==================== wrr_grant_scheduler
Fig. 1: wrr_grant_scheduler, gate families picked out
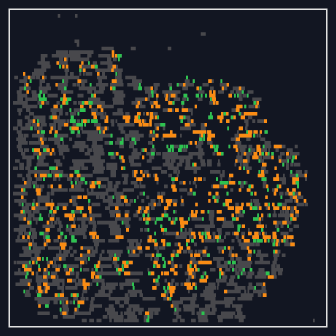
Fig. 2: wrr_grant_scheduler, clock distribution
Scale bar: 50 um.
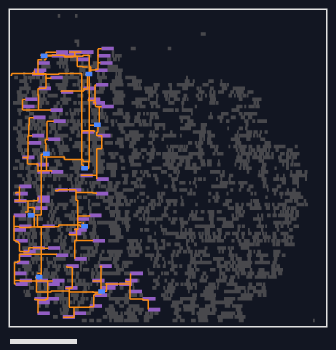
<file path="config.mk">
export PLATFORM = sky130hd
export DESIGN_NAME = wrr_grant_scheduler
export DESIGN_NICKNAME = d
export VERILOG_FILES = /design/src/rtl/wrr_grant_scheduler.sv
export SDC_FILE = /design/constraint.sdc
export NUM_CORES = 1
export LEC_CHECK = 0
export CORE_MARGIN = 2
export CORE_UTILIZATION = 30
export CTS_BUF_LIST = sky130_fd_sc_hd__clkbuf_4 sky130_fd_sc_hd__clkbuf_8
export CTS_CLUSTER_SIZE = 24
export DETAILED_ROUTE_END_ITERATION = 12
export PLACE_DENSITY = 0.54
export SLEW_MARGIN = 40
export SYNTH_ARGS = -nofsm -noshare
export SYNTH_HDL_FRONTEND = slang
export SYNTH_SLANG_ARGS = --single-unit
</file>
<file path="constraint.sdc">
create_clock -name clk -period 69.9 [get_ports clk]
set_input_delay 13.98 -clock clk [delete_from_list [all_inputs] [get_ports clk]]
set_output_delay 13.98 -clock clk [all_outputs]
set_load 0.1 [all_outputs]
</file>
<file path="src/rtl/wrr_grant_scheduler.sv">
// Packet-level SP/WRR arbiter for the shared SRAM write path; grant is held until the winner's eop.
// Optional ARB_TIMEOUT_EN macro adds a per-transfer cycle budget with forced release and timeout_err pulse.
module wrr_grant_scheduler #(
  parameter int num_of_ports   = 16,
  parameter int TIMEOUT_CYCLES = 1024
) (
  input  logic                      clk,
  input  logic                      rst,
  input  logic                      sp0_wrr1,
  input  logic [num_of_ports-1:0]   req,
  input  logic [num_of_ports-1:0]   eop,
  input  logic [num_of_ports*3-1:0] priority_in,
  output logic [num_of_ports-1:0]   grant,
  output logic [3:0]                select,
  output logic                      transfering,
  output logic                      timeout_err
);

  localparam logic [0:0] IDLE = 1'b0;
  localparam logic [0:0] XFER = 1'b1;

  logic [0:0]              state_reg;
  logic [num_of_ports-1:0] grant_reg;
  logic [3:0]              select_reg;
  logic                    transfering_reg;
  logic [3:0]              rr_ptr_reg;
  logic [3:0]              credit_reg [num_of_ports];
  logic [2:0]              prio_arr   [num_of_ports];

  logic       sp_found, wrr_found, req_found;
  logic [3:0] sp_idx, wrr_idx, req_idx, winner_idx;
  logic [2:0] sp_best;
  logic       decide, reload, release_now, timeout_hit;

  genvar gi;
  generate
    for (gi = 0; gi < num_of_ports; gi++) begin : g_prio
      assign prio_arr[gi] = priority_in[3*gi +: 3];
    end
  endgenerate

  // One circular pass from rr_ptr+1 gathers the SP, WRR and first-requester candidates.
  always_comb begin
    sp_found  = 1'b0;
    wrr_found = 1'b0;
    req_found = 1'b0;
    sp_idx    = 4'd0;
    wrr_idx   = 4'd0;
    req_idx   = 4'd0;
    sp_best   = 3'd0;
    for (int k = 0; k < num_of_ports; k++) begin
      int         s;
      logic [3:0] idx;
      s = int'(rr_ptr_reg) + 1 + k;
      if (s >= num_of_ports) s = s - num_of_ports;
      idx = 4'(s);
      if (req[idx]) begin
        if (!req_found) begin
          req_found = 1'b1;
          req_idx   = idx;
        end
        // Strict greater-than keeps the earliest port in scan order on ties.
        if (!sp_found || prio_arr[idx] > sp_best) begin
          sp_found = 1'b1;
          sp_idx   = idx;
          sp_best  = prio_arr[idx];
        end
        if (!wrr_found && credit_reg[idx] != 4'd0) begin
          wrr_found = 1'b1;
          wrr_idx   = idx;
        end
      end
    end
  end

  assign decide     = (state_reg == IDLE) && (|req);
  assign reload     = sp0_wrr1 && !wrr_found;
  assign winner_idx = !sp0_wrr1 ? sp_idx : (wrr_found ? wrr_idx : req_idx);

`ifdef ARB_TIMEOUT_EN
  logic [15:0] count_reg;
  logic        timeout_err_reg;

  assign timeout_hit = (count_reg == 16'(TIMEOUT_CYCLES - 1)) && !eop[select_reg];

  always_ff @(posedge clk or negedge rst) begin
    if (!rst) begin
      count_reg       <= 16'd0;
      timeout_err_reg <= 1'b0;
    end else begin
      timeout_err_reg <= 1'b0;
      if (state_reg == IDLE) begin
        count_reg <= 16'd0;
      end else if (eop[select_reg]) begin
        count_reg <= 16'd0;
      end else if (timeout_hit) begin
        count_reg       <= 16'd0;
        timeout_err_reg <= 1'b1;
      end else begin
        count_reg <= count_reg + 16'd1;
      end
    end
  end

  assign timeout_err = timeout_err_reg;
`else
  assign timeout_hit = 1'b0;
  assign timeout_err = 1'b0;
`endif

  assign release_now = (state_reg == XFER) && (eop[select_reg] || timeout_hit);

  always_ff @(posedge clk or negedge rst) begin
    if (!rst) begin
      state_reg       <= IDLE;
      grant_reg       <= '0;
      select_reg      <= 4'd0;
      transfering_reg <= 1'b0;
      rr_ptr_reg      <= 4'(num_of_ports - 1);
    end else if (decide) begin
      state_reg              <= XFER;
      grant_reg              <= '0;
      grant_reg[winner_idx]  <= 1'b1;
      select_reg             <= winner_idx;
      transfering_reg        <= 1'b1;
      rr_ptr_reg             <= winner_idx;
    end else if (release_now) begin
      state_reg       <= IDLE;
      grant_reg       <= '0;
      select_reg      <= 4'd0;
      transfering_reg <= 1'b0;
    end
  end

  // Credits only move on a WRR decision; a reload charges the winner in the same cycle.
  always_ff @(posedge clk or negedge rst) begin
    if (!rst) begin
      for (int i = 0; i < num_of_ports; i++) credit_reg[i] <= 4'd0;
    end else if (decide && sp0_wrr1) begin
      for (int i = 0; i < num_of_ports; i++) begin
        if (reload) begin
          if (4'(i) == winner_idx) credit_reg[i] <= {1'b0, prio_arr[i]};
          else                     credit_reg[i] <= {1'b0, prio_arr[i]} + 4'd1;
        end else if (4'(i) == winner_idx) begin
          credit_reg[i] <= credit_reg[i] - 4'd1;
        end
      end
    end
  end

  assign grant       = grant_reg;
  assign select      = select_reg;
  assign transfering = transfering_reg;

endmodule
</file>
==> summary.txt <==
Status on the layout run. Post-synth tally of flip-flops with integrated enable landed at 0. Number of sequential storage elements landed at 89. The most numerous cell type found on the critical path is o21ai_0.

Wire segments on met2 add up to 34.1 mm in the final route. Sequential fraction of total cell area landed at 0.124.

For the worst-skew pair, the clock arrives at the later sink with an insertion delay of roughly 0.44 ns. Per the detail_route report, the via count comes to approximately 18000. The H-tree was split into 3 levels. Share of flip-flops with an asynchronous set or reset landed at 1.00. At the end of the flow, the number of nets in the layout was 2217. The run finished with clean final reports. Number of top-level pins landed at 105. Quantity of I/O buffers inserted on ports landed at 103. The worst-case max-slew headroom was logged as 0.402.

Per STA, the endpoint of the critical path is credit_reg[61]$_DFFE_PN0P_. Met3 routed wirelength landed at 6.76 mm. Count of warning messages emitted by the tools landed at 30. STA lists the maximum fanout along the critical path as 16. The area taken by multi-input combinational cells is reported as 0.0132 mm2. Quantity of hold-fixing buffers added after cts landed at 0.

Per the CTS log, the root buffer master is clkbuf_8. Reg-to-reg setup timing slack landed at ~40 ns. The CTS report gives the tree buffer count as 9. The cell-mix breakdown from Yosys lists the XOR/XNOR area share as 0.0148. Per the layout report, the design carries around 71 non-clock inverters. Count of routing violations after the opening detailed-route iteration landed at about 2200. Depth of the most critical reg-to-reg path landed at 134.
Notes on Fig. 1 above:
- inverting AOI/OAI gates: orange (cells 524; most used a21oi_1)
- NAND gates: green (cells 345; most used nand2_1)
highest-count logic cell in the final layout: nand2_1
fraction of area in multi-input gates: 0.730
Final Instance Count excl. Fillers: 2757

Notes on Fig. 2 above:
- cells driving clock nets: blue (count 9)
- flip-flops: purple (count 89)
- clock wires: orange (length 1550 um)
- routed clock nets: 10


==================== serial_incrementer_flat
Fig. 3: serial_incrementer_flat, clock distribution
Scale bar: 10 um.
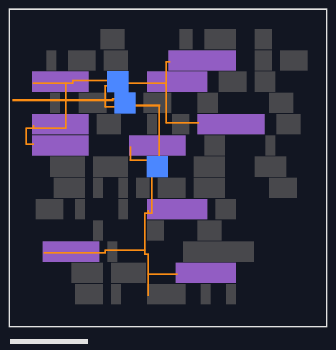
Fig. 4: serial_incrementer_flat, cell placement
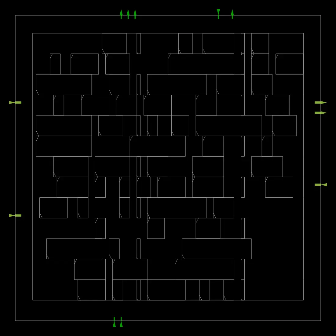
## src/rtl/inc_pkg.sv

```systemverilog
// Shared types and helpers for the bit-serial incrementer.
// No logic; state encoding plus counter-width helper.
// Imported by the incrementer top level.
package inc_pkg;

    // FSM state encoding: kept as plain logic constants so legacy flows can read it
    typedef logic [1:0] state_t;

    localparam state_t ST_IDLE = 2'd0;
    localparam state_t ST_BUSY = 2'd1;
    localparam state_t ST_DONE = 2'd2;

    // Bit counter must hold the value WIDTH itself, so size it for WIDTH+1 codes
    function automatic int cnt_width(input int width);
        return $clog2(width + 1);
    endfunction

endpackage

```

## src/rtl/serial_incrementer_if.sv

```systemverilog
// Word-level valid/ready bus around the bit-serial incrementer.
// Latency: none (wires only).
// Backpressure: in_ready / out_ready carry flow control in each direction.
interface serial_incrementer_if #(
    parameter int WIDTH = 2
);
    logic             in_valid;
    logic             in_ready;
    logic [WIDTH-1:0] in;
    logic             out_valid;
    logic             out_ready;
    logic [WIDTH-1:0] out;
    logic             wrap;
    logic             busy;

    // Upstream loader / downstream consumer side
    modport master (
        output in_valid, in, out_ready,
        input  in_ready, out_valid, out, wrap, busy
    );

    // Incrementer side
    modport slave (
        input  in_valid, in, out_ready,
        output in_ready, out_valid, out, wrap, busy
    );
endinterface

```

## src/rtl/serial_half_add.sv

```systemverilog
// One-bit half adder used for the serial carry chain.
// Latency: combinational.
// Backpressure: none.
module serial_half_add (
    input  logic i_a,
    input  logic i_cin,
    output logic o_s,
    output logic o_cout
);
    assign o_s    = i_a ^ i_cin;
    assign o_cout = i_a & i_cin;
endmodule

```

## src/rtl/serial_incrementer.sv

```systemverilog
// Bit-serial (in + 1) mod 2^WIDTH, LSB first, one bit per cycle; wrap flags an all-ones operand.
// Latency: result valid WIDTH cycles after the accept; one word per WIDTH + 2 cycles.
// Backpressure: result and wrap hold in DONE until out_ready; in_ready only in IDLE.
module serial_incrementer
    import inc_pkg::*;
#(
    parameter int WIDTH = 2
) (
    input  logic                 clk,
    input  logic                 rst,
    serial_incrementer_if.slave  bus
);
    localparam int              CW   = cnt_width(WIDTH);
    localparam logic [CW-1:0]   LAST = CW'(WIDTH - 1);

    state_t           r_state;
    logic [WIDTH-1:0] r_sh;
    logic [CW-1:0]    r_cnt;
    logic             r_carry;
    logic [WIDTH-1:0] r_out;
    logic             r_wrap;

    logic [WIDTH-1:0] w_sh_next;
    logic             w_s;
    logic             w_cout;
    logic             w_accept;
    logic             w_last;

    assign w_accept = bus.in_valid && (r_state == ST_IDLE);
    assign w_last   = (r_state == ST_BUSY) && (r_cnt == LAST);

    serial_half_add u_half_add (
        .i_a    (r_sh[0]),
        .i_cin  (r_carry),
        .o_s    (w_s),
        .o_cout (w_cout)
    );

    // Sum bit enters at the MSB; a 1-bit word has nothing to shift down
    generate
        if (WIDTH == 1) begin : g_w1
            assign w_sh_next = w_s;
        end else begin : g_wn
            assign w_sh_next = {w_s, r_sh[WIDTH-1:1]};
        end
    endgenerate

    // FSM: IDLE -> BUSY on accept, BUSY -> DONE after the last step, DONE -> IDLE on out_ready
    always_ff @(posedge clk) begin
        if (rst) begin
            r_state <= ST_IDLE;
        end else begin
            case (r_state)
                ST_IDLE: if (w_accept)      r_state <= ST_BUSY;
                ST_BUSY: if (w_last)        r_state <= ST_DONE;
                ST_DONE: if (bus.out_ready) r_state <= ST_IDLE;
                default:                    r_state <= ST_IDLE;
            endcase
        end
    end

    // Serial datapath: load operand with carry-in 1, then one half-add step per BUSY cycle
    always_ff @(posedge clk) begin
        if (rst) begin
            r_sh    <= '0;
            r_carry <= 1'b0;
            r_cnt   <= '0;
        end else if (w_accept) begin
            r_sh    <= bus.in;
            r_carry <= 1'b1;
            r_cnt   <= '0;
        end else if (r_state == ST_BUSY) begin
            r_sh    <= w_sh_next;
            r_carry <= w_cout;
            r_cnt   <= r_cnt + CW'(1);
        end
    end

    // Result registers capture on the final step and hold through any DONE stall
    always_ff @(posedge clk) begin
        if (rst) begin
            r_out  <= '0;
            r_wrap <= 1'b0;
        end else if (w_last) begin
            r_out  <= w_sh_next;
            r_wrap <= w_cout;
        end
    end

    assign bus.in_ready  = (r_state == ST_IDLE);
    assign bus.out_valid = (r_state == ST_DONE);
    assign bus.busy      = (r_state != ST_IDLE);
    assign bus.out       = r_out;
    assign bus.wrap      = r_wrap;

endmodule

```

## src/flat_wrapper.sv

```systemverilog
// flat-port wrapper written by rule: the top's interface ports become plain ports
module serial_incrementer_flat import inc_pkg::*;
#(
    parameter int WIDTH = 2
)
  (clk, rst, bus_in_valid, bus_in, bus_out_ready, bus_in_ready, bus_out_valid, bus_out, bus_wrap, bus_busy);
  serial_incrementer_if #(.WIDTH(WIDTH)) bus_i ();
  input  logic clk;
  input  logic rst;
  input wire logic [$bits(bus_i.in_valid)-1:0] bus_in_valid;
  input wire logic [$bits(bus_i.in)-1:0] bus_in;
  input wire logic [$bits(bus_i.out_ready)-1:0] bus_out_ready;
  output wire logic [$bits(bus_i.in_ready)-1:0] bus_in_ready;
  output wire logic [$bits(bus_i.out_valid)-1:0] bus_out_valid;
  output wire logic [$bits(bus_i.out)-1:0] bus_out;
  output wire logic [$bits(bus_i.wrap)-1:0] bus_wrap;
  output wire logic [$bits(bus_i.busy)-1:0] bus_busy;
  assign bus_i.in_valid = bus_in_valid;
  assign bus_i.in = bus_in;
  assign bus_i.out_ready = bus_out_ready;
  assign bus_in_ready = bus_i.in_ready;
  assign bus_out_valid = bus_i.out_valid;
  assign bus_out = bus_i.out;
  assign bus_wrap = bus_i.wrap;
  assign bus_busy = bus_i.busy;
  serial_incrementer #(.WIDTH(WIDTH)) u_core (.clk(clk), .rst(rst), .bus(bus_i));
endmodule
```

## config.mk

```make
export PLATFORM = sky130hd
export DESIGN_NAME = serial_incrementer_flat
export DESIGN_NICKNAME = d
export VERILOG_FILES = /design/src/rtl/inc_pkg.sv /design/src/rtl/serial_incrementer_if.sv /design/src/rtl/serial_half_add.sv /design/src/rtl/serial_incrementer.sv /design/src/flat_wrapper.sv
export SDC_FILE = /design/constraint.sdc
export NUM_CORES = 1
export LEC_CHECK = 0
export CAP_MARGIN = 20
export CELL_PAD_IN_SITES_DETAIL_PLACEMENT = 1
export CELL_PAD_IN_SITES_GLOBAL_PLACEMENT = 1
export CORE_MARGIN = 2
export CORE_UTILIZATION = 32
export CTS_CLUSTER_DIAMETER = 120
export DETAILED_ROUTE_END_ITERATION = 6
export GPL_TIMING_DRIVEN = 0
export PLACE_DENSITY_LB_ADDON = 0.15
export SYNTH_ARGS = -nofsm -noshare
export SYNTH_HDL_FRONTEND = slang
export SYNTH_SLANG_ARGS = --single-unit
```

## constraint.sdc

```tcl
create_clock -name clk -period 1.2 [get_ports clk]
set_input_delay 0.12 -clock clk [delete_from_list [all_inputs] [get_ports clk]]
set_output_delay 0.12 -clock clk [all_outputs]
set_load 0.005 [all_outputs]
```

==> summary.txt <==
Status on the layout run. The run finished with clean final reports. The top cell type in the final layout, fill and taps aside, is nor2_1. Post-CTS repair changed the size of 13 cells.

Horizontal die dimension landed at 40.5 um. The number of cells on the worst reg-to-reg path is 4. For reference, the critical path is launched at u_core.r_state[1]$_SDFFE_PP0P_. Combinational-cell power consumption landed at 145 uW.

For this run, combinational gates with multiple inputs come to 33. For this design, the slowest cell found on the critical path is or3b_4. VDD sags by at most roughly 0.6 mV.

The final max-slew violation count recorded for this run is 0. During I/O placement, the number of pins put on the boundary was 12. The count of nets left with antenna violations once routing finished came out at 0. TritonCTS built the clock tree.

The synthesized netlist was found by Yosys to have 46 cells. In the log, the iteration count for the first detailed-route pass is 3. At the end of the flow, the number of nets in the layout was 71. In this run the core area contains 13 standard-cell rows. Synthesis area per yosys landed at 425 um2. During placement, the flow inserted port buffers numbering 10. Of the post-synthesis cell area, the dominant cell type holds 0.471. Final wirelength landed at 901 um. Sorting the synthesized cells by how often they occur yields nor2_1, dfxtp_1, mux2i_1.
Notes on Fig. 3 above:
- clock wires: orange (length 118 um)
- cells driving clock nets: blue (count 3)
- flip-flops: purple (count 10)
- routed clock nets: 4

Notes on Fig. 4 above:
Final Instance Count excl. Fillers: 77
flip-flops: 10


==================== even_odd_pair_streamer_flat
Fig. 5: even_odd_pair_streamer_flat, met2 routing
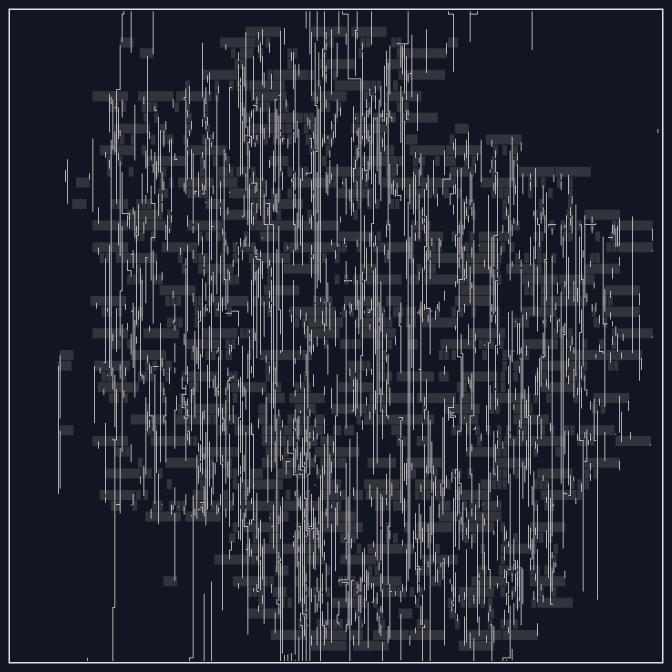
File: config.mk
export PLATFORM = sky130hd
export DESIGN_NAME = even_odd_pair_streamer_flat
export DESIGN_NICKNAME = d
export VERILOG_FILES = /design/src/rtl/even_odd_pair_streamer_if.sv /design/src/rtl/even_odd_pair_streamer.sv /design/src/flat_wrapper.sv
export SDC_FILE = /design/constraint.sdc
export NUM_CORES = 1
export LEC_CHECK = 0
export ABC_AREA = 1
export CAP_MARGIN = 20
export CORE_MARGIN = 2
export CORE_UTILIZATION = 30
export CTS_BUF_LIST = sky130_fd_sc_hd__clkbuf_8
export DETAILED_ROUTE_END_ITERATION = 10
export DONT_BUFFER_PORTS = 1
export PLACE_DENSITY = 0.49
export SLEW_MARGIN = 0
export SYNTH_ARGS = -nofsm -noshare
export SYNTH_HDL_FRONTEND = slang
export SYNTH_SLANG_ARGS = --single-unit
File: constraint.sdc
create_clock -name clk -period 2 [get_ports clk]
set_clock_uncertainty 0.2 [all_clocks]
set_input_delay 0.3 -clock clk [delete_from_list [all_inputs] [get_ports clk]]
set_output_delay 0.3 -clock clk [all_outputs]
set_load 0.05 [all_outputs]
File: src/rtl/even_odd_pair_streamer_if.sv
// -----------------------------------------------------------------------------
// even_odd_pair_streamer_if
//   Bus bundle for the even/odd pair streamer.
//   Write side : WrEn, WrAddr ([0]=bank, [PAIR_W:1]=pair), WrData, Go
//   Stream side: Busy, Start, ReadDataEven, ReadDataOdd, PairIdx, Done
//   master modport : the agent that loads words and requests runs
//   slave modport  : the streamer itself
// -----------------------------------------------------------------------------
interface even_odd_pair_streamer_if #(
  parameter int DATA_W = 16,
  parameter int PAIR_W = 2
);
  logic              WrEn;
  logic [PAIR_W:0]   WrAddr;
  logic [DATA_W-1:0] WrData;
  logic              Go;
  logic              Busy;
  logic              Start;
  logic [DATA_W-1:0] ReadDataEven;
  logic [DATA_W-1:0] ReadDataOdd;
  logic [PAIR_W-1:0] PairIdx;
  logic              Done;

  modport master (
    output WrEn, WrAddr, WrData, Go,
    input  Busy, Start, ReadDataEven, ReadDataOdd, PairIdx, Done
  );

  modport slave (
    input  WrEn, WrAddr, WrData, Go,
    output Busy, Start, ReadDataEven, ReadDataOdd, PairIdx, Done
  );
endinterface

File: src/rtl/even_odd_pair_streamer.sv
// -----------------------------------------------------------------------------
// even_odd_pair_streamer
//   Dual-bank sample buffer feeding the min/max finder. Words are written into
//   an even bank (address LSB=0) or an odd bank (LSB=1) while idle. A Go request
//   streams one {even, odd} pair per clock with Start high for exactly PAIRS
//   cycles, followed by a one-cycle Done pulse. All outputs are registered.
//
// Ports
//   clk   : rising-edge clock
//   rst_n : asynchronous active-low reset (clears state, outputs and memory)
//   bus   : slave side of even_odd_pair_streamer_if
//           in : WrEn, WrAddr, WrData, Go
//           out: Busy, Start, ReadDataEven, ReadDataOdd, PairIdx, Done
// -----------------------------------------------------------------------------
module even_odd_pair_streamer #(
  parameter int DATA_W = 16,
  parameter int PAIRS  = 4,
  parameter int PAIR_W = 2
) (
  input  logic                      clk,
  input  logic                      rst_n,
  even_odd_pair_streamer_if.slave   bus
);

  localparam logic [PAIR_W-1:0] LAST_PAIR = PAIR_W'(PAIRS - 1);

  typedef enum logic [1:0] {
    IDLE   = 2'd0,
    STREAM = 2'd1,
    DONE   = 2'd2
  } state_t;

  state_t            state_q, state_d;
  logic [PAIR_W-1:0] ptr_q, ptr_d;

  logic [DATA_W-1:0] even_q [PAIRS];
  logic [DATA_W-1:0] odd_q  [PAIRS];

  logic              busy_q, busy_d;
  logic              start_q, start_d;
  logic              done_q, done_d;
  logic [DATA_W-1:0] rd_even_q, rd_even_d;
  logic [DATA_W-1:0] rd_odd_q, rd_odd_d;
  logic [PAIR_W-1:0] pair_idx_q, pair_idx_d;
  logic              wr_ok;

  // Next-state and registered-output computation. The output registers are
  // driven from the current state, so Start/Busy trail the state by one edge:
  // the state enters STREAM on the Go edge, pair 0 appears one edge later.
  always_comb begin
    state_d    = state_q;
    ptr_d      = ptr_q;
    busy_d     = 1'b0;
    start_d    = 1'b0;
    done_d     = 1'b0;
    rd_even_d  = rd_even_q;
    rd_odd_d   = rd_odd_q;
    pair_idx_d = pair_idx_q;
    wr_ok      = 1'b0;

    unique case (state_q)
      IDLE: begin
        // Writes commit on the same edge as Go, ahead of the pair-0 read.
        wr_ok = bus.WrEn;
        if (bus.Go) begin
          state_d = STREAM;
          ptr_d   = '0;
        end
      end
      STREAM: begin
        busy_d     = 1'b1;
        start_d    = 1'b1;
        rd_even_d  = even_q[ptr_q];
        rd_odd_d   = odd_q[ptr_q];
        pair_idx_d = ptr_q;
        if (ptr_q == LAST_PAIR) begin
          state_d = DONE;
          ptr_d   = '0;
        end else begin
          ptr_d = ptr_q + 1'b1;
        end
      end
      DONE: begin
        done_d  = 1'b1;
        state_d = IDLE;
      end
      default: begin
        state_d = IDLE;
        ptr_d   = '0;
      end
    endcase
  end

  always_ff @(posedge clk or negedge rst_n) begin
    if (!rst_n) begin
      state_q <= IDLE;
      ptr_q   <= '0;
    end else begin
      state_q <= state_d;
      ptr_q   <= ptr_d;
    end
  end

  always_ff @(posedge clk or negedge rst_n) begin
    if (!rst_n) begin
      busy_q     <= 1'b0;
      start_q    <= 1'b0;
      done_q     <= 1'b0;
      rd_even_q  <= '0;
      rd_odd_q   <= '0;
      pair_idx_q <= '0;
    end else begin
      busy_q     <= busy_d;
      start_q    <= start_d;
      done_q     <= done_d;
      rd_even_q  <= rd_even_d;
      rd_odd_q   <= rd_odd_d;
      pair_idx_q <= pair_idx_d;
    end
  end

  // Sample banks; reset wipes every word so an aborted run leaves no residue.
  always_ff @(posedge clk or negedge rst_n) begin
    if (!rst_n) begin
      for (int i = 0; i < PAIRS; i++) begin
        even_q[i] <= '0;
        odd_q[i]  <= '0;
      end
    end else if (wr_ok) begin
      if (bus.WrAddr[0]) begin
        odd_q[bus.WrAddr[PAIR_W:1]] <= bus.WrData;
      end else begin
        even_q[bus.WrAddr[PAIR_W:1]] <= bus.WrData;
      end
    end
  end

  assign bus.Busy         = busy_q;
  assign bus.Start        = start_q;
  assign bus.Done         = done_q;
  assign bus.ReadDataEven = rd_even_q;
  assign bus.ReadDataOdd  = rd_odd_q;
  assign bus.PairIdx      = pair_idx_q;

endmodule

File: src/flat_wrapper.sv
// flat-port wrapper written by rule: the top's interface ports become plain ports
module even_odd_pair_streamer_flat 
#(
  parameter int DATA_W = 16,
  parameter int PAIRS  = 4,
  parameter int PAIR_W = 2
)
  (clk, rst_n, bus_WrEn, bus_WrAddr, bus_WrData, bus_Go, bus_Busy, bus_Start, bus_ReadDataEven, bus_ReadDataOdd, bus_PairIdx, bus_Done);
  even_odd_pair_streamer_if #(.DATA_W(DATA_W), .PAIR_W(PAIR_W)) bus_i ();
  input  logic clk;
  input  logic rst_n;
  input wire logic [$bits(bus_i.WrEn)-1:0] bus_WrEn;
  input wire logic [$bits(bus_i.WrAddr)-1:0] bus_WrAddr;
  input wire logic [$bits(bus_i.WrData)-1:0] bus_WrData;
  input wire logic [$bits(bus_i.Go)-1:0] bus_Go;
  output wire logic [$bits(bus_i.Busy)-1:0] bus_Busy;
  output wire logic [$bits(bus_i.Start)-1:0] bus_Start;
  output wire logic [$bits(bus_i.ReadDataEven)-1:0] bus_ReadDataEven;
  output wire logic [$bits(bus_i.ReadDataOdd)-1:0] bus_ReadDataOdd;
  output wire logic [$bits(bus_i.PairIdx)-1:0] bus_PairIdx;
  output wire logic [$bits(bus_i.Done)-1:0] bus_Done;
  assign bus_i.WrEn = bus_WrEn;
  assign bus_i.WrAddr = bus_WrAddr;
  assign bus_i.WrData = bus_WrData;
  assign bus_i.Go = bus_Go;
  assign bus_Busy = bus_i.Busy;
  assign bus_Start = bus_i.Start;
  assign bus_ReadDataEven = bus_i.ReadDataEven;
  assign bus_ReadDataOdd = bus_i.ReadDataOdd;
  assign bus_PairIdx = bus_i.PairIdx;
  assign bus_Done = bus_i.Done;
  even_odd_pair_streamer #(.DATA_W(DATA_W), .PAIRS(PAIRS), .PAIR_W(PAIR_W)) u_core (.clk(clk), .rst_n(rst_n), .bus(bus_i));
endmodule
==> summary.txt <==
Status on the layout run. Signal nets in the final route climb as high as met4. For the worst setup path, the data required time is around 2.2 ns. Of the total power, combinational logic draws 0.335. Quantity of I/O buffers inserted on ports landed at 0. The final reports fail on negative hold slack. Of the total synthesized cell area, the portion taken by full adders, half adders and majority gates is 0.00162. The global routing report lists combined usage of all routing layers as 0.174.

Once layout is done, the placed cells without fillers occupy 0.00875 mm2. Per the OpenROAD power report, switching power amounts to between 6000 and 7000 uW. Highest ir drop seen on vdd landed at between 0.7 and 0.8 mV. Post-placement worst setup slack landed at 0.289 ns. The flow ran to the end, but the final reports show violations. The final timing report lists a hold violation count of around 170.

Wire segments on met2 add up to 10.2 mm in the final route. Antenna diode instance count landed at 0. Final net count landed at 1077.

The final layout report lists a non-clock buffer count of 49. The main area contributors are dfrtp_1, nand2_1, inv_1. In the final layout, the registers with the most flip-flops are u_core.even_q: 64 flops, u_core.odd_q: 64 flops. Worst-case hold slack landed at -0.664 ns.

Clock buffer instance count of the final layout landed at 20.
Notes on Fig. 5 above:
- main direction: vertical
- nets with wire on the layer: 733
- longest straight run: 95.5 um
- wire length on this layer: 10200 um
met2 global-route usage: 0.277
total length of routed wires: 22.0 mm
vias post-DR: 6210


==================== hazard_scoreboard
Fig. 6: hazard_scoreboard, met2 routing
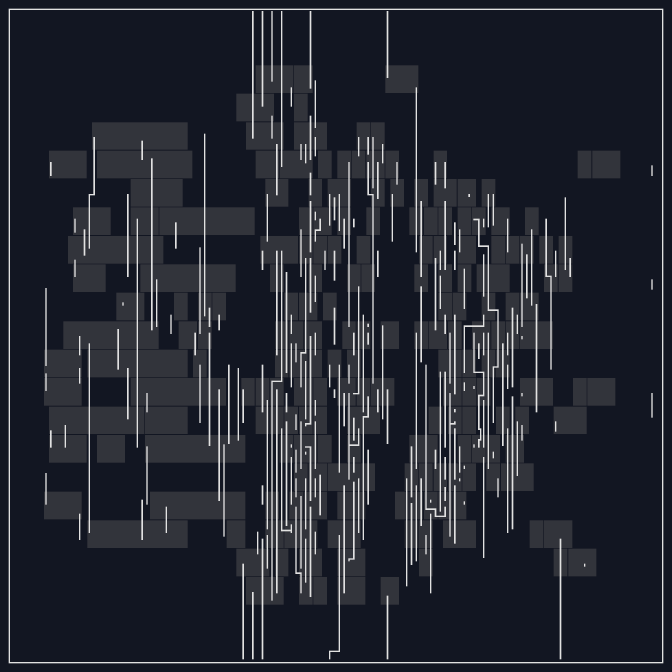
Fig. 7: hazard_scoreboard, gate families picked out
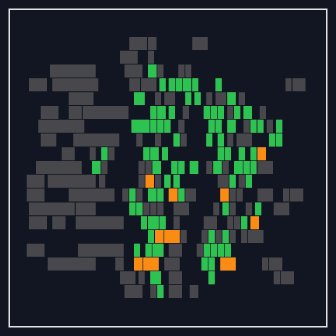
## config.mk

```make
export PLATFORM = sky130hd
export DESIGN_NAME = hazard_scoreboard
export DESIGN_NICKNAME = d
export VERILOG_FILES = /design/src/rtl/hazard_scoreboard.sv
export SDC_FILE = /design/constraint.sdc
export NUM_CORES = 1
export LEC_CHECK = 0
export ABC_AREA = 1
export CORE_MARGIN = 3
export CORE_UTILIZATION = 30
export CTS_CLUSTER_SIZE = 25
export DETAILED_ROUTE_END_ITERATION = 12
export GPL_TIMING_DRIVEN = 0
export SYNTH_ARGS = -nofsm -noshare
export SYNTH_HDL_FRONTEND = slang
export SYNTH_SLANG_ARGS = --single-unit
```

## constraint.sdc

```tcl
create_clock -name clk -period 1.5 [get_ports clk]
set_clock_uncertainty 0.05 [all_clocks]
set_input_delay 0.45 -clock clk [delete_from_list [all_inputs] [get_ports clk]]
set_output_delay 0.45 -clock clk [all_outputs]
set_load 0.005 [all_outputs]
```

## src/rtl/hazard_scoreboard.sv

```systemverilog
// hazard_scoreboard: shift-register scoreboard of in-flight register writers.
// Raises a combinational stall for not-yet-available results and produces
// registered A/B forward selects for the instruction entering EX.
// Optional feature macro: HAZARD_FWD_EN (defined = latency-aware forwarding;
// undefined = no forwarding, consumers wait until the producer reaches WB).
module hazard_scoreboard #(
  parameter int RAWIDTH = 5,
  parameter int DEPTH   = 3,
  parameter int LWIDTH  = 2,
  localparam int SWIDTH = $clog2(DEPTH + 1)
) (
  input  logic               clk,
  input  logic               rst,
  input  logic               id_valid,
  input  logic [RAWIDTH-1:0] id_rs1,
  input  logic [RAWIDTH-1:0] id_rs2,
  input  logic               id_rs1_used,
  input  logic               id_rs2_used,
  input  logic [RAWIDTH-1:0] id_rd,
  input  logic               id_rd_we,
  input  logic [LWIDTH-1:0]  id_lat,
  input  logic               ex_flush,
  output logic               stall,
  output logic [SWIDTH-1:0]  fwd_a_sel,
  output logic [SWIDTH-1:0]  fwd_b_sel
);

  // Scoreboard: index k is pipeline stage k after ID (1 = EX ... DEPTH = WB).
  logic [DEPTH:1]     v_r;
  logic [RAWIDTH-1:0] rd_r [1:DEPTH];

  // Youngest matching producer stage per source (0 = none).
  logic [SWIDTH-1:0]  win_a_s;
  logic [SWIDTH-1:0]  win_b_s;
  logic               hazard_s;
  logic               stall_s;
  logic               load_s;

  // Priority search: scan oldest to youngest so the lowest stage is kept last.
  always_comb begin
    win_a_s = {SWIDTH{1'b0}};
    win_b_s = {SWIDTH{1'b0}};
    for (int k = DEPTH; k >= 1; k--) begin
      if (v_r[k] && (rd_r[k] != {RAWIDTH{1'b0}}) && id_rs1_used && (rd_r[k] == id_rs1)) begin
        win_a_s = SWIDTH'(k);
      end else begin
        win_a_s = win_a_s;
      end
      if (v_r[k] && (rd_r[k] != {RAWIDTH{1'b0}}) && id_rs2_used && (rd_r[k] == id_rs2)) begin
        win_b_s = SWIDTH'(k);
      end else begin
        win_b_s = win_b_s;
      end
    end
  end

`ifdef HAZARD_FWD_EN
  logic [LWIDTH-1:0] lat_r [1:DEPTH];
  logic [LWIDTH-1:0] lat_clamp_s;
  logic              early_a_s;
  logic              early_b_s;
  logic [SWIDTH-1:0] fwd_a_nxt_s;
  logic [SWIDTH-1:0] fwd_b_nxt_s;
  logic [SWIDTH-1:0] fwd_a_r;
  logic [SWIDTH-1:0] fwd_b_r;

  // Clamp issue latency into the legal window 1..DEPTH-1.
  always_comb begin
    lat_clamp_s = id_lat;
    if (id_lat == {LWIDTH{1'b0}}) begin
      lat_clamp_s = LWIDTH'(1);
    end else if (int'(id_lat) >= DEPTH) begin
      lat_clamp_s = LWIDTH'(DEPTH - 1);
    end else begin
      lat_clamp_s = id_lat;
    end
  end

  // A winning producer is "early" when it has not yet reached its result stage.
  always_comb begin
    early_a_s = 1'b0;
    early_b_s = 1'b0;
    for (int k = 1; k <= DEPTH; k++) begin
      if (win_a_s == SWIDTH'(k)) begin
        early_a_s = (k < int'(lat_r[k]));
      end else begin
        early_a_s = early_a_s;
      end
      if (win_b_s == SWIDTH'(k)) begin
        early_b_s = (k < int'(lat_r[k]));
      end else begin
        early_b_s = early_b_s;
      end
    end
  end

  // Hazard only when the youngest match cannot be forwarded yet.
  always_comb begin
    hazard_s = early_a_s | early_b_s;
  end

  // Next forward selects: producer moves to k+1 when consumer enters EX;
  // a producer already in WB is served by the register file.
  always_comb begin
    fwd_a_nxt_s = {SWIDTH{1'b0}};
    fwd_b_nxt_s = {SWIDTH{1'b0}};
    if (id_valid && !stall_s && !ex_flush) begin
      if ((win_a_s != {SWIDTH{1'b0}}) && (win_a_s != SWIDTH'(DEPTH))) begin
        fwd_a_nxt_s = win_a_s + SWIDTH'(1);
      end else begin
        fwd_a_nxt_s = {SWIDTH{1'b0}};
      end
      if ((win_b_s != {SWIDTH{1'b0}}) && (win_b_s != SWIDTH'(DEPTH))) begin
        fwd_b_nxt_s = win_b_s + SWIDTH'(1);
      end else begin
        fwd_b_nxt_s = {SWIDTH{1'b0}};
      end
    end else begin
      fwd_a_nxt_s = {SWIDTH{1'b0}};
      fwd_b_nxt_s = {SWIDTH{1'b0}};
    end
  end

  // Forward select registers, valid during the consumer's EX cycle.
  always_ff @(posedge clk or negedge rst) begin
    if (!rst) begin
      fwd_a_r <= {SWIDTH{1'b0}};
      fwd_b_r <= {SWIDTH{1'b0}};
    end else begin
      fwd_a_r <= fwd_a_nxt_s;
      fwd_b_r <= fwd_b_nxt_s;
    end
  end

  // Latency field travels alongside the scoreboard entries.
  always_ff @(posedge clk or negedge rst) begin
    if (!rst) begin
      for (int k = 1; k <= DEPTH; k++) begin
        lat_r[k] <= {LWIDTH{1'b0}};
      end
    end else begin
      lat_r[1] <= lat_clamp_s;
      for (int k = 2; k <= DEPTH; k++) begin
        lat_r[k] <= lat_r[k-1];
      end
    end
  end

  assign fwd_a_sel = fwd_a_r;
  assign fwd_b_sel = fwd_b_r;
`else
  logic unused_lat_s;

  // Without forwarding, any match short of WB must wait.
  always_comb begin
    hazard_s = ((win_a_s != {SWIDTH{1'b0}}) && (win_a_s != SWIDTH'(DEPTH))) ||
               ((win_b_s != {SWIDTH{1'b0}}) && (win_b_s != SWIDTH'(DEPTH)));
  end

  assign unused_lat_s = ^id_lat;
  assign fwd_a_sel    = {SWIDTH{1'b0}};
  assign fwd_b_sel    = {SWIDTH{1'b0}};
`endif

  // Stall and entry-1 load decision; a flush discards the ID instruction.
  always_comb begin
    stall_s = id_valid && !ex_flush && hazard_s;
    load_s  = id_valid && id_rd_we && !stall_s && !ex_flush;
  end

  // Scoreboard shift: entry 1 takes ID or a bubble, older entries always advance.
  always_ff @(posedge clk or negedge rst) begin
    if (!rst) begin
      v_r <= {DEPTH{1'b0}};
      for (int k = 1; k <= DEPTH; k++) begin
        rd_r[k] <= {RAWIDTH{1'b0}};
      end
    end else begin
      v_r[1]  <= load_s;
      rd_r[1] <= id_rd;
      for (int k = 2; k <= DEPTH; k++) begin
        v_r[k]  <= v_r[k-1];
        rd_r[k] <= rd_r[k-1];
      end
    end
  end

  assign stall = stall_s;

endmodule

```

==> summary.txt <==
Status on the layout run. Cell count along the critical path landed at 10. Detailed-route iteration 0 reported a violation count of 32. In this run the tightest slew margin relative to its limit is 0.666. Count of distinct cell types in the synthesized netlist landed at 15. Inverter tally of the final layout excluding the clock network landed at 26. Highest clock rate landed at 505 MHz. The biggest slice of the area belongs to combinational gates.

The initial antenna violation count is 0. Number of instances in the placed design landed at 233. After layout, the worst setup slack is -0.479 ns. Met1 usage in global routing landed at 0.144. H-tree depth reported by CTS landed at 1. Share of synthesized area occupied by flip-flops and latches landed at 0.315. Pin count of the biggest net entering global routing landed at 13. Final net count landed at 224. Clock buffer count from CTS landed at 3. After detailed routing, the met3 layer carries 112 um of wire.

In this run the worst setup path begins at rd_r[9]$_DFF_PN0_. TritonRoute reported its final design rule violation total as 0. Recorded from the global router log, the overflow total was 0. The final reports fail on negative setup slack. The area fraction of the largest cell type after synthesis is 0.315.

Sum of buffers and inverters on the critical path landed at 4. The flow ran to the end, but the final reports show violations. Sequential cell fraction of total power landed at 0.439. Leakage power landed at between 0.0007 and 0.0008 uW. Number of endpoints failing setup at the final stage landed at 1. Max capacitance violation total landed at 0. After layout, the buffer instance count without clock buffers stands at 31.
About Fig. 6:
- main direction: vertical
- nets with wire on the layer: 173
- share of all routed wire: 48%
- wire length on this layer: 1200 um
met2 global-route usage: 0.212
vias post-DR: 1070
total length of routed wires: 2.50 mm

About Fig. 7:
- NAND gates: green (cells 82; most used nand2_1)
- inverting AOI/OAI gates: orange (cells 10)
highest-count logic cell in the final layout: nand2_1
Final Instance Count excl. Fillers: 241
fraction of area in multi-input gates: 0.422


==================== hsiao_memory_scrubber
File: config.mk
export PLATFORM = sky130hd
export DESIGN_NAME = hsiao_memory_scrubber
export DESIGN_NICKNAME = d
export VERILOG_FILES = /design/src/rtl/hsiao_memory_scrubber_pkg.sv /design/src/rtl/hsiao_memory_scrubber_sat_counter.sv /design/src/rtl/hsiao_memory_scrubber.sv
export SDC_FILE = /design/constraint.sdc
export NUM_CORES = 1
export LEC_CHECK = 0
export ABC_AREA = 1
export CORE_MARGIN = 1.5
export CORE_UTILIZATION = 43
export CTS_BUF_LIST = sky130_fd_sc_hd__clkbuf_16
export DETAILED_ROUTE_END_ITERATION = 6
export MAX_ROUTING_LAYER = met4
export PLACE_DENSITY = 0.77
export SKIP_LAST_GASP = 1
export SLEW_MARGIN = 20
export SYNTH_ARGS = -nofsm -noshare
export SYNTH_HDL_FRONTEND = slang
export SYNTH_SLANG_ARGS = --single-unit
File: constraint.sdc
create_clock -name clk -period 1.3 [get_ports clk]
set_input_delay 0.195 -clock clk [delete_from_list [all_inputs] [get_ports clk]]
set_output_delay 0.195 -clock clk [all_outputs]
set_load 0.01 [all_outputs]
File: src/rtl/hsiao_memory_scrubber_pkg.sv
// Shared types and default widths for the Hsiao memory scrubber.
package hsiao_pkg;

  localparam int unsigned ADDR_WIDTH = 4;
  localparam int unsigned DATA_WIDTH = 8;
  localparam int unsigned DEPTH      = 16;
  localparam int unsigned CNT_WIDTH  = 8;

  typedef enum logic [2:0] {
    IDLE,
    READ,
    CHECK,
    WRITE,
    DONE
  } scrub_state_e;

endpackage

File: src/rtl/hsiao_memory_scrubber_sat_counter.sv
// Saturating up-counter with synchronous clear; clear beats increment.
module sat_counter #(
  parameter int unsigned WIDTH = 8
) (
  input  logic             clk,
  input  logic             rst,
  input  logic             inc,
  input  logic             clr,
  output logic [WIDTH-1:0] count
);

  // Count up to all-ones and hold there; clear has priority.
  always_ff @(posedge clk or negedge rst) begin
    if (!rst) begin
      count <= '0;
    end else if (clr) begin
      count <= '0;
    end else if (inc && (count != '1)) begin
      count <= count + WIDTH'(1);
    end
  end

endmodule

File: src/rtl/hsiao_memory_scrubber.sv
// Memory scrubber: passes host writes through when idle, otherwise sweeps
// every address once, rewriting single-bit-corrected words and logging
// double-bit errors.
module hsiao_memory_scrubber
  import hsiao_pkg::*;
#(
  parameter int unsigned ADDR_WIDTH = hsiao_pkg::ADDR_WIDTH,
  parameter int unsigned DATA_WIDTH = hsiao_pkg::DATA_WIDTH,
  parameter int unsigned DEPTH      = hsiao_pkg::DEPTH,
  parameter int unsigned CNT_WIDTH  = hsiao_pkg::CNT_WIDTH
) (
  input  logic                  clk,
  input  logic                  rst,
  input  logic                  start,
  input  logic                  clear_counts,
  input  logic [ADDR_WIDTH-1:0] host_addr,
  input  logic [DATA_WIDTH-1:0] host_data,
  input  logic                  host_wr_en,
  output logic                  host_ready,
  input  logic [DATA_WIDTH-1:0] dec_data,
  input  logic                  dec_sec,
  input  logic                  dec_ded,
  output logic [ADDR_WIDTH-1:0] mem_addr,
  output logic [DATA_WIDTH-1:0] mem_data,
  output logic                  mem_wr_en,
  output logic                  busy,
  output logic                  done,
  output logic [CNT_WIDTH-1:0]  sec_count,
  output logic [CNT_WIDTH-1:0]  ded_count,
  output logic                  ded_flag,
  output logic [ADDR_WIDTH-1:0] ded_addr
);

  scrub_state_e          state;
  logic [ADDR_WIDTH-1:0] scan_addr;
  logic [DATA_WIDTH-1:0] wr_data;
  logic                  last_addr;
  logic                  sec_inc;
  logic                  ded_inc;

  // Decode sweep position and error events seen in CHECK.
  always_comb begin
    last_addr = (scan_addr == ADDR_WIDTH'(DEPTH - 1));
    ded_inc   = (state == CHECK) && dec_ded;
    sec_inc   = (state == CHECK) && dec_sec && !dec_ded;
  end

  // Sweep controller with registered busy/done/host_ready.
  always_ff @(posedge clk or negedge rst) begin
    if (!rst) begin
      state      <= IDLE;
      scan_addr  <= '0;
      wr_data    <= '0;
      busy       <= 1'b0;
      done       <= 1'b0;
      host_ready <= 1'b1;
    end else begin
      done <= 1'b0;
      case (state)
        IDLE: begin
          if (start) begin
            state      <= READ;
            scan_addr  <= '0;
            busy       <= 1'b1;
            host_ready <= 1'b0;
          end
        end
        READ: begin
          state <= CHECK;
        end
        CHECK: begin
          // DED wins when both flags are raised: never rewrite it.
          if (dec_sec && !dec_ded) begin
            wr_data <= dec_data;
            state   <= WRITE;
          end else if (last_addr) begin
            state <= DONE;
            busy  <= 1'b0;
            done  <= 1'b1;
          end else begin
            scan_addr <= scan_addr + ADDR_WIDTH'(1);
            state     <= READ;
          end
        end
        WRITE: begin
          if (last_addr) begin
            state <= DONE;
            busy  <= 1'b0;
            done  <= 1'b1;
          end else begin
            scan_addr <= scan_addr + ADDR_WIDTH'(1);
            state     <= READ;
          end
        end
        DONE: begin
          state      <= IDLE;
          host_ready <= 1'b1;
        end
        default: begin
          state      <= IDLE;
          busy       <= 1'b0;
          host_ready <= 1'b1;
        end
      endcase
    end
  end

  // Memory port mux: host owns the port only in IDLE.
  always_comb begin
    mem_addr  = scan_addr;
    mem_data  = wr_data;
    mem_wr_en = 1'b0;
    if (state == IDLE) begin
      mem_addr  = host_addr;
      mem_data  = host_data;
      mem_wr_en = host_wr_en;
    end else if (state == WRITE) begin
      mem_wr_en = 1'b1;
    end
  end

  // Sticky DED flag and most recent DED address; clear beats a new DED.
  always_ff @(posedge clk or negedge rst) begin
    if (!rst) begin
      ded_flag <= 1'b0;
      ded_addr <= '0;
    end else if (clear_counts) begin
      ded_flag <= 1'b0;
      ded_addr <= '0;
    end else if (ded_inc) begin
      ded_flag <= 1'b1;
      ded_addr <= scan_addr;
    end
  end

  sat_counter #(.WIDTH(CNT_WIDTH)) u_sec_counter (
    .clk   (clk),
    .rst   (rst),
    .inc   (sec_inc),
    .clr   (clear_counts),
    .count (sec_count)
  );

  sat_counter #(.WIDTH(CNT_WIDTH)) u_ded_counter (
    .clk   (clk),
    .rst   (rst),
    .inc   (ded_inc),
    .clr   (clear_counts),
    .count (ded_count)
  );

endmodule

==> summary.txt <==
Status on the layout run. The global routing report lists met1 layer usage as 0.319. The power report lists the clock group at 1420 uW. Post-synth tally of flip-flops with integrated enable landed at 0. The number of global-route vias before repair was 2325. Summed area of non-filler cells in the final layout landed at between 0.003 and 0.004 mm2. The checks that failed: negative setup slack. The run finished, with violations left.

TritonRoute reported its final design rule violation total as 0. Number of endpoints failing setup at the final stage landed at 51. The final timing summary puts the cycle share of the worst path at 1.28. Of all the cell area in the finished design, non-clock buffers hold 0.299. Fill cells in the final layout number 285. Of all the cell area in the finished design, the clock network holds 0.0433. Multi-input combinational area share landed at 0.352. Horizontal die dimension landed at roughly 74 um. Per the slew report, the remaining headroom to the max-slew limit stands at 0.714. Once routing completed, OpenROAD measured the worst setup slack at -0.365 ns. Looking at the area split, the leading class of cells is combinational gates.
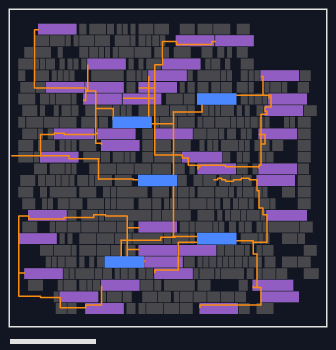
Fig. 8. Clock distribution (hsiao_memory_scrubber).
Scale bar: 20 um.
- flip-flops: purple (count 39)
- cells driving clock nets: blue (count 5)
- clock wires: orange (length 523 um)
- flops lie: all over the die
- routed clock nets: 6

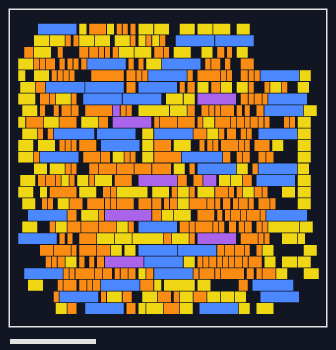
Fig. 9. Placed cells, one color a class (hsiao_memory_scrubber).
Scale bar: 20 um.
- all other logic: orange (cells 262)
- other buffers and delay cells: yellow (cells 127)
- flops: blue (cells 39)
- clock drivers and dummy loads: purple (cells 8)

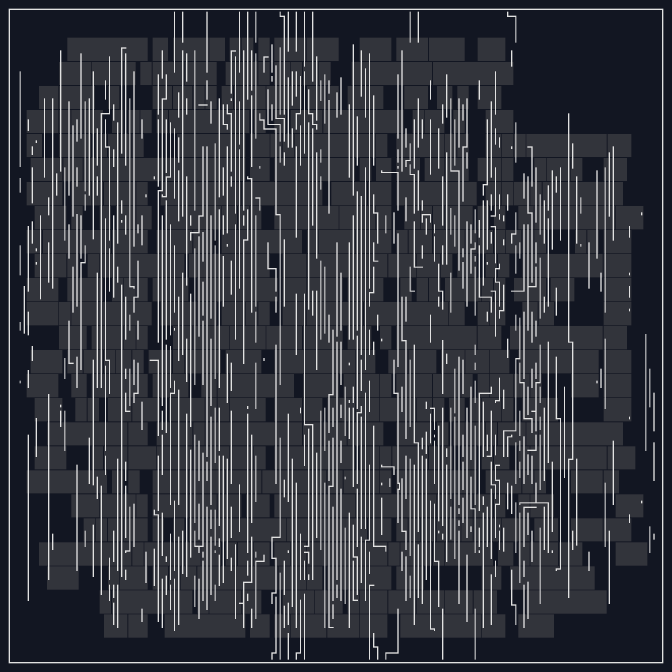
Fig. 10. Met2 routing (hsiao_memory_scrubber).
- wire length on this layer: 4030 um
- main direction: vertical
- share of all routed wire: 52%
- nets with wire on the layer: 406
- longest straight run: 35.0 um
met2 global-route usage: 0.414
vias post-DR: 2659
total length of routed wires: 7.72 mm


==================== poly_use_hint_stream
Fig. 11: poly_use_hint_stream, clock distribution
Scale bar: 100 um.
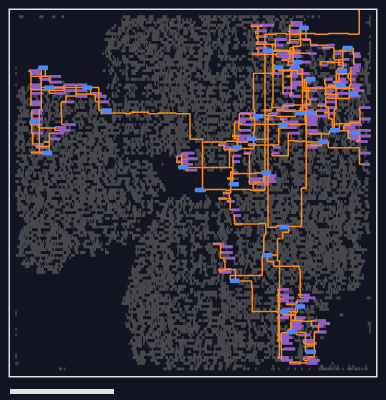
Fig. 12: poly_use_hint_stream, met2 routing
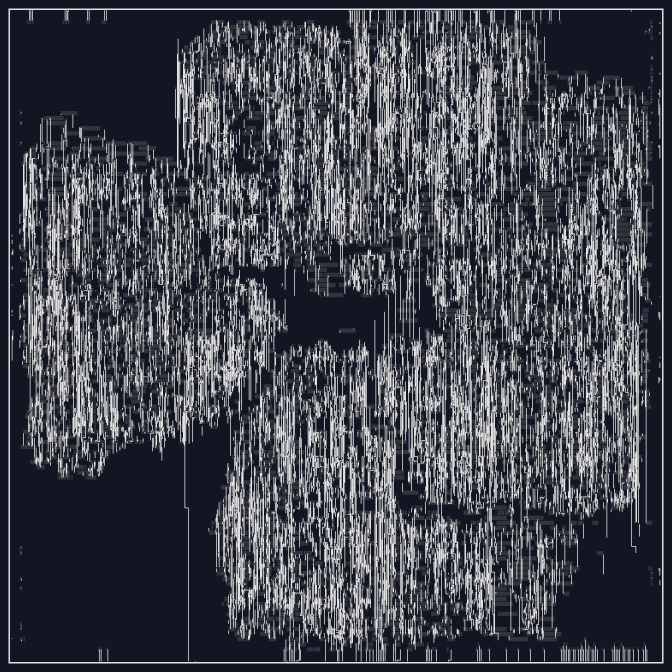
`src/rtl/dilithium_pkg.sv`:
```
// Shared Dilithium constants for the hint-correction stream: modulus, GAMMA2
// choices, mode encoding and the per-lane data types.
package dilithium_pkg;

  localparam int N         = 256;
  localparam int Q         = 8380417;
  localparam int GAMMA2_88 = 95232;
  localparam int GAMMA2_32 = 261888;

  // in_mode encoding: 0 -> GAMMA2_88 (m=44), 1 -> GAMMA2_32 (m=16)
  localparam logic MODE_88 = 1'b0;
  localparam logic MODE_32 = 1'b1;

  localparam logic signed [33:0] Q_S        = 34'(Q);
  localparam logic signed [33:0] HALF_Q_S   = 34'((Q - 1) / 2);
  localparam logic signed [33:0] TWO_G2_88  = 34'(2 * GAMMA2_88);
  localparam logic signed [33:0] TWO_G2_32  = 34'(2 * GAMMA2_32);

  typedef logic [5:0]         a1_t;
  typedef logic signed [33:0] a0_t;

  // Largest legal a1 value (m-1) for the given mode.
  function automatic a1_t a1_max(input logic mode);
    return (mode == MODE_32) ? 6'd15 : 6'd43;
  endfunction

endpackage

```
`src/rtl/use_hint_lane.sv`:
```
// One coefficient lane: decompose a into (a1, a0), and apply the hint to an
// already-registered (a1, a0) pair. Both halves are purely combinational.
module use_hint_lane
  import dilithium_pkg::*;
(
  input  logic [31:0] coef,
  input  logic        mode,
  output a1_t         a1,
  output a0_t         a0,
  input  a1_t         r_a1,
  input  a0_t         r_a0,
  input  logic        r_hint,
  input  logic        r_mode,
  output a1_t         corr
);

  logic [32:0]        t;
  logic [47:0]        p88;
  logic [47:0]        p32;
  logic signed [33:0] sub;
  logic signed [33:0] a0_raw;
  a1_t                top_val;

  always_comb begin
    t   = ({1'b0, coef} + 33'd127) >> 7;
    p88 = {15'd0, t} * 48'd11275 + 48'd8388608;
    p32 = {15'd0, t} * 48'd1025 + 48'd2097152;
    if (mode == MODE_32) begin
      a1 = {2'b00, 4'(p32 >> 22)};
    end else if ((p88 >> 24) > 48'd43) begin
      a1 = '0;
    end else begin
      a1 = 6'(p88 >> 24);
    end
    sub    = ((mode == MODE_32) ? TWO_G2_32 : TWO_G2_88) * $signed({28'd0, a1});
    a0_raw = $signed({2'b00, coef}) - sub;
    a0     = (a0_raw > HALF_Q_S) ? a0_raw - Q_S : a0_raw;
  end

  // Correction wraps modulo m in both directions.
  always_comb begin
    top_val = a1_max(r_mode);
    if (!r_hint) begin
      corr = r_a1;
    end else if (r_a0 > 34'sd0) begin
      corr = (r_a1 >= top_val) ? 6'd0 : r_a1 + 6'd1;
    end else begin
      corr = (r_a1 == 6'd0) ? top_val : r_a1 - 6'd1;
    end
  end

endmodule

```
`src/rtl/poly_use_hint_stream.sv`:
```
// Streaming UseHint over 256-coefficient polynomials, LANES coefficients per
// beat, two-stage pipeline with per-polynomial hint weight accounting.
module poly_use_hint_stream
  import dilithium_pkg::*;
#(
  parameter int LANES = 4,
  parameter int OMEGA = 80
) (
  input  logic                  clk,
  input  logic                  rst,
  input  logic                  in_valid,
  output logic                  in_ready,
  input  logic [32*LANES-1:0]   in_coef,
  input  logic [LANES-1:0]      in_hint,
  input  logic                  in_mode,
  output logic                  out_valid,
  input  logic                  out_ready,
  output logic [32*LANES-1:0]   out_coef,
  output logic                  out_last,
  output logic [8:0]            out_hint_cnt,
  output logic                  out_hint_err
);

  localparam int         BEATS     = N / LANES;
  localparam logic [7:0] LAST_BEAT = 8'(BEATS - 1);
  localparam logic [9:0] OMEGA_W   = 10'(OMEGA);

  // Handshake: a beat moves on any rising edge where valid && ready. Both
  // stages advance together; a stalled output beat freezes the whole pipe.
  logic       advance;
  logic       xfer;
  logic       is_last;
  logic       mode_cur;
  logic [7:0] beat_cnt;
  logic       mode_hold;
  logic [8:0] hint_acc;
  logic [8:0] hint_pop;
  logic [8:0] hint_total;

  logic       s1_valid;
  logic       s1_last;
  logic       s1_mode;
  logic [8:0] s1_cnt;
  logic [LANES-1:0] s1_hint;

  a1_t d_a1  [LANES];
  a0_t d_a0  [LANES];
  a1_t s1_a1 [LANES];
  a0_t s1_a0 [LANES];
  a1_t corr  [LANES];

  assign advance  = !(out_valid && !out_ready);
  assign in_ready = advance && !rst;
  assign xfer     = in_valid && in_ready;
  assign is_last  = (beat_cnt == LAST_BEAT);
  // Mode is taken live on beat 0 and from the held copy afterwards.
  assign mode_cur = (beat_cnt == 8'd0) ? in_mode : mode_hold;
  assign hint_total = hint_acc + hint_pop;
  assign out_hint_err = ({1'b0, out_hint_cnt} > OMEGA_W);

  always_comb begin
    hint_pop = '0;
    for (int k = 0; k < LANES; k++) begin
      hint_pop = hint_pop + {8'd0, in_hint[k]};
    end
  end

  for (genvar g = 0; g < LANES; g++) begin : g_lane
    use_hint_lane u_lane (
      .coef   (in_coef[32*g +: 32]),
      .mode   (mode_cur),
      .a1     (d_a1[g]),
      .a0     (d_a0[g]),
      .r_a1   (s1_a1[g]),
      .r_a0   (s1_a0[g]),
      .r_hint (s1_hint[g]),
      .r_mode (s1_mode),
      .corr   (corr[g])
    );
  end

  always_ff @(posedge clk) begin
    if (rst) begin
      beat_cnt     <= '0;
      mode_hold    <= MODE_88;
      hint_acc     <= '0;
      s1_valid     <= 1'b0;
      s1_last      <= 1'b0;
      s1_mode      <= MODE_88;
      s1_cnt       <= '0;
      s1_hint      <= '0;
      out_valid    <= 1'b0;
      out_coef     <= '0;
      out_last     <= 1'b0;
      out_hint_cnt <= '0;
      for (int k = 0; k < LANES; k++) begin
        s1_a1[k] <= '0;
        s1_a0[k] <= '0;
      end
    end else begin
      if (xfer) begin
        beat_cnt <= is_last ? 8'd0 : 8'(beat_cnt + 8'd1);
        hint_acc <= is_last ? 9'd0 : hint_total;
        if (beat_cnt == 8'd0) begin
          mode_hold <= in_mode;
        end
      end
      if (advance) begin
        s1_valid <= xfer;
        s1_last  <= xfer && is_last;
        s1_cnt   <= (xfer && is_last) ? hint_total : 9'd0;
        s1_mode  <= mode_cur;
        s1_hint  <= in_hint;
        for (int k = 0; k < LANES; k++) begin
          s1_a1[k] <= d_a1[k];
          s1_a0[k] <= d_a0[k];
          out_coef[32*k +: 32] <= {26'd0, corr[k]};
        end
        out_valid    <= s1_valid;
        out_last     <= s1_valid && s1_last;
        out_hint_cnt <= (s1_valid && s1_last) ? s1_cnt : 9'd0;
      end
    end
  end

endmodule

```
`config.mk`:
```
export PLATFORM = sky130hd
export DESIGN_NAME = poly_use_hint_stream
export DESIGN_NICKNAME = d
export VERILOG_FILES = /design/src/rtl/dilithium_pkg.sv /design/src/rtl/use_hint_lane.sv /design/src/rtl/poly_use_hint_stream.sv
export SDC_FILE = /design/constraint.sdc
export NUM_CORES = 2
export LEC_CHECK = 0
export CAP_MARGIN = 5
export CELL_PAD_IN_SITES_DETAIL_PLACEMENT = 0
export CELL_PAD_IN_SITES_GLOBAL_PLACEMENT = 1
export CORE_MARGIN = 5
export CORE_UTILIZATION = 45
export CTS_CLUSTER_SIZE = 8
export DETAILED_ROUTE_END_ITERATION = 7
export PLACE_DENSITY = 0.83
export SETUP_SLACK_MARGIN = 0.3
export SYNTH_ARGS = -nofsm -noshare
export SYNTH_HDL_FRONTEND = slang
export SYNTH_SLANG_ARGS = --single-unit
```
`constraint.sdc`:
```
create_clock -name clk -period 21.8 [get_ports clk]
set_input_delay 4.36 -clock clk [delete_from_list [all_inputs] [get_ports clk]]
set_output_delay 4.36 -clock clk [all_outputs]
set_load 0.01 [all_outputs]
```
==> summary.txt <==
Status on the layout run. The flow ran to the end, and the final reports show no timing, DRC or antenna violations. Met1 routed wirelength after detailed routing landed at 63.5 mm. Clock buffer instance count of the final layout landed at 58. Per the final timing report, the hold violations number 0. In the final layout, the registers with the most flip-flops are s1_a0: 136 flops, out_coef: 24 flops, s1_a1: 24 flops. In the final layout, the share of cells above drive strength 1 is 0.0372.

Sequential fraction of total cell area landed at 0.110. The endpoint identified for the worst register-to-register timing path is s1_a0[0][25]$_SDFFCE_PN0P_. Max capacitance violation total landed at 0. Met3 routed wirelength landed at 6.56 mm. Number of endpoints failing setup at the final stage landed at 0. Quantity of I/O buffers inserted on ports landed at 173.

Once synthesis finished, the tally of register bits stood at 229. Per the layout area report, the register area comes to 0.00619 mm2. Placeable core region landed at 0.116 mm2.

The most common cell in the synthesized netlist is ha_1. The final report lists a non-filler cell total of 7661.

Share of synthesized cell area in and, or, nand and nor gates landed at 0.159. The synthesis report lists the most area-consuming cells as ha_1, fa_1, edfxtp_1.
About Fig. 11:
- cells driving clock nets: blue (count 36)
- flip-flops: purple (count 229)
- clock wires: orange (length 4540 um)
- flops lie: all over the die
- routed clock nets: 37
Setup Skew: 0.0389 ns

About Fig. 12:
- share of all routed wire: 48%
- main direction: vertical
- longest straight run: 104 um


==================== student_sample_dma
Fig. 13: student_sample_dma, clock distribution
Scale bar: 50 um.
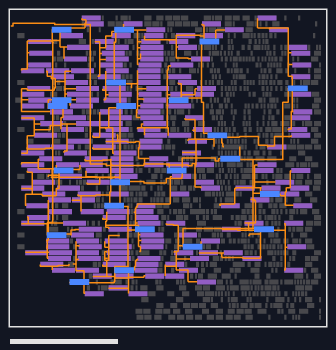
Fig. 14: student_sample_dma, cell placement
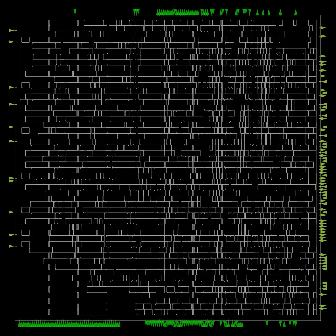
--- src/rtl/student_sample_dma.sv ---
// Streaming TL-UL host: queues audio samples and writes them as 32-bit PutFullData into a circular buffer.
// Optional build macro STUDENT_DMA_PACK_EN packs two 16-bit samples per bus word.
package tlul_pkg;
    typedef enum logic [2:0] {
        PutFullData    = 3'h0,
        PutPartialData = 3'h1,
        Get            = 3'h4
    } tl_a_op_e;

    typedef enum logic [2:0] {
        AccessAck     = 3'h0,
        AccessAckData = 3'h1
    } tl_d_op_e;

    typedef struct packed {
        logic        a_valid;
        tl_a_op_e    a_opcode;
        logic [2:0]  a_param;
        logic [1:0]  a_size;
        logic [7:0]  a_source;
        logic [31:0] a_address;
        logic [3:0]  a_mask;
        logic [31:0] a_data;
        logic        d_ready;
    } tl_h2d_t;

    typedef struct packed {
        logic        d_valid;
        tl_d_op_e    d_opcode;
        logic [2:0]  d_param;
        logic [1:0]  d_size;
        logic [7:0]  d_source;
        logic        d_sink;
        logic [31:0] d_data;
        logic        d_error;
        logic        a_ready;
    } tl_d2h_t;
endpackage

module student_sample_dma #(
    parameter int DATA_SIZE  = 16,
    parameter int FIFO_DEPTH = 8,
    parameter int SOURCE_ID  = 0
) (
    input  logic                 clk_i,
    input  logic                 rst_ni,
    input  logic                 enable_i,
    input  logic [31:0]          base_addr_i,
    input  logic [15:0]          len_words_i,
    input  logic [DATA_SIZE-1:0] sample_i,
    input  logic                 valid_strobe_i,
    output tlul_pkg::tl_h2d_t    tl_host_o,
    input  tlul_pkg::tl_d2h_t    tl_host_i,
    output logic [15:0]          wr_idx_o,
    output logic                 busy_o,
    output logic                 overflow_o,
    output logic                 bus_error_o,
    output logic                 wrap_irq_o
);
    import tlul_pkg::*;

    localparam int AW = $clog2(FIFO_DEPTH);

    typedef enum logic [1:0] {IDLE, REQ, RESP} state_e;

    state_e      state_q, state_d;
    tl_h2d_t     a_q;
    logic [31:0] fifo_mem [FIFO_DEPTH];
    logic [AW:0] wr_ptr_q, rd_ptr_q;
    logic [15:0] wr_idx_q, idx_d, len_eff;
    logic [16:0] idx_inc;
    logic [31:0] sample_ext, push_word, a_addr_d;
    logic        en_q, en_rise, fifo_empty, fifo_full;
    logic        push_req, push_ok, pop, drop, flush, load_a;
    logic        idx_adv, idx_wrap;
    logic        overflow_q, bus_error_q, wrap_irq_q;
    logic        unused_in;

    assign sample_ext = 32'($signed(sample_i));
    assign en_rise    = enable_i & ~en_q;
    assign fifo_empty = (wr_ptr_q == rd_ptr_q);
    assign fifo_full  = (wr_ptr_q[AW] != rd_ptr_q[AW]) && (wr_ptr_q[AW-1:0] == rd_ptr_q[AW-1:0]);

`ifdef STUDENT_DMA_PACK_EN
    logic [15:0] half_q;
    logic        half_vld_q;
    logic        unused_pack;

    assign push_req    = enable_i & valid_strobe_i & half_vld_q;
    assign push_word   = {sample_ext[15:0], half_q};
    assign unused_pack = ^sample_ext[31:16];

    // The pending low half-word is dropped as soon as capture is disabled.
    always_ff @(posedge clk_i or negedge rst_ni) begin
        if (!rst_ni) begin
            half_q     <= '0;
            half_vld_q <= 1'b0;
        end else if (!enable_i) begin
            half_vld_q <= 1'b0;
        end else if (valid_strobe_i) begin
            half_q     <= sample_ext[15:0];
            half_vld_q <= ~half_vld_q;
        end
    end
`else
    assign push_req  = enable_i & valid_strobe_i;
    assign push_word = sample_ext;
`endif

    // A full FIFO still accepts a sample when the head leaves in the same cycle.
    assign pop     = (state_q == REQ) & tl_host_i.a_ready;
    assign push_ok = push_req & (~fifo_full | pop);
    assign drop    = push_req & fifo_full & ~pop;
    assign flush   = ~enable_i & ((state_q == IDLE) | ((state_q == RESP) & tl_host_i.d_valid));

    // NOTE: sample storage has no reset; only the pointers define what is valid.
    always_ff @(posedge clk_i) begin
        if (push_ok) fifo_mem[wr_ptr_q[AW-1:0]] <= push_word;
    end

    always_ff @(posedge clk_i or negedge rst_ni) begin
        if (!rst_ni) begin
            wr_ptr_q <= '0;
            rd_ptr_q <= '0;
        end else if (flush) begin
            rd_ptr_q <= wr_ptr_q;
        end else begin
            if (push_ok) wr_ptr_q <= wr_ptr_q + 1'b1;
            if (pop)     rd_ptr_q <= rd_ptr_q + 1'b1;
        end
    end

    // Index math uses >= so a shortened buffer wraps on the next increment.
    assign len_eff  = (len_words_i == 16'd0) ? 16'd1 : len_words_i;
    assign idx_inc  = {1'b0, wr_idx_q} + 17'd1;
    assign idx_wrap = (idx_inc >= {1'b0, len_eff});
    assign idx_adv  = (state_q == RESP) & tl_host_i.d_valid;
    assign idx_d    = en_rise ? 16'd0 : idx_adv ? (idx_wrap ? 16'd0 : idx_inc[15:0]) : wr_idx_q;
    assign a_addr_d = {base_addr_i[31:2], 2'b00} + {14'd0, idx_d, 2'b00};

    always_comb begin
        // NOTE: every combinational output gets a default first so no latch is inferred.
        state_d = state_q;
        load_a  = 1'b0;
        unique case (state_q)
            IDLE: if (!fifo_empty && enable_i) begin
                state_d = REQ;
                load_a  = 1'b1;
            end
            REQ:  if (tl_host_i.a_ready) state_d = RESP;
            RESP: if (tl_host_i.d_valid) begin
                if (!fifo_empty && enable_i) begin
                    state_d = REQ;
                    load_a  = 1'b1;
                end else begin
                    state_d = IDLE;
                end
            end
            default: state_d = IDLE;
        endcase
    end

    always_ff @(posedge clk_i or negedge rst_ni) begin
        if (!rst_ni) begin
            state_q     <= IDLE;
            en_q        <= 1'b0;
            wr_idx_q    <= '0;
            overflow_q  <= 1'b0;
            bus_error_q <= 1'b0;
            wrap_irq_q  <= 1'b0;
        end else begin
            state_q    <= state_d;
            en_q       <= enable_i;
            wr_idx_q   <= idx_d;
            wrap_irq_q <= idx_adv & idx_wrap & ~en_rise;
            if (en_rise) begin
                overflow_q  <= 1'b0;
                bus_error_q <= 1'b0;
            end else begin
                if (drop) overflow_q <= 1'b1;
                if (idx_adv && tl_host_i.d_error) bus_error_q <= 1'b1;
            end
        end
    end

    // A-channel is held in flops so it cannot change while waiting for a_ready.
    always_ff @(posedge clk_i or negedge rst_ni) begin
        if (!rst_ni) begin
            a_q          <= '0;
            a_q.a_opcode <= PutFullData;
        end else if (load_a) begin
            a_q.a_valid   <= 1'b1;
            a_q.a_opcode  <= PutFullData;
            a_q.a_param   <= 3'd0;
            a_q.a_size    <= 2'd2;
            a_q.a_source  <= 8'(SOURCE_ID);
            a_q.a_address <= a_addr_d;
            a_q.a_mask    <= 4'hF;
            a_q.a_data    <= fifo_mem[rd_ptr_q[AW-1:0]];
        end else if (pop) begin
            a_q.a_valid <= 1'b0;
        end
    end

    always_comb begin
        tl_host_o         = a_q;
        tl_host_o.d_ready = (state_q == RESP);
    end

    assign wr_idx_o    = wr_idx_q;
    assign busy_o      = (state_q != IDLE) | ~fifo_empty;
    assign overflow_o  = overflow_q;
    assign bus_error_o = bus_error_q;
    assign wrap_irq_o  = wrap_irq_q;

    assign unused_in = ^{tl_host_i.d_opcode, tl_host_i.d_param, tl_host_i.d_size, tl_host_i.d_source,
                         tl_host_i.d_sink, tl_host_i.d_data, base_addr_i[1:0]};
endmodule

--- config.mk ---
export PLATFORM = sky130hd
export DESIGN_NAME = student_sample_dma
export DESIGN_NICKNAME = d
export VERILOG_FILES = /design/src/rtl/student_sample_dma.sv
export SDC_FILE = /design/constraint.sdc
export NUM_CORES = 1
export LEC_CHECK = 0
export ABC_AREA = 1
export CAP_MARGIN = 0
export CORE_MARGIN = 2
export CORE_UTILIZATION = 52
export DETAILED_ROUTE_END_ITERATION = 16
export PLACE_DENSITY_LB_ADDON = 0.25
export SYNTH_ARGS = -nofsm -noshare
export SYNTH_HDL_FRONTEND = slang
export SYNTH_SLANG_ARGS = --single-unit
export TNS_END_PERCENT = 10
--- constraint.sdc ---
create_clock -name clk_i -period 5.5 [get_ports clk_i]
set_clock_uncertainty 0.2 [all_clocks]
set_input_delay 0.825 -clock clk_i [delete_from_list [all_inputs] [get_ports clk_i]]
set_output_delay 0.825 -clock clk_i [all_outputs]
set_load 0.05 [all_outputs]
==> summary.txt <==
Status on the layout run. Wires add up to between 20 and 30 mm. Wire length per cell landed at 16.5 um. In this run, placement finished with an instance count of 1499. The synthesis log from Yosys contains 0 warnings.

The worst register-to-register path ends at tl_host_o[66]$_DFFE_PN0P_. In this run, post-CTS repair resized a total of 0 instances. Per the OpenROAD floorplan log, the area of the die is 0.0215 mm2. For the combinational group, total power comes out at 3590 uW. The skew report gives the latency at the later pin of the worst-skew pair as 0.52 ns.

Quantity of I/O buffers inserted on ports landed at 157. In the final layout, flip-flops and latches occupy 0.00580 mm2. Yosys reported that registers with async set or reset make up 0.379.

The STA report counts the stages on the worst setup path as 31. STA lists the maximum fanout along the critical path as 12. Of the available clock period, the critical path in the final layout requires 0.883. The flow inserted 270 tap cells. Detailed-routing iteration count for the pre-antenna-repair pass landed at 5. Before any placement, the netlist area is recorded as 0.0106 mm2. met2 is the most crowded layer.

The flow ran to the end, and the final reports show no timing, DRC or antenna violations. Worst hold path stage count landed at 2. Compound-gate portion of the synthesized area landed at 0.105. Reg-to-reg setup timing slack landed at approximately 0.65 ns. For this run, global-route usage on met2 was measured as 0.410. For this run, the register share of the synthesized area comes to 0.549. The class occupying the most area after layout is reported as flip-flops and latches. Horizontal die dimension landed at 147 um.

Clock buffer count from CTS landed at 22. The highest metal layer carrying signal wires in the routed design is met4.
## Picture notes: Fig. 13
- clock wires: orange (length 2370 um)
- cells driving clock nets: blue (count 22)
- flip-flops: purple (count 206)
- flops lie: all over the die
- routed clock nets: 23

## Picture notes: Fig. 14
final standard cell utilization of the core: 0.638
area of the core: 0.0201 mm2
flip-flops: 206


==================== wdg_feed_ctrl_flat
--- src/rtl/wdg_feed_ctrl_pkg.sv ---
// Shared definitions for the watchdog feed controller: watchdog register map,
// unlock key, bus/sequence state types and the sequence step table.
package wdg_feed_pkg;

   // Watchdog register offsets (shared with the watchdog define file)
   localparam logic [31:0] OFS_CTRL = 32'h00;
   localparam logic [31:0] OFS_PSCR = 32'h04;
   localparam logic [31:0] OFS_CNT  = 32'h08;
   localparam logic [31:0] OFS_CMP  = 32'h0C;
   localparam logic [31:0] OFS_STAT = 32'h10;
   localparam logic [31:0] OFS_KEY  = 32'h14;
   localparam logic [31:0] OFS_FEED = 32'h18;

   // Unlock key; every write to a non-KEY register re-locks the watchdog
   localparam logic [31:0] WDG_KEY  = 32'h5F37_59DF;

   typedef enum logic [1:0] {IDLE, SETUP, ACCESS} bus_state_e;

   typedef enum logic [1:0] {SEQ_INIT, SEQ_FEED, SEQ_STAT} seq_sel_e;

   typedef struct packed {
      logic [31:0] ofs;
      logic [31:0] data;
      logic        write;
      logic        last;
   } step_t;

   // Final step of each sequence: init has 6 writes, feed 4, STAT read 1
   function automatic logic step_is_last(seq_sel_e seq, logic [2:0] step);
      case (seq)
         SEQ_INIT: return step == 3'd5;
         SEQ_FEED: return step == 3'd3;
         default:  return 1'b1;
      endcase
   endfunction

   // Maps (sequence, step) to one bus transfer. Even steps of init and feed
   // are KEY writes, so each protected write gets its own unlock.
   function automatic step_t step_entry(seq_sel_e    seq,
                                        logic [2:0]  step,
                                        logic [31:0] pscr,
                                        logic [31:0] cmp,
                                        logic [31:0] ctrl);
      step_t s;
      s.ofs   = OFS_KEY;
      s.data  = WDG_KEY;
      s.write = 1'b1;
      s.last  = step_is_last(seq, step);
      case (seq)
         SEQ_INIT: begin
            case (step)
               3'd1:    begin s.ofs = OFS_PSCR; s.data = pscr; end
               3'd3:    begin s.ofs = OFS_CMP;  s.data = cmp;  end
               3'd5:    begin s.ofs = OFS_CTRL; s.data = ctrl; end
               default: ;
            endcase
         end
         SEQ_FEED: begin
            // FEED must be pulsed back to 0 or the counter stays cleared
            case (step)
               3'd1:    begin s.ofs = OFS_FEED; s.data = 32'd1; end
               3'd3:    begin s.ofs = OFS_FEED; s.data = 32'd0; end
               default: ;
            endcase
         end
         default: begin
            s.ofs   = OFS_STAT;
            s.data  = '0;
            s.write = 1'b0;
         end
      endcase
      return s;
   endfunction

endpackage

--- src/rtl/wdg_feed_ctrl_if.sv ---
// APB4 request/response bundle between the feed controller (master) and the
// watchdog slave.
interface wdg_feed_ctrl_if;
   logic [31:0] paddr_o;
   logic        psel_o;
   logic        penable_o;
   logic        pwrite_o;
   logic [31:0] pwdata_o;
   logic [31:0] prdata_i;
   logic        pready_i;
   logic        pslverr_i;

   modport master (
      output paddr_o, psel_o, penable_o, pwrite_o, pwdata_o,
      input  prdata_i, pready_i, pslverr_i
   );

   modport slave (
      input  paddr_o, psel_o, penable_o, pwrite_o, pwdata_o,
      output prdata_i, pready_i, pslverr_i
   );
endinterface

--- src/rtl/wdg_feed_ctrl_apb4_mst_xfer.sv ---
// Single APB4 transfer engine. A request is taken in IDLE, or at the
// completing ACCESS so sequence steps run back to back (ACCESS -> SETUP).
// Address, direction and write data are held from SETUP through ACCESS.
module apb4_mst_xfer
   import wdg_feed_pkg::*;
(
   input  logic            pclk,
   input  logic            presetn,
   input  logic            i_req,
   input  logic [31:0]     i_addr,
   input  logic [31:0]     i_wdata,
   input  logic            i_write,
   output logic            o_done,
   output logic            o_err,
   wdg_feed_ctrl_if.master bus
);

   bus_state_e  r_state;
   logic        r_psel;
   logic        r_penable;
   logic        r_write;
   logic [31:0] r_addr;
   logic [31:0] r_wdata;
   logic        w_done;

   assign w_done = (r_state == ACCESS) && bus.pready_i;
   assign o_done = w_done;
   assign o_err  = w_done && bus.pslverr_i;

   // Bus FSM with registered APB outputs; address/data forced to 0 in IDLE
   always_ff @(posedge pclk) begin
      // NOTE: state uses non-blocking assignments so every register here sees pre-edge values.
      if (!presetn) begin
         r_state   <= IDLE;
         r_psel    <= 1'b0;
         r_penable <= 1'b0;
         r_write   <= 1'b0;
         r_addr    <= '0;
         r_wdata   <= '0;
      end else begin
         case (r_state)
            IDLE: begin
               if (i_req) begin
                  r_state   <= SETUP;
                  r_psel    <= 1'b1;
                  r_penable <= 1'b0;
                  r_addr    <= i_addr;
                  r_wdata   <= i_wdata;
                  r_write   <= i_write;
               end
            end
            SETUP: begin
               r_state   <= ACCESS;
               r_penable <= 1'b1;
            end
            ACCESS: begin
               if (bus.pready_i) begin
                  if (i_req && !bus.pslverr_i) begin
                     r_state   <= SETUP;
                     r_penable <= 1'b0;
                     r_addr    <= i_addr;
                     r_wdata   <= i_wdata;
                     r_write   <= i_write;
                  end else begin
                     r_state   <= IDLE;
                     r_psel    <= 1'b0;
                     r_penable <= 1'b0;
                     r_write   <= 1'b0;
                     r_addr    <= '0;
                     r_wdata   <= '0;
                  end
               end
            end
            default: begin
               r_state   <= IDLE;
               r_psel    <= 1'b0;
               r_penable <= 1'b0;
            end
         endcase
      end
   end

   assign bus.psel_o    = r_psel;
   assign bus.penable_o = r_penable;
   assign bus.pwrite_o  = r_write;
   assign bus.paddr_o   = r_addr;
   assign bus.pwdata_o  = r_wdata;

endmodule

--- src/rtl/wdg_feed_ctrl.sv ---
// Watchdog feed controller: unlocks and programs the watchdog after init_i,
// then feeds it with the keyed sequence only once every requester has sent a
// heartbeat. Optional feature macro WDG_FEED_CTRL_STAT_CLR_EN adds a STAT
// read (flag clear) triggered by irq_i.
module wdg_feed_ctrl
   import wdg_feed_pkg::*;
#(
   parameter int          NUM_REQ   = 4,
   parameter logic [31:0] BASE_ADDR = 32'h0,
   parameter logic [31:0] PSCR_INIT = 32'd2,
   parameter logic [31:0] CMP_INIT  = 32'hFFFF,
   parameter logic [31:0] CTRL_INIT = 32'h5
)(
   input  logic               pclk,
   input  logic               presetn,
   input  logic               init_i,
   input  logic [NUM_REQ-1:0] hb_i,
   input  logic               irq_i,
   output logic               init_done_o,
   output logic               busy_o,
   output logic [NUM_REQ-1:0] hb_seen_o,
   output logic               err_o,
   output logic               ovif_o,
   wdg_feed_ctrl_if.master    bus
);

   logic               r_active;
   seq_sel_e           r_seq;
   logic [2:0]         r_step;
   logic [NUM_REQ-1:0] r_hb_seen;
   logic               r_err;
   logic               r_init_done;

   logic               w_done;
   logic               w_xfer_err;
   logic               w_cur_last;
   logic               w_req;
   logic               w_idle;
   logic               w_launch_init;
   logic               w_launch_stat;
   logic               w_launch_feed;
   logic [2:0]         w_next_idx;
   step_t              w_next;

   // On completion the engine needs the following step right away, so the
   // table is indexed one ahead in that cycle.
   assign w_cur_last = step_is_last(r_seq, r_step);
   assign w_next_idx = w_done ? r_step + 3'd1 : r_step;
   assign w_next     = step_entry(r_seq, w_next_idx, PSCR_INIT, CMP_INIT, CTRL_INIT);
   assign w_req      = r_active && !(w_done && (w_cur_last || w_xfer_err));

   // Fixed priority in IDLE: init > STAT read > feed
   assign w_idle        = !r_active;
   assign w_launch_init = w_idle && init_i;
   assign w_launch_feed = w_idle && !init_i && !w_launch_stat && r_init_done && (&r_hb_seen);

   apb4_mst_xfer u_xfer (
      .pclk    (pclk),
      .presetn (presetn),
      .i_req   (w_req),
      .i_addr  (BASE_ADDR + w_next.ofs),
      .i_wdata (w_next.data),
      .i_write (w_next.write),
      .o_done  (w_done),
      .o_err   (w_xfer_err),
      .bus     (bus)
   );

   // Sequencer: launch, step advance, abort on error, heartbeat aggregation
   always_ff @(posedge pclk) begin
      if (!presetn) begin
         r_active    <= 1'b0;
         r_seq       <= SEQ_INIT;
         r_step      <= '0;
         r_hb_seen   <= '0;
         r_err       <= 1'b0;
         r_init_done <= 1'b0;
      end else begin
         // A heartbeat arriving in the launch cycle survives the clear
         r_hb_seen <= (w_launch_feed ? '0 : r_hb_seen) | hb_i;
         if (w_launch_init) begin
            r_active    <= 1'b1;
            r_seq       <= SEQ_INIT;
            r_step      <= '0;
            r_err       <= 1'b0;
            r_init_done <= 1'b0;
         end else if (w_launch_stat) begin
            r_active <= 1'b1;
            r_seq    <= SEQ_STAT;
            r_step   <= '0;
         end else if (w_launch_feed) begin
            r_active <= 1'b1;
            r_seq    <= SEQ_FEED;
            r_step   <= '0;
         end else if (w_done) begin
            if (w_xfer_err) begin
               r_err    <= 1'b1;
               r_active <= 1'b0;
            end else if (w_cur_last) begin
               r_active <= 1'b0;
               if (r_seq == SEQ_INIT) r_init_done <= 1'b1;
            end else begin
               r_step <= r_step + 3'd1;
            end
         end
      end
   end

`ifdef WDG_FEED_CTRL_STAT_CLR_EN
   logic r_ovif;
   logic w_unused;

   assign w_launch_stat = w_idle && !init_i && irq_i && r_init_done;

   // Capture the overflow flag from the completing STAT read
   always_ff @(posedge pclk) begin
      if (!presetn) begin
         r_ovif <= 1'b0;
      end else if (w_done && (r_seq == SEQ_STAT)) begin
         r_ovif <= bus.prdata_i[0];
      end
   end

   assign ovif_o   = r_ovif;
   assign w_unused = ^{w_next.last, bus.prdata_i[31:1]};
`else
   logic w_unused;

   assign w_launch_stat = 1'b0;
   assign ovif_o        = 1'b0;
   assign w_unused      = ^{w_next.last, irq_i, bus.prdata_i};
`endif

   assign busy_o      = bus.psel_o;
   assign init_done_o = r_init_done;
   assign hb_seen_o   = r_hb_seen;
   assign err_o       = r_err;

endmodule

--- src/flat_wrapper.sv ---
// flat-port wrapper written by rule: the top's interface ports become plain ports
module wdg_feed_ctrl_flat import wdg_feed_pkg::*;
#(
   parameter int          NUM_REQ   = 4,
   parameter logic [31:0] BASE_ADDR = 32'h0,
   parameter logic [31:0] PSCR_INIT = 32'd2,
   parameter logic [31:0] CMP_INIT  = 32'hFFFF,
   parameter logic [31:0] CTRL_INIT = 32'h5
)
  (pclk, presetn, init_i, hb_i, irq_i, init_done_o, busy_o, hb_seen_o, err_o, ovif_o, bus_paddr_o, bus_psel_o, bus_penable_o, bus_pwrite_o, bus_pwdata_o, bus_prdata_i, bus_pready_i, bus_pslverr_i);
  wdg_feed_ctrl_if bus_i ();
  input  logic pclk;
  input  logic presetn;
  input  logic init_i;
  input  logic [NUM_REQ-1:0] hb_i;
  input  logic irq_i;
  output logic init_done_o;
  output logic busy_o;
  output logic [NUM_REQ-1:0] hb_seen_o;
  output logic err_o;
  output logic ovif_o;
  output wire logic [$bits(bus_i.paddr_o)-1:0] bus_paddr_o;
  output wire logic [$bits(bus_i.psel_o)-1:0] bus_psel_o;
  output wire logic [$bits(bus_i.penable_o)-1:0] bus_penable_o;
  output wire logic [$bits(bus_i.pwrite_o)-1:0] bus_pwrite_o;
  output wire logic [$bits(bus_i.pwdata_o)-1:0] bus_pwdata_o;
  input wire logic [$bits(bus_i.prdata_i)-1:0] bus_prdata_i;
  input wire logic [$bits(bus_i.pready_i)-1:0] bus_pready_i;
  input wire logic [$bits(bus_i.pslverr_i)-1:0] bus_pslverr_i;
  assign bus_paddr_o = bus_i.paddr_o;
  assign bus_psel_o = bus_i.psel_o;
  assign bus_penable_o = bus_i.penable_o;
  assign bus_pwrite_o = bus_i.pwrite_o;
  assign bus_pwdata_o = bus_i.pwdata_o;
  assign bus_i.prdata_i = bus_prdata_i;
  assign bus_i.pready_i = bus_pready_i;
  assign bus_i.pslverr_i = bus_pslverr_i;
  wdg_feed_ctrl #(.NUM_REQ(NUM_REQ), .BASE_ADDR(BASE_ADDR), .PSCR_INIT(PSCR_INIT), .CMP_INIT(CMP_INIT), .CTRL_INIT(CTRL_INIT)) u_core (.pclk(pclk), .presetn(presetn), .init_i(init_i), .hb_i(hb_i), .irq_i(irq_i), .init_done_o(init_done_o), .busy_o(busy_o), .hb_seen_o(hb_seen_o), .err_o(err_o), .ovif_o(ovif_o), .bus(bus_i));
endmodule
--- config.mk ---
export PLATFORM = sky130hd
export DESIGN_NAME = wdg_feed_ctrl_flat
export DESIGN_NICKNAME = d
export VERILOG_FILES = /design/src/rtl/wdg_feed_ctrl_pkg.sv /design/src/rtl/wdg_feed_ctrl_if.sv /design/src/rtl/wdg_feed_ctrl_apb4_mst_xfer.sv /design/src/rtl/wdg_feed_ctrl.sv /design/src/flat_wrapper.sv
export SDC_FILE = /design/constraint.sdc
export NUM_CORES = 1
export LEC_CHECK = 0
export ABC_AREA = 0
export CORE_ASPECT_RATIO = 0.5
export CORE_MARGIN = 2
export CORE_UTILIZATION = 46
export CTS_CLUSTER_SIZE = 25
export DETAILED_ROUTE_END_ITERATION = 10
export MAX_ROUTING_LAYER = met4
export PLACE_DENSITY = 0.82
export SYNTH_ARGS = -nofsm -noshare
export SYNTH_HDL_FRONTEND = slang
export SYNTH_HIERARCHICAL = 1
export SYNTH_SLANG_ARGS = --single-unit
--- constraint.sdc ---
create_clock -name pclk -period 2.8 [get_ports pclk]
set_clock_uncertainty 0.1 [all_clocks]
set_input_delay 0.7 -clock pclk [delete_from_list [all_inputs] [get_ports pclk]]
set_output_delay 0.7 -clock pclk [all_outputs]
set_load 0.005 [all_outputs]
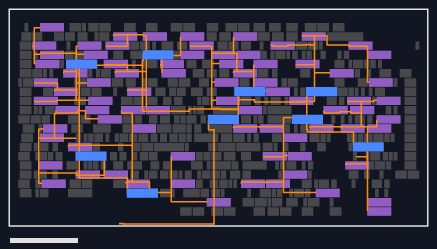
Fig. 15. Clock distribution (wdg_feed_ctrl_flat).
Scale bar: 20 um.
- flip-flops: purple (count 79)
- clock wires: orange (length 903 um)
- cells driving clock nets: blue (count 9)
- flops lie: all over the die
- routed clock nets: 10

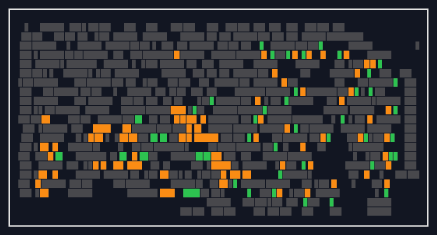
Fig. 16. Gate families picked out (wdg_feed_ctrl_flat).
- inverting AOI/OAI gates: orange (cells 70; most used a21oi_1)
- NAND gates: green (cells 45; most used nand2_1)
Final Instance Count excl. Fillers: 552
fraction of area in multi-input gates: 0.343
highest-count logic cell in the final layout: clkdlybuf4s50_1

==> summary.txt <==
Status on the layout run. The run finished with clean final reports. Mux cell area share after synthesis landed at 0.0142. Max-slew violation total from the final report landed at 0. Of the total power, the share spent switching nets is 0.235. After routing the design area is 0.00473 mm2. For this design the static power due to leakage is about 0.0019 uW. At the later pin of the worst-skew pair, clock insertion delay measures 0.33 ns. The cell-mix breakdown from Yosys lists the XOR/XNOR area share as 0.00537.

Looking at the group totals, the largest power group turns out to be registers. After synthesis, the share of flip-flops with an asynchronous set or reset is 0. Relative to the synthesized area, the layout overhead comes to 44.9%. The routed design could run at a clock period as short as 2.61 ns.

In the final layout, the fill cell count is roughly 540. Measured on the final layout, buffering overhead outside the clock network stands at 0.229. Post-placement cell area landed at roughly 0.0044 mm2. Checking hold timing, the worst path is listed with class register to register. Counting the warning lines in the Yosys log gives 6.

The worst hold path terminates at u_core/err_o$_SDFFE_PP0P_. Met3 routed wirelength landed at 402 um. In this run the tools logged warnings totalling 59. Flip-flop and latch area landed at 0.00158 mm2. Count of antenna-violating nets left after detailed routing landed at 0. Entering global routing, the biggest net connects 42 pins. Share of the synthesized area in the top cell type landed at 0.484. Post-synthesis share of cell area spent on full adders, half adders and majority gates landed at 0.00383. Summing internal, switching and leakage power gives 2810 uW. After global routing the overflow that remains totals 0.

==================== bsr_block_scheduler
Fig. 17: bsr_block_scheduler, clock distribution
Scale bar: 20 um.
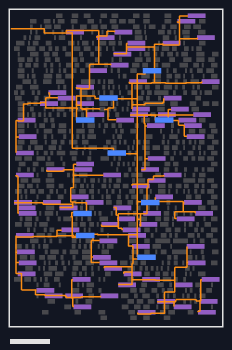
Fig. 18: bsr_block_scheduler, placed cells, one color a class
Scale bar: 20 um.
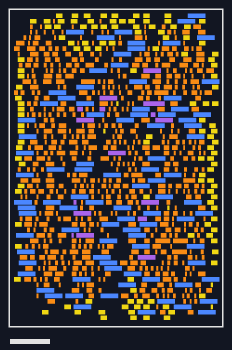
$ cat config.mk
export PLATFORM = sky130hd
export DESIGN_NAME = bsr_block_scheduler
export DESIGN_NICKNAME = d
export VERILOG_FILES = /design/src/rtl/bsr_sched_pkg.sv /design/src/rtl/sched_phase_counter.sv /design/src/rtl/bsr_block_scheduler.sv
export SDC_FILE = /design/constraint.sdc
export NUM_CORES = 1
export LEC_CHECK = 0
export CAP_MARGIN = 20
export CELL_PAD_IN_SITES_DETAIL_PLACEMENT = 1
export CELL_PAD_IN_SITES_GLOBAL_PLACEMENT = 1
export CORE_ASPECT_RATIO = 1.5
export CORE_UTILIZATION = 43
export DETAILED_ROUTE_END_ITERATION = 12
export HOLD_SLACK_MARGIN = 0.1
export PLACE_DENSITY_LB_ADDON = 0.1
export RECOVER_POWER = 100
export SLEW_MARGIN = 20
export SYNTH_ARGS = -nofsm -noshare
export SYNTH_HDL_FRONTEND = slang
export SYNTH_SLANG_ARGS = --single-unit
$ cat constraint.sdc
create_clock -name clk -period 8.15 [get_ports clk]
set_clock_uncertainty 0.1 [all_clocks]
set_input_delay 1.63 -clock clk [delete_from_list [all_inputs] [get_ports clk]]
set_output_delay 1.63 -clock clk [all_outputs]
set_load 0.01 [all_outputs]
$ cat src/rtl/bsr_sched_pkg.sv
// bsr_sched_pkg: state encoding, default phase lengths and buffer address helper for the BSR scheduler
package bsr_sched_pkg;
  typedef enum logic [3:0] {
    IDLE, RP0, RP1, RPW, CI, CIW, LOADW, COMP, DRAIN, ROWEND, FIN
  } sched_state_e;
  localparam int LOADW_CYC = 16;
  localparam int COMP_CYC  = 16;
  localparam int DRAIN_CYC = 16;
  function automatic logic [31:0] blk_addr(input logic [31:0] blk, input logic [31:0] size,
                                           input logic [31:0] idx);
    return blk * size + idx;
  endfunction
endpackage

$ cat src/rtl/sched_phase_counter.sv
// sched_phase_counter: loadable down-counter timing the LOADW/COMP/DRAIN phases
module sched_phase_counter #(
  parameter int W = 5
) (
  input  logic         clk,
  input  logic         rst_n,
  input  logic         load,
  input  logic [W-1:0] load_val,
  input  logic         hold,
  output logic [W-1:0] cnt,
  output logic         last
);
  logic [W-1:0] cnt_d, cnt_q;
  always_comb cnt_d = load ? load_val : (hold || last) ? cnt_q : cnt_q - W'(1);
  always_ff @(posedge clk or negedge rst_n) begin
    if (!rst_n) cnt_q <= '0;
    else cnt_q <= cnt_d;
  end
  assign cnt  = cnt_q;
  assign last = cnt_q == '0;
endmodule

$ cat src/rtl/bsr_block_scheduler.sv
// bsr_block_scheduler: walks BSR row_ptr/col_idx metadata and sequences weight load, compute and drain per block
module bsr_block_scheduler import bsr_sched_pkg::*; #(
  parameter int N_ROWS  = LOADW_CYC,
  parameter int N_COLS  = DRAIN_CYC,
  parameter int K_TILE  = COMP_CYC,
  parameter int META_AW = 10,
  parameter int BLK_W   = 16,
  parameter int ADDR_W  = 16
) (
  input  logic               clk,
  input  logic               rst_n,
  input  logic               start,
  input  logic [BLK_W-1:0]   num_brows,
  input  logic               hold,
  output logic               rp_rd_en,
  output logic [META_AW-1:0] rp_rd_addr,
  input  logic [BLK_W-1:0]   rp_rd_data,
  output logic               ci_rd_en,
  output logic [META_AW-1:0] ci_rd_addr,
  input  logic [BLK_W-1:0]   ci_rd_data,
  output logic               wgt_rd_en,
  output logic [ADDR_W-1:0]  wgt_rd_addr,
  output logic               act_rd_en,
  output logic [ADDR_W-1:0]  act_rd_addr,
  output logic               act_zero,
  output logic               load_weight,
  output logic               block_valid,
  output logic               row_done,
  output logic [BLK_W-1:0]   row_idx,
  output logic               busy,
  output logic               done
);
  localparam int M1   = N_ROWS > K_TILE ? N_ROWS : K_TILE;
  localparam int MAXC = M1 > N_COLS ? M1 : N_COLS;
  localparam int CW   = $clog2(MAXC + 1);

  sched_state_e     state_q, state_d;
  logic [BLK_W-1:0] nb_q, nb_d, br_q, br_d, p_q, p_d, e_q, e_d, bc_q, bc_d, e_cur;
  logic [BLK_W:0]   p_inc;
  logic             rp_v_q, ci_v_q, load_weight_q, block_valid_q, act_zero_q;
  logic             run, drain_en, cnt_load, last;
  logic [CW-1:0]    cnt, load_val;
  logic [31:0]      row_i, k_i;

  sched_phase_counter #(.W(CW)) u_phase (
    .clk      (clk),
    .rst_n    (rst_n),
    .load     (cnt_load),
    .load_val (load_val),
    .hold     (hold),
    .cnt      (cnt),
    .last     (last)
  );

  // Enables are gated by hold in the same cycle so a frozen counter never re-issues or skips a read.
  assign run         = !hold;
  assign row_i       = 32'(N_ROWS - 1) - 32'(cnt);
  assign k_i         = 32'(K_TILE - 1) - 32'(cnt);
  assign rp_rd_en    = run && (state_q == RP0 || state_q == RP1);
  assign rp_rd_addr  = rp_rd_en ? META_AW'(state_q == RP1 ? br_q + 1'b1 : br_q) : '0;
  assign ci_rd_en    = run && state_q == CI;
  assign ci_rd_addr  = ci_rd_en ? META_AW'(p_q) : '0;
  assign wgt_rd_en   = run && state_q == LOADW;
  assign wgt_rd_addr = wgt_rd_en ? ADDR_W'(blk_addr(32'(p_q), N_ROWS, row_i)) : '0;
  assign act_rd_en   = run && state_q == COMP;
  assign act_rd_addr = act_rd_en ? ADDR_W'(blk_addr(32'(bc_q), K_TILE, k_i)) : '0;
  assign drain_en    = run && state_q == DRAIN;
  assign act_zero    = act_zero_q;
  assign load_weight = load_weight_q;
  assign block_valid = block_valid_q;
  assign row_done    = run && state_q == ROWEND;
  assign row_idx     = br_q;
  assign done        = run && state_q == FIN;
  assign busy        = state_q != IDLE && state_q != FIN;
  // Read data is captured on the cycle it arrives, even if hold is up, so a stall never loses it.
  assign e_cur       = (state_q == RPW && rp_v_q) ? rp_rd_data : e_q;
  assign p_inc       = {1'b0, p_q} + 1'b1;

  always_comb begin
    state_d  = state_q;
    nb_d     = nb_q;
    br_d     = br_q;
    p_d      = (state_q == RP1 && rp_v_q) ? rp_rd_data : p_q;
    e_d      = e_cur;
    bc_d     = (state_q == CIW && ci_v_q) ? ci_rd_data : bc_q;
    cnt_load = 1'b0;
    load_val = '0;
    if (run) begin
      case (state_q)
        IDLE: if (start) begin
          nb_d    = num_brows;
          br_d    = '0;
          state_d = num_brows == '0 ? FIN : RP0;
        end
        RP0:    state_d = RP1;
        RP1:    state_d = RPW;
        RPW:    state_d = e_cur <= p_q ? ROWEND : CI;
        CI:     state_d = CIW;
        CIW: begin
          state_d  = LOADW;
          cnt_load = 1'b1;
          load_val = CW'(N_ROWS - 1);
        end
        LOADW: if (last) begin
          state_d  = COMP;
          cnt_load = 1'b1;
          load_val = CW'(K_TILE - 1);
        end
        COMP: if (last) begin
          state_d  = DRAIN;
          cnt_load = 1'b1;
          load_val = CW'(N_COLS - 1);
        end
        DRAIN: if (last) begin
          p_d     = p_inc[BLK_W-1:0];
          state_d = p_inc < {1'b0, e_q} ? CI : ROWEND;
        end
        ROWEND: begin
          br_d    = br_q + 1'b1;
          state_d = br_q + 1'b1 == nb_q ? FIN : RP0;
        end
        FIN:     state_d = IDLE;
        default: state_d = IDLE;
      endcase
    end
  end

  always_ff @(posedge clk or negedge rst_n) begin
    if (!rst_n) begin
      state_q       <= IDLE;
      nb_q          <= '0;
      br_q          <= '0;
      p_q           <= '0;
      e_q           <= '0;
      bc_q          <= '0;
      rp_v_q        <= 1'b0;
      ci_v_q        <= 1'b0;
      load_weight_q <= 1'b0;
      block_valid_q <= 1'b0;
      act_zero_q    <= 1'b0;
    end else begin
      state_q       <= state_d;
      nb_q          <= nb_d;
      br_q          <= br_d;
      p_q           <= p_d;
      e_q           <= e_d;
      bc_q          <= bc_d;
      rp_v_q        <= rp_rd_en;
      ci_v_q        <= ci_rd_en;
      load_weight_q <= wgt_rd_en;
      block_valid_q <= act_rd_en || drain_en;
      act_zero_q    <= drain_en;
    end
  end
endmodule

==> summary.txt <==
Status on the layout run. For this block, the routed nets add up to 20.6 mm of wire. Mux cell area share after synthesis landed at 0.0780. Per the GRT log, the top usage layer is met2.

Wire length of the first global-routing pass landed at 34.1 mm. Share of synthesized cell area in and, or, nand and nor gates landed at 0.205. The report counts max-capacitance violations totalling 3. Mean area per synthesized cell landed at 8.82 um2. The tree is rooted in a clkbuf_16. The number of clock sinks came to 90. Per the timing report, the most critical flop-to-flop path originates at state_q[0]$_DFFE_PN0P_. Die height landed at around 160 um. The total overflow left after global routing is 0. Per the cell usage report, the commonest logic cell in the layout is dfrtp_1.

The checks that failed: max-capacitance violations, max-slew violations. The run finished, with violations left. After its last routability iteration, the placer logged a weighted congestion of 0.899.

Met1 usage in global routing landed at 0.279. Number of placement rows landed at 56. The number of nets handed over by synthesis was around 890. Combined area of the multi-input logic cells landed at 0.00425 mm2. Max-slew violation total from the final report landed at 110. Count of routing violations after the opening detailed-route iteration landed at between 150 and 200.

Setup repair after global routing left no endpoint under its margin. Data on the critical path is required at its endpoint by 8.30 ns. In the final design, more cell area goes to combinational gates than to any other class.

Yosys instantiated no cell more often than dfrtp_1. Per the synth stats, the proportion of register bits with asynchronous set or reset is 1.00. Max fanout on the critical path was recorded as 17.
Notes on Fig. 17 above:
- clock wires: orange (length 1360 um)
- cells driving clock nets: blue (count 9)
- flip-flops: purple (count 90)
- flops lie: all over the die
Clock group: 439 uW
clock latency (worst-skew pair): 0.35 ns
clock power share: 0.170

Notes on Fig. 18 above:
- other buffers and delay cells: yellow (cells 129)
- clock drivers and dummy loads: purple (cells 16)
- flops: blue (cells 90)
- all other logic: orange (cells 653)


==================== op_fetch_flat
Fig. 19: op_fetch_flat, met2 routing
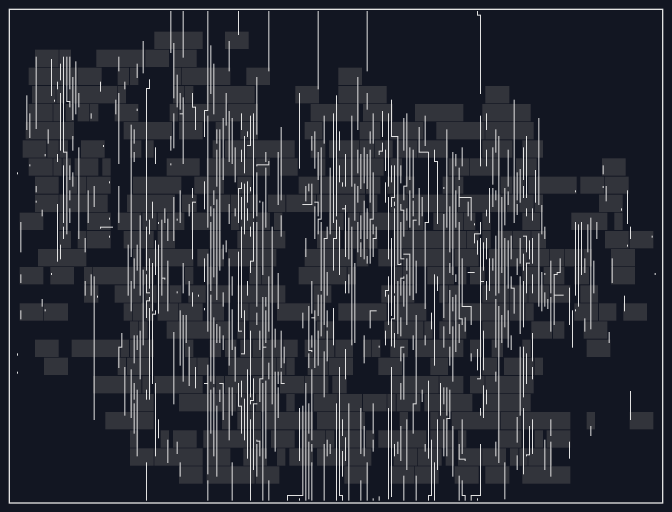
Fig. 20: op_fetch_flat, cell placement
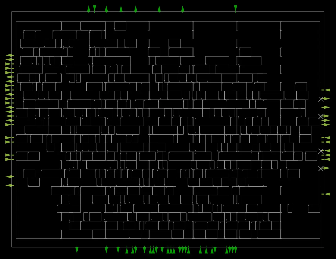
Fig. 21: op_fetch_flat, gate families picked out
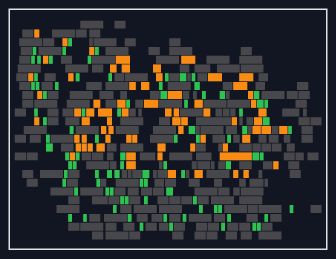
<file path="src/rtl/op_fetch_if.sv">
// ----------------------------------------------------------------------------
// op_fetch_if
// Bundles the signals around the op fetch sequencer: the loader byte stream,
// the run/stop controls, the op RAM port and the decode handshake.
//   master : the sequencer (op_fetch). It drives load_ready, load_err, write,
//            writeop, addr, instr, instr_pc, instr_valid and halted.
//   slave  : the surroundings (loader, op RAM, decoder). They drive the rest.
// ----------------------------------------------------------------------------
interface op_fetch_if #(
    parameter int ADDR_W = 8
);
    // Loader side
    logic              load_start;
    logic              load_valid;
    logic [7:0]        load_byte;
    logic              load_last;
    logic              load_ready;
    logic              load_err;
    // Run control
    logic              run_start;
    logic              stop;
    // Op RAM port
    logic              write;
    logic [7:0]        writeop;
    logic [ADDR_W-1:0] addr;
    logic [7:0]        op;
    // Decode handshake
    logic [7:0]        instr;
    logic [ADDR_W-1:0] instr_pc;
    logic              instr_valid;
    logic              instr_ready;
    logic              jump;
    logic [ADDR_W-1:0] jump_addr;
    logic              halted;

    modport master (
        input  load_start, load_valid, load_byte, load_last,
        input  run_start, stop, op, instr_ready, jump, jump_addr,
        output load_ready, load_err, write, writeop, addr,
        output instr, instr_pc, instr_valid, halted
    );

    modport slave (
        output load_start, load_valid, load_byte, load_last,
        output run_start, stop, op, instr_ready, jump, jump_addr,
        input  load_ready, load_err, write, writeop, addr,
        input  instr, instr_pc, instr_valid, halted
    );
endinterface

</file>
<file path="src/rtl/op_fetch.sv">
// ----------------------------------------------------------------------------
// op_fetch
// Owns the op RAM port. In LOAD it writes a program byte stream into the RAM
// from address 0 upwards; in ISSUE/WAIT/PRESENT it reads one op at a time and
// offers it to decode over a valid/ready handshake, following jumps, until
// decode accepts HALT_OP.
// Ports:
//   clk            clock, rising edge
//   rst            synchronous reset, active-low
//   bus (master)   load_*        : program byte stream in, load_ready/load_err out
//                  run_start/stop: start fetching at START_PC / abort to IDLE
//                  write/writeop/addr/op : op RAM port (outputs registered)
//                  instr/instr_pc/instr_valid/instr_ready/jump/jump_addr : decode
//                  halted        : high while in HALT
// Timing: addr is loaded as the FSM enters ISSUE, so the RAM sees it during the
// ISSUE cycle; op is captured after READ_LAT WAIT cycles. With instr_ready held
// high one instr is delivered every READ_LAT+2 cycles.
// ----------------------------------------------------------------------------
module op_fetch #(
    parameter int                ADDR_W   = 8,
    parameter int                READ_LAT = 1,        // 1 or 2
    parameter logic [ADDR_W-1:0] START_PC = '0,
    parameter logic [7:0]        HALT_OP  = 8'hFF
) (
    input  logic    clk,
    input  logic    rst,
    op_fetch_if.master bus
);

    typedef enum logic [2:0] {
        S_IDLE, S_LOAD, S_ISSUE, S_WAIT, S_PRESENT, S_HALT
    } state_t;

    localparam logic [ADDR_W-1:0] LAST_ADDR = '1;

    state_t            state, next_state;
    logic [ADDR_W-1:0] pc, next_pc;
    logic [ADDR_W-1:0] load_addr;
    logic [1:0]        lat_cnt;
    logic              lat_done;
    logic              load_acc;
    logic              accept;

    // ---------------- state register ----------------
    // NOTE: clocked state uses non-blocking assignments so every register
    // samples pre-edge values, independent of block ordering.
    always_ff @(posedge clk) begin
        if (!rst) state <= S_IDLE;
        else      state <= next_state;
    end

    // ---------------- outputs / handshake decode ----------------
    always_comb begin
        // A byte presented alongside stop is not taken.
        bus.load_ready = (state == S_LOAD) && !bus.stop;
        bus.halted     = (state == S_HALT);
        load_acc       = bus.load_ready && bus.load_valid;
        accept         = (state == S_PRESENT) && bus.instr_valid && bus.instr_ready;
        lat_done       = (lat_cnt == 2'(READ_LAT - 1));
    end

    // ---------------- next state ----------------
    // NOTE: every signal gets a default before the case so no path leaves it
    // unassigned, which would otherwise infer a latch.
    always_comb begin
        next_state = state;
        next_pc    = pc;
        case (state)
            S_IDLE: begin
                if (bus.load_start) begin
                    next_state = S_LOAD;
                end else if (bus.run_start) begin
                    next_state = S_ISSUE;
                    next_pc    = START_PC;
                end
            end
            S_LOAD: begin
                // Leave after the last byte, or after the byte that fills the RAM.
                if (bus.stop)
                    next_state = S_IDLE;
                else if (load_acc && (bus.load_last || load_addr == LAST_ADDR))
                    next_state = S_IDLE;
            end
            S_ISSUE: begin
                next_state = bus.stop ? S_IDLE : S_WAIT;
            end
            S_WAIT: begin
                if (bus.stop)      next_state = S_IDLE;
                else if (lat_done) next_state = S_PRESENT;
            end
            S_PRESENT: begin
                if (bus.stop) begin
                    next_state = S_IDLE;
                end else if (accept) begin
                    if (bus.instr == HALT_OP) begin
                        next_state = S_HALT;
                    end else begin
                        next_state = S_ISSUE;
                        next_pc    = bus.jump ? bus.jump_addr : pc + ADDR_W'(1);
                    end
                end
            end
            S_HALT: begin
                if (bus.load_start) begin
                    next_state = S_LOAD;
                end else if (bus.stop) begin
                    next_state = S_IDLE;
                end else if (bus.run_start) begin
                    next_state = S_ISSUE;
                    next_pc    = START_PC;
                end
            end
            default: next_state = S_IDLE;
        endcase
    end

    // ---------------- datapath registers ----------------
    always_ff @(posedge clk) begin
        if (!rst) begin
            bus.write       <= 1'b0;
            bus.writeop     <= '0;
            bus.addr        <= '0;
            bus.load_err    <= 1'b0;
            bus.instr       <= '0;
            bus.instr_pc    <= '0;
            bus.instr_valid <= 1'b0;
            pc              <= '0;
            load_addr       <= '0;
            lat_cnt         <= '0;
        end else begin
            // write is a one-cycle echo of a load accept.
            bus.write <= load_acc;
            if (load_acc) begin
                bus.writeop <= bus.load_byte;
                bus.addr    <= load_addr;
                load_addr   <= load_addr + ADDR_W'(1);
                if (!bus.load_last && load_addr == LAST_ADDR)
                    bus.load_err <= 1'b1;
            end

            if (next_state == S_LOAD && state != S_LOAD) begin
                load_addr    <= '0;
                bus.load_err <= 1'b0;
            end

            // ISSUE never repeats, so this fires exactly once per fetch.
            if (next_state == S_ISSUE) begin
                pc       <= next_pc;
                bus.addr <= next_pc;
            end

            lat_cnt <= (state == S_WAIT) ? lat_cnt + 2'd1 : 2'd0;

            if (state == S_WAIT && next_state == S_PRESENT) begin
                bus.instr       <= bus.op;
                bus.instr_pc    <= pc;
                bus.instr_valid <= 1'b1;
            end else if (next_state != S_PRESENT) begin
                bus.instr_valid <= 1'b0;
            end
        end
    end

endmodule

</file>
<file path="src/flat_wrapper.sv">
// flat-port wrapper written by rule: the top's interface ports become plain ports
module op_fetch_flat 
#(
    parameter int                ADDR_W   = 8,
    parameter int                READ_LAT = 1,                 
    parameter logic [ADDR_W-1:0] START_PC = '0,
    parameter logic [7:0]        HALT_OP  = 8'hFF
)
  (clk, rst, bus_load_start, bus_load_valid, bus_load_byte, bus_load_last, bus_run_start, bus_stop, bus_op, bus_instr_ready, bus_jump, bus_jump_addr, bus_load_ready, bus_load_err, bus_write, bus_writeop, bus_addr, bus_instr, bus_instr_pc, bus_instr_valid, bus_halted);
  op_fetch_if #(.ADDR_W(ADDR_W)) bus_i ();
  input  logic clk;
  input  logic rst;
  input wire logic [$bits(bus_i.load_start)-1:0] bus_load_start;
  input wire logic [$bits(bus_i.load_valid)-1:0] bus_load_valid;
  input wire logic [$bits(bus_i.load_byte)-1:0] bus_load_byte;
  input wire logic [$bits(bus_i.load_last)-1:0] bus_load_last;
  input wire logic [$bits(bus_i.run_start)-1:0] bus_run_start;
  input wire logic [$bits(bus_i.stop)-1:0] bus_stop;
  input wire logic [$bits(bus_i.op)-1:0] bus_op;
  input wire logic [$bits(bus_i.instr_ready)-1:0] bus_instr_ready;
  input wire logic [$bits(bus_i.jump)-1:0] bus_jump;
  input wire logic [$bits(bus_i.jump_addr)-1:0] bus_jump_addr;
  output wire logic [$bits(bus_i.load_ready)-1:0] bus_load_ready;
  output wire logic [$bits(bus_i.load_err)-1:0] bus_load_err;
  output wire logic [$bits(bus_i.write)-1:0] bus_write;
  output wire logic [$bits(bus_i.writeop)-1:0] bus_writeop;
  output wire logic [$bits(bus_i.addr)-1:0] bus_addr;
  output wire logic [$bits(bus_i.instr)-1:0] bus_instr;
  output wire logic [$bits(bus_i.instr_pc)-1:0] bus_instr_pc;
  output wire logic [$bits(bus_i.instr_valid)-1:0] bus_instr_valid;
  output wire logic [$bits(bus_i.halted)-1:0] bus_halted;
  assign bus_i.load_start = bus_load_start;
  assign bus_i.load_valid = bus_load_valid;
  assign bus_i.load_byte = bus_load_byte;
  assign bus_i.load_last = bus_load_last;
  assign bus_i.run_start = bus_run_start;
  assign bus_i.stop = bus_stop;
  assign bus_i.op = bus_op;
  assign bus_i.instr_ready = bus_instr_ready;
  assign bus_i.jump = bus_jump;
  assign bus_i.jump_addr = bus_jump_addr;
  assign bus_load_ready = bus_i.load_ready;
  assign bus_load_err = bus_i.load_err;
  assign bus_write = bus_i.write;
  assign bus_writeop = bus_i.writeop;
  assign bus_addr = bus_i.addr;
  assign bus_instr = bus_i.instr;
  assign bus_instr_pc = bus_i.instr_pc;
  assign bus_instr_valid = bus_i.instr_valid;
  assign bus_halted = bus_i.halted;
  op_fetch #(.ADDR_W(ADDR_W), .READ_LAT(READ_LAT), .START_PC(START_PC), .HALT_OP(HALT_OP)) u_core (.clk(clk), .rst(rst), .bus(bus_i));
endmodule
</file>
<file path="config.mk">
export PLATFORM = sky130hd
export DESIGN_NAME = op_fetch_flat
export DESIGN_NICKNAME = d
export VERILOG_FILES = /design/src/rtl/op_fetch_if.sv /design/src/rtl/op_fetch.sv /design/src/flat_wrapper.sv
export SDC_FILE = /design/constraint.sdc
export NUM_CORES = 1
export LEC_CHECK = 0
export CORE_ASPECT_RATIO = 0.75
export CORE_UTILIZATION = 40
export CTS_CLUSTER_DIAMETER = 80
export DETAILED_ROUTE_END_ITERATION = 6
export PLACE_DENSITY = 0.77
export SYNTH_ARGS = -nofsm -noshare
export SYNTH_HDL_FRONTEND = slang
export SYNTH_SLANG_ARGS = --single-unit
</file>
<file path="constraint.sdc">
create_clock -name clk -period 4.6 [get_ports clk]
set_input_delay 0.92 -clock clk [delete_from_list [all_inputs] [get_ports clk]]
set_output_delay 0.92 -clock clk [all_outputs]
set_load 0.02 [all_outputs]
</file>
==> summary.txt <==
Status on the layout run. Per the placement report, the placed cell count is 452. Inverter tally of the final layout excluding the clock network landed at 10. According to the finish report, the design has a final net count of 414. The final reports fail on design-rule violations.

The script parses the final routing iteration and logs DRC violations as 8. Global-route track usage on met2 landed at 0.295. Worst-case hold slack landed at 0.457 ns. Counting the warning lines in the Yosys log gives 0. Number of ordinary and repair buffers in the finished layout landed at between 70 and 80. In this run the most critical hold path is launched from u_core.bus.writeop[5]$_SDFFE_PN0P_. The chip occupies 0.00723 mm2. Met1 usage in global routing landed at 0.283.

Per STA, the endpoint of the critical path is bus_load_ready. Leakage power landed at 0.00116 uW. The worst hold path terminates at u_core.bus.writeop[5]$_SDFFE_PN0P_. The flow ran to the end, but the final reports show violations. Final wirelength landed at 6.86 mm. Leaving out fill and tap cells, the most frequent cells in the layout are nand2_1, clkdlybuf4s50_1, dfxtp_1, a21oi_1, mux2i_1. Power dissipated by switching net loads landed at 222 uW. The clock buffers instantiated in the layout total 6. The layout summary lists the proportion of cells stronger than drive strength 1 as 0.0633.
Notes on Fig. 19 above:
- nets with wire on the layer: 340
- share of all routed wire: 45%
- longest straight run: 26.5 um
- wire length on this layer: 3060 um

Notes on Fig. 20 above:
area of the core: 0.00647 mm2
flop share of the area: 0.314

Notes on Fig. 21 above:
- inverting AOI/OAI gates: orange (cells 70; most used a21oi_1)
- NAND gates: green (cells 89; most used nand2_1)


==================== led_display_row_driver_flat
### config.mk
export PLATFORM = sky130hd
export DESIGN_NAME = led_display_row_driver_flat
export DESIGN_NICKNAME = d
export VERILOG_FILES = /design/src/rtl/led_display_row_driver_if.sv /design/src/rtl/led_display_row_driver.sv /design/src/flat_wrapper.sv
export SDC_FILE = /design/constraint.sdc
export NUM_CORES = 1
export LEC_CHECK = 0
export CAP_MARGIN = 5
export CORE_MARGIN = 2
export CORE_UTILIZATION = 56
export DETAILED_ROUTE_END_ITERATION = 10
export PLACE_DENSITY = 0.86
export REMOVE_ABC_BUFFERS = 1
export SETUP_SLACK_MARGIN = 0.5
export SLEW_MARGIN = 10
export SYNTH_ARGS = -nofsm -noshare
export SYNTH_HDL_FRONTEND = slang
export SYNTH_SLANG_ARGS = --single-unit
### constraint.sdc
create_clock -name clk_in -period 10.25 [get_ports clk_in]
set_input_delay 2.05 -clock clk_in [delete_from_list [all_inputs] [get_ports clk_in]]
set_output_delay 2.05 -clock clk_in [all_outputs]
set_load 0.03 [all_outputs]
### src/rtl/led_display_row_driver_if.sv
// Shared row types and the valid/ready row handshake into the HUB75 row driver.
package led_display_row_driver_pkg;

    localparam int unsigned GL_NUM_COL_PIXELS = 64;

    typedef struct packed {
        logic [GL_NUM_COL_PIXELS-1:0] red;
        logic [GL_NUM_COL_PIXELS-1:0] green;
        logic [GL_NUM_COL_PIXELS-1:0] blue;
    } rgb_half_t;

    typedef struct packed {
        rgb_half_t top;
        rgb_half_t bot;
    } rgb_row_t;

endpackage

interface led_display_row_driver_if;
    import led_display_row_driver_pkg::*;

    rgb_row_t row_in;
    logic     row_valid_in;
    logic     row_ready_out;

    modport master (output row_in, output row_valid_in, input row_ready_out);
    modport slave  (input row_in, input row_valid_in, output row_ready_out);

endinterface

### src/rtl/led_display_row_driver.sv
// HUB75 row driver: captures one rgb_row_t per handshake, shifts it out MSB
// pixel first, then blanks, latches and displays it on the next row address.
module led_display_row_driver
    import led_display_row_driver_pkg::*;
#(
    parameter int unsigned SYS_CLK_FREQ   = 100_000_000,
    parameter int unsigned ADDR_W         = 4,
    parameter int unsigned CLK_DIV        = 4,
    parameter int unsigned BLANK_CYCLES   = 2,
    parameter int unsigned LATCH_CYCLES   = 2,
    parameter int unsigned DISPLAY_CYCLES = 256
) (
    input  logic                     clk_in,
    input  logic                     n_reset_in,
    led_display_row_driver_if.slave  row_if,
    output logic [5:0]               hub_rgb_out,
    output logic                     hub_clk_out,
    output logic                     hub_lat_out,
    output logic                     hub_oe_n_out,
    output logic [ADDR_W-1:0]        hub_addr_out
);

    localparam int unsigned PIX_W   = (GL_NUM_COL_PIXELS > 1) ? $clog2(GL_NUM_COL_PIXELS) : 1;
    localparam int unsigned CNT_MAX = CLK_DIV + BLANK_CYCLES + LATCH_CYCLES + DISPLAY_CYCLES;
    localparam int unsigned CNT_W   = $clog2(CNT_MAX + 1);

    if (SYS_CLK_FREQ == 0 || CLK_DIV < 2 || (CLK_DIV % 2) != 0 ||
        BLANK_CYCLES == 0 || LATCH_CYCLES == 0 || DISPLAY_CYCLES == 0) begin : g_param_check
        $error("led_display_row_driver: illegal parameter set");
    end

    typedef enum logic [2:0] {
        ST_IDLE,
        ST_SHIFT,
        ST_BLANK,
        ST_LATCH,
        ST_DISPLAY
    } state_t;

    state_t            state_q, state_d;
    logic [CNT_W-1:0]  cnt_q, cnt_d;
    logic [PIX_W-1:0]  pix_q, pix_d;
    logic [ADDR_W-1:0] row_cnt_q, row_cnt_d;
    rgb_row_t          row_q, row_d;
    logic              shown_q, shown_d;
    logic              arm_q;

    logic              ready_q, ready_d;
    logic [5:0]        rgb_d;
    logic              clk_d, lat_d, oe_n_d;
    logic [ADDR_W-1:0] addr_d;

    logic              take;

    assign take                 = row_if.row_valid_in && ready_q;
    assign row_if.row_ready_out = ready_q;

    // State register plus sequencing counters, capture register and "row shown" flag.
    always_ff @(posedge clk_in or negedge n_reset_in) begin
        if (!n_reset_in) begin
            state_q   <= ST_IDLE;
            cnt_q     <= '0;
            pix_q     <= '0;
            row_cnt_q <= '0;
            row_q     <= '0;
            shown_q   <= 1'b0;
            arm_q     <= 1'b0;
        end else begin
            state_q   <= state_d;
            cnt_q     <= cnt_d;
            pix_q     <= pix_d;
            row_cnt_q <= row_cnt_d;
            row_q     <= row_d;
            shown_q   <= shown_d;
            arm_q     <= 1'b1;
        end
    end

    // Next-state logic: cnt counts the pixel phase in SHIFT and the dwell time elsewhere.
    always_comb begin
        state_d   = state_q;
        cnt_d     = cnt_q;
        pix_d     = pix_q;
        row_cnt_d = row_cnt_q;
        row_d     = row_q;
        shown_d   = shown_q;
        case (state_q)
            ST_IDLE: begin
                if (take) begin
                    state_d = ST_SHIFT;
                    cnt_d   = '0;
                    pix_d   = PIX_W'(GL_NUM_COL_PIXELS - 1);
                    row_d   = row_if.row_in;
                end
            end
            ST_SHIFT: begin
                if (cnt_q == CNT_W'(CLK_DIV - 1)) begin
                    cnt_d = '0;
                    if (pix_q == '0) begin
                        state_d = ST_BLANK;
                    end else begin
                        pix_d = pix_q - 1'b1;
                    end
                end else begin
                    cnt_d = cnt_q + 1'b1;
                end
            end
            ST_BLANK: begin
                if (cnt_q == CNT_W'(BLANK_CYCLES - 1)) begin
                    state_d = ST_LATCH;
                    cnt_d   = '0;
                end else begin
                    cnt_d = cnt_q + 1'b1;
                end
            end
            ST_LATCH: begin
                if (cnt_q == CNT_W'(LATCH_CYCLES - 1)) begin
                    state_d = ST_DISPLAY;
                    cnt_d   = '0;
                    shown_d = 1'b1;
                end else begin
                    cnt_d = cnt_q + 1'b1;
                end
            end
            ST_DISPLAY: begin
                if (cnt_q == CNT_W'(DISPLAY_CYCLES - 1)) begin
                    state_d   = ST_IDLE;
                    cnt_d     = '0;
                    row_cnt_d = row_cnt_q + 1'b1;
                end else begin
                    cnt_d = cnt_q + 1'b1;
                end
            end
            default: begin
                state_d = ST_IDLE;
                cnt_d   = '0;
            end
        endcase
    end

    // Output decode from the next-state values so the registered pins line up with the state.
    always_comb begin
        ready_d = arm_q && (state_d == ST_IDLE);
        rgb_d   = hub_rgb_out;
        if (state_d == ST_SHIFT && cnt_d == '0) begin
            rgb_d = {row_d.top.red[pix_d], row_d.top.green[pix_d], row_d.top.blue[pix_d],
                     row_d.bot.red[pix_d], row_d.bot.green[pix_d], row_d.bot.blue[pix_d]};
        end
        clk_d  = (state_d == ST_SHIFT) && (cnt_d >= CNT_W'(CLK_DIV / 2));
        lat_d  = (state_d == ST_LATCH);
        oe_n_d = !((state_d == ST_DISPLAY) || (state_d == ST_SHIFT && shown_q));
        addr_d = hub_addr_out;
        if (state_d == ST_BLANK && state_q != ST_BLANK) begin
            addr_d = row_cnt_q;
        end
    end

    // Registered panel pins and ready.
    always_ff @(posedge clk_in or negedge n_reset_in) begin
        if (!n_reset_in) begin
            ready_q      <= 1'b0;
            hub_rgb_out  <= '0;
            hub_clk_out  <= 1'b0;
            hub_lat_out  <= 1'b0;
            hub_oe_n_out <= 1'b1;
            hub_addr_out <= '0;
        end else begin
            ready_q      <= ready_d;
            hub_rgb_out  <= rgb_d;
            hub_clk_out  <= clk_d;
            hub_lat_out  <= lat_d;
            hub_oe_n_out <= oe_n_d;
            hub_addr_out <= addr_d;
        end
    end

endmodule

### src/flat_wrapper.sv
// flat-port wrapper written by rule: the top's interface ports become plain ports
module led_display_row_driver_flat import led_display_row_driver_pkg::*;
#(
    parameter int unsigned SYS_CLK_FREQ   = 100_000_000,
    parameter int unsigned ADDR_W         = 4,
    parameter int unsigned CLK_DIV        = 4,
    parameter int unsigned BLANK_CYCLES   = 2,
    parameter int unsigned LATCH_CYCLES   = 2,
    parameter int unsigned DISPLAY_CYCLES = 256
)
  (clk_in, n_reset_in, hub_rgb_out, hub_clk_out, hub_lat_out, hub_oe_n_out, hub_addr_out, row_if_row_in, row_if_row_valid_in, row_if_row_ready_out);
  led_display_row_driver_if row_if_i ();
  input  logic clk_in;
  input  logic n_reset_in;
  output logic [5:0] hub_rgb_out;
  output logic hub_clk_out;
  output logic hub_lat_out;
  output logic hub_oe_n_out;
  output logic [ADDR_W-1:0] hub_addr_out;
  input wire logic [$bits(row_if_i.row_in)-1:0] row_if_row_in;
  input wire logic [$bits(row_if_i.row_valid_in)-1:0] row_if_row_valid_in;
  output wire logic [$bits(row_if_i.row_ready_out)-1:0] row_if_row_ready_out;
  assign row_if_i.row_in = row_if_row_in;
  assign row_if_i.row_valid_in = row_if_row_valid_in;
  assign row_if_row_ready_out = row_if_i.row_ready_out;
  led_display_row_driver #(.SYS_CLK_FREQ(SYS_CLK_FREQ), .ADDR_W(ADDR_W), .CLK_DIV(CLK_DIV), .BLANK_CYCLES(BLANK_CYCLES), .LATCH_CYCLES(LATCH_CYCLES), .DISPLAY_CYCLES(DISPLAY_CYCLES)) u_core (.clk_in(clk_in), .n_reset_in(n_reset_in), .row_if(row_if_i), .hub_rgb_out(hub_rgb_out), .hub_clk_out(hub_clk_out), .hub_lat_out(hub_lat_out), .hub_oe_n_out(hub_oe_n_out), .hub_addr_out(hub_addr_out));
endmodule
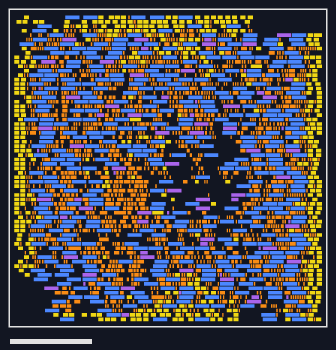
Fig. 22. Placed cells, one color a class (led_display_row_driver_flat).
Scale bar: 50 um.
- other buffers and delay cells: yellow (cells 422)
- clock drivers and dummy loads: purple (cells 74)
- all other logic: orange (cells 1795)
- flops: blue (cells 422)
placement row count: 69
Layout Cell Area excl Fill: 0.0258 mm2
area of the core: 0.0355 mm2
final standard cell utilization of the core: 0.726

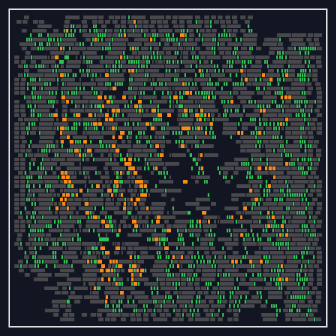
Fig. 23. Gate families picked out (led_display_row_driver_flat).
- inverting AOI/OAI gates: orange (cells 207; most used o21ai_0)
- NAND gates: green (cells 1220; most used nand2_1; where all over the die)
highest-count logic cell in the final layout: nand2_1
Final Instance Count excl. Fillers: 3177

==> summary.txt <==
Status on the layout run. The flow ran to the end, and the final reports show no timing, DRC or antenna violations. The tightest min-delay check is of the register to register type. According to the CTS report, the clock sink count is 422. Wire length per cell landed at 20.8 um.

Per the layout area report, the sequential fraction of cell area is 0.410. In the power breakdown, the biggest contributor is registers. Detailed routing placed a total of 30.5 mm of wire on met2. Final weighted congestion in routability-driven placement landed at 0.902. Share of flip-flops with an asynchronous set or reset landed at 1.00. Maximum single-stage delay on the critical path landed at 0.67 ns. Buffering overhead landed at 0.163.

Among the stages of the critical path, the cell type that occurs most often is nand2_1. Count of antenna-violating nets left after detailed routing landed at 0. Per report_power, the Clock row totals 1540 uW. Pin count of the biggest net entering global routing landed at 255. For the worst min-delay path, the startpoint reported by OpenROAD is u_core.shown_q$_DFFE_PN0P_. In this run, placement finished with an instance count of 3100. Total power normalized to cell area comes to 132 mW/mm2. Detailed-routing iteration count for the pre-antenna-repair pass landed at 6. The DRC violation total left in the routed layout is recorded as 0.

In the floorplan report the effective utilization is 0.567. Reg-to-reg setup timing slack landed at 4.83 ns. The critical path's slowest stage uses the library cell buf_12. Per the layout report, the design carries 12 non-clock inverters.


==> gallery <==
Placed cells, one color a class.
picture 1
Scale bar: 10 um.
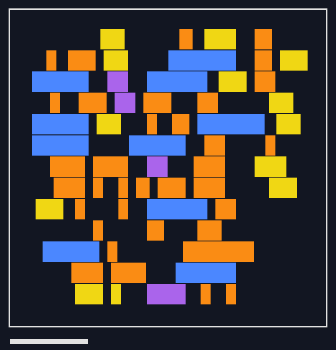
picture 2
Scale bar: 20 um.
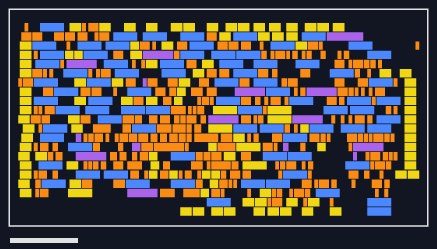
picture 3
Scale bar: 100 um.
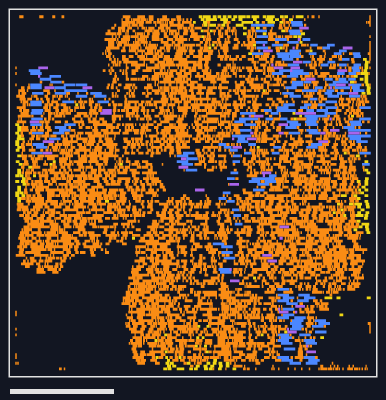
picture 4
Scale bar: 50 um.
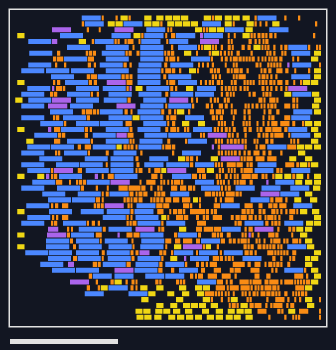
picture 5
Scale bar: 50 um.
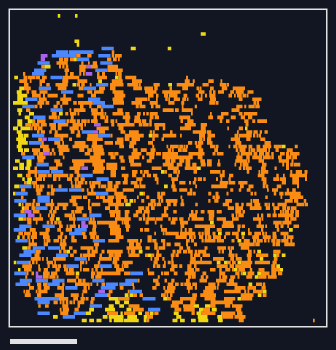
picture 6
Scale bar: 50 um.
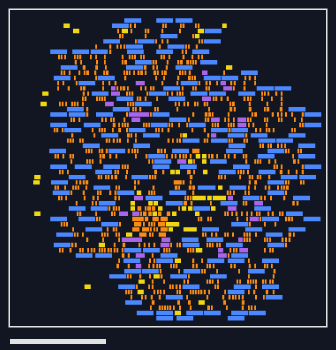
Of these, fewest cells: picture 1
Of these, fewest sequential cells: picture 1
picture 3: poly_use_hint_stream
picture 6: even_odd_pair_streamer_flat
picture 5: wrr_grant_scheduler
picture 1: serial_incrementer_flat
picture 4: student_sample_dma
picture 2: wdg_feed_ctrl_flat

Key to picture 1:
- flops: blue (cells 10)
- all other logic: orange (cells 35)
- other buffers and delay cells: yellow (cells 13)
- clock drivers and dummy loads: purple (cells 4)


==> gallery <==
Clock distribution.
image #1
Scale bar: 20 um.
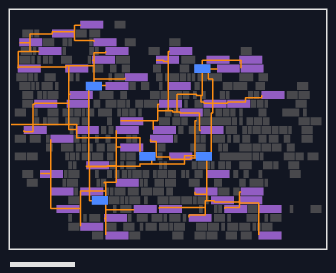
image #2
Scale bar: 50 um.
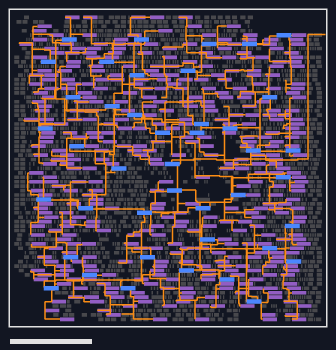
image #3
Scale bar: 50 um.
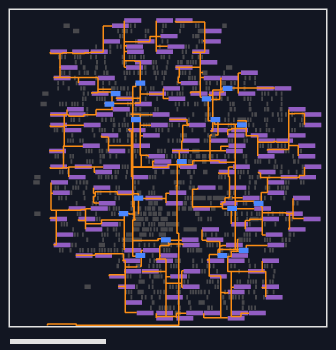
image #4
Scale bar: 20 um.
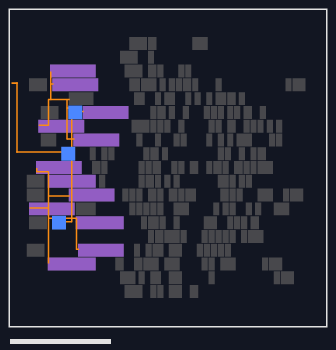
Image #4 is hazard_scoreboard.
Image #1 is op_fetch_flat.
Image #2 is led_display_row_driver_flat.
Image #3 is even_odd_pair_streamer_flat.

Key to image #2:
- clock wires: orange (length 4920 um)
- flip-flops: purple (count 422)
- cells driving clock nets: blue (count 42)
- routed clock nets: 43
- flops lie: all over the die

Power is estimated from default activity; no workload was simulated.
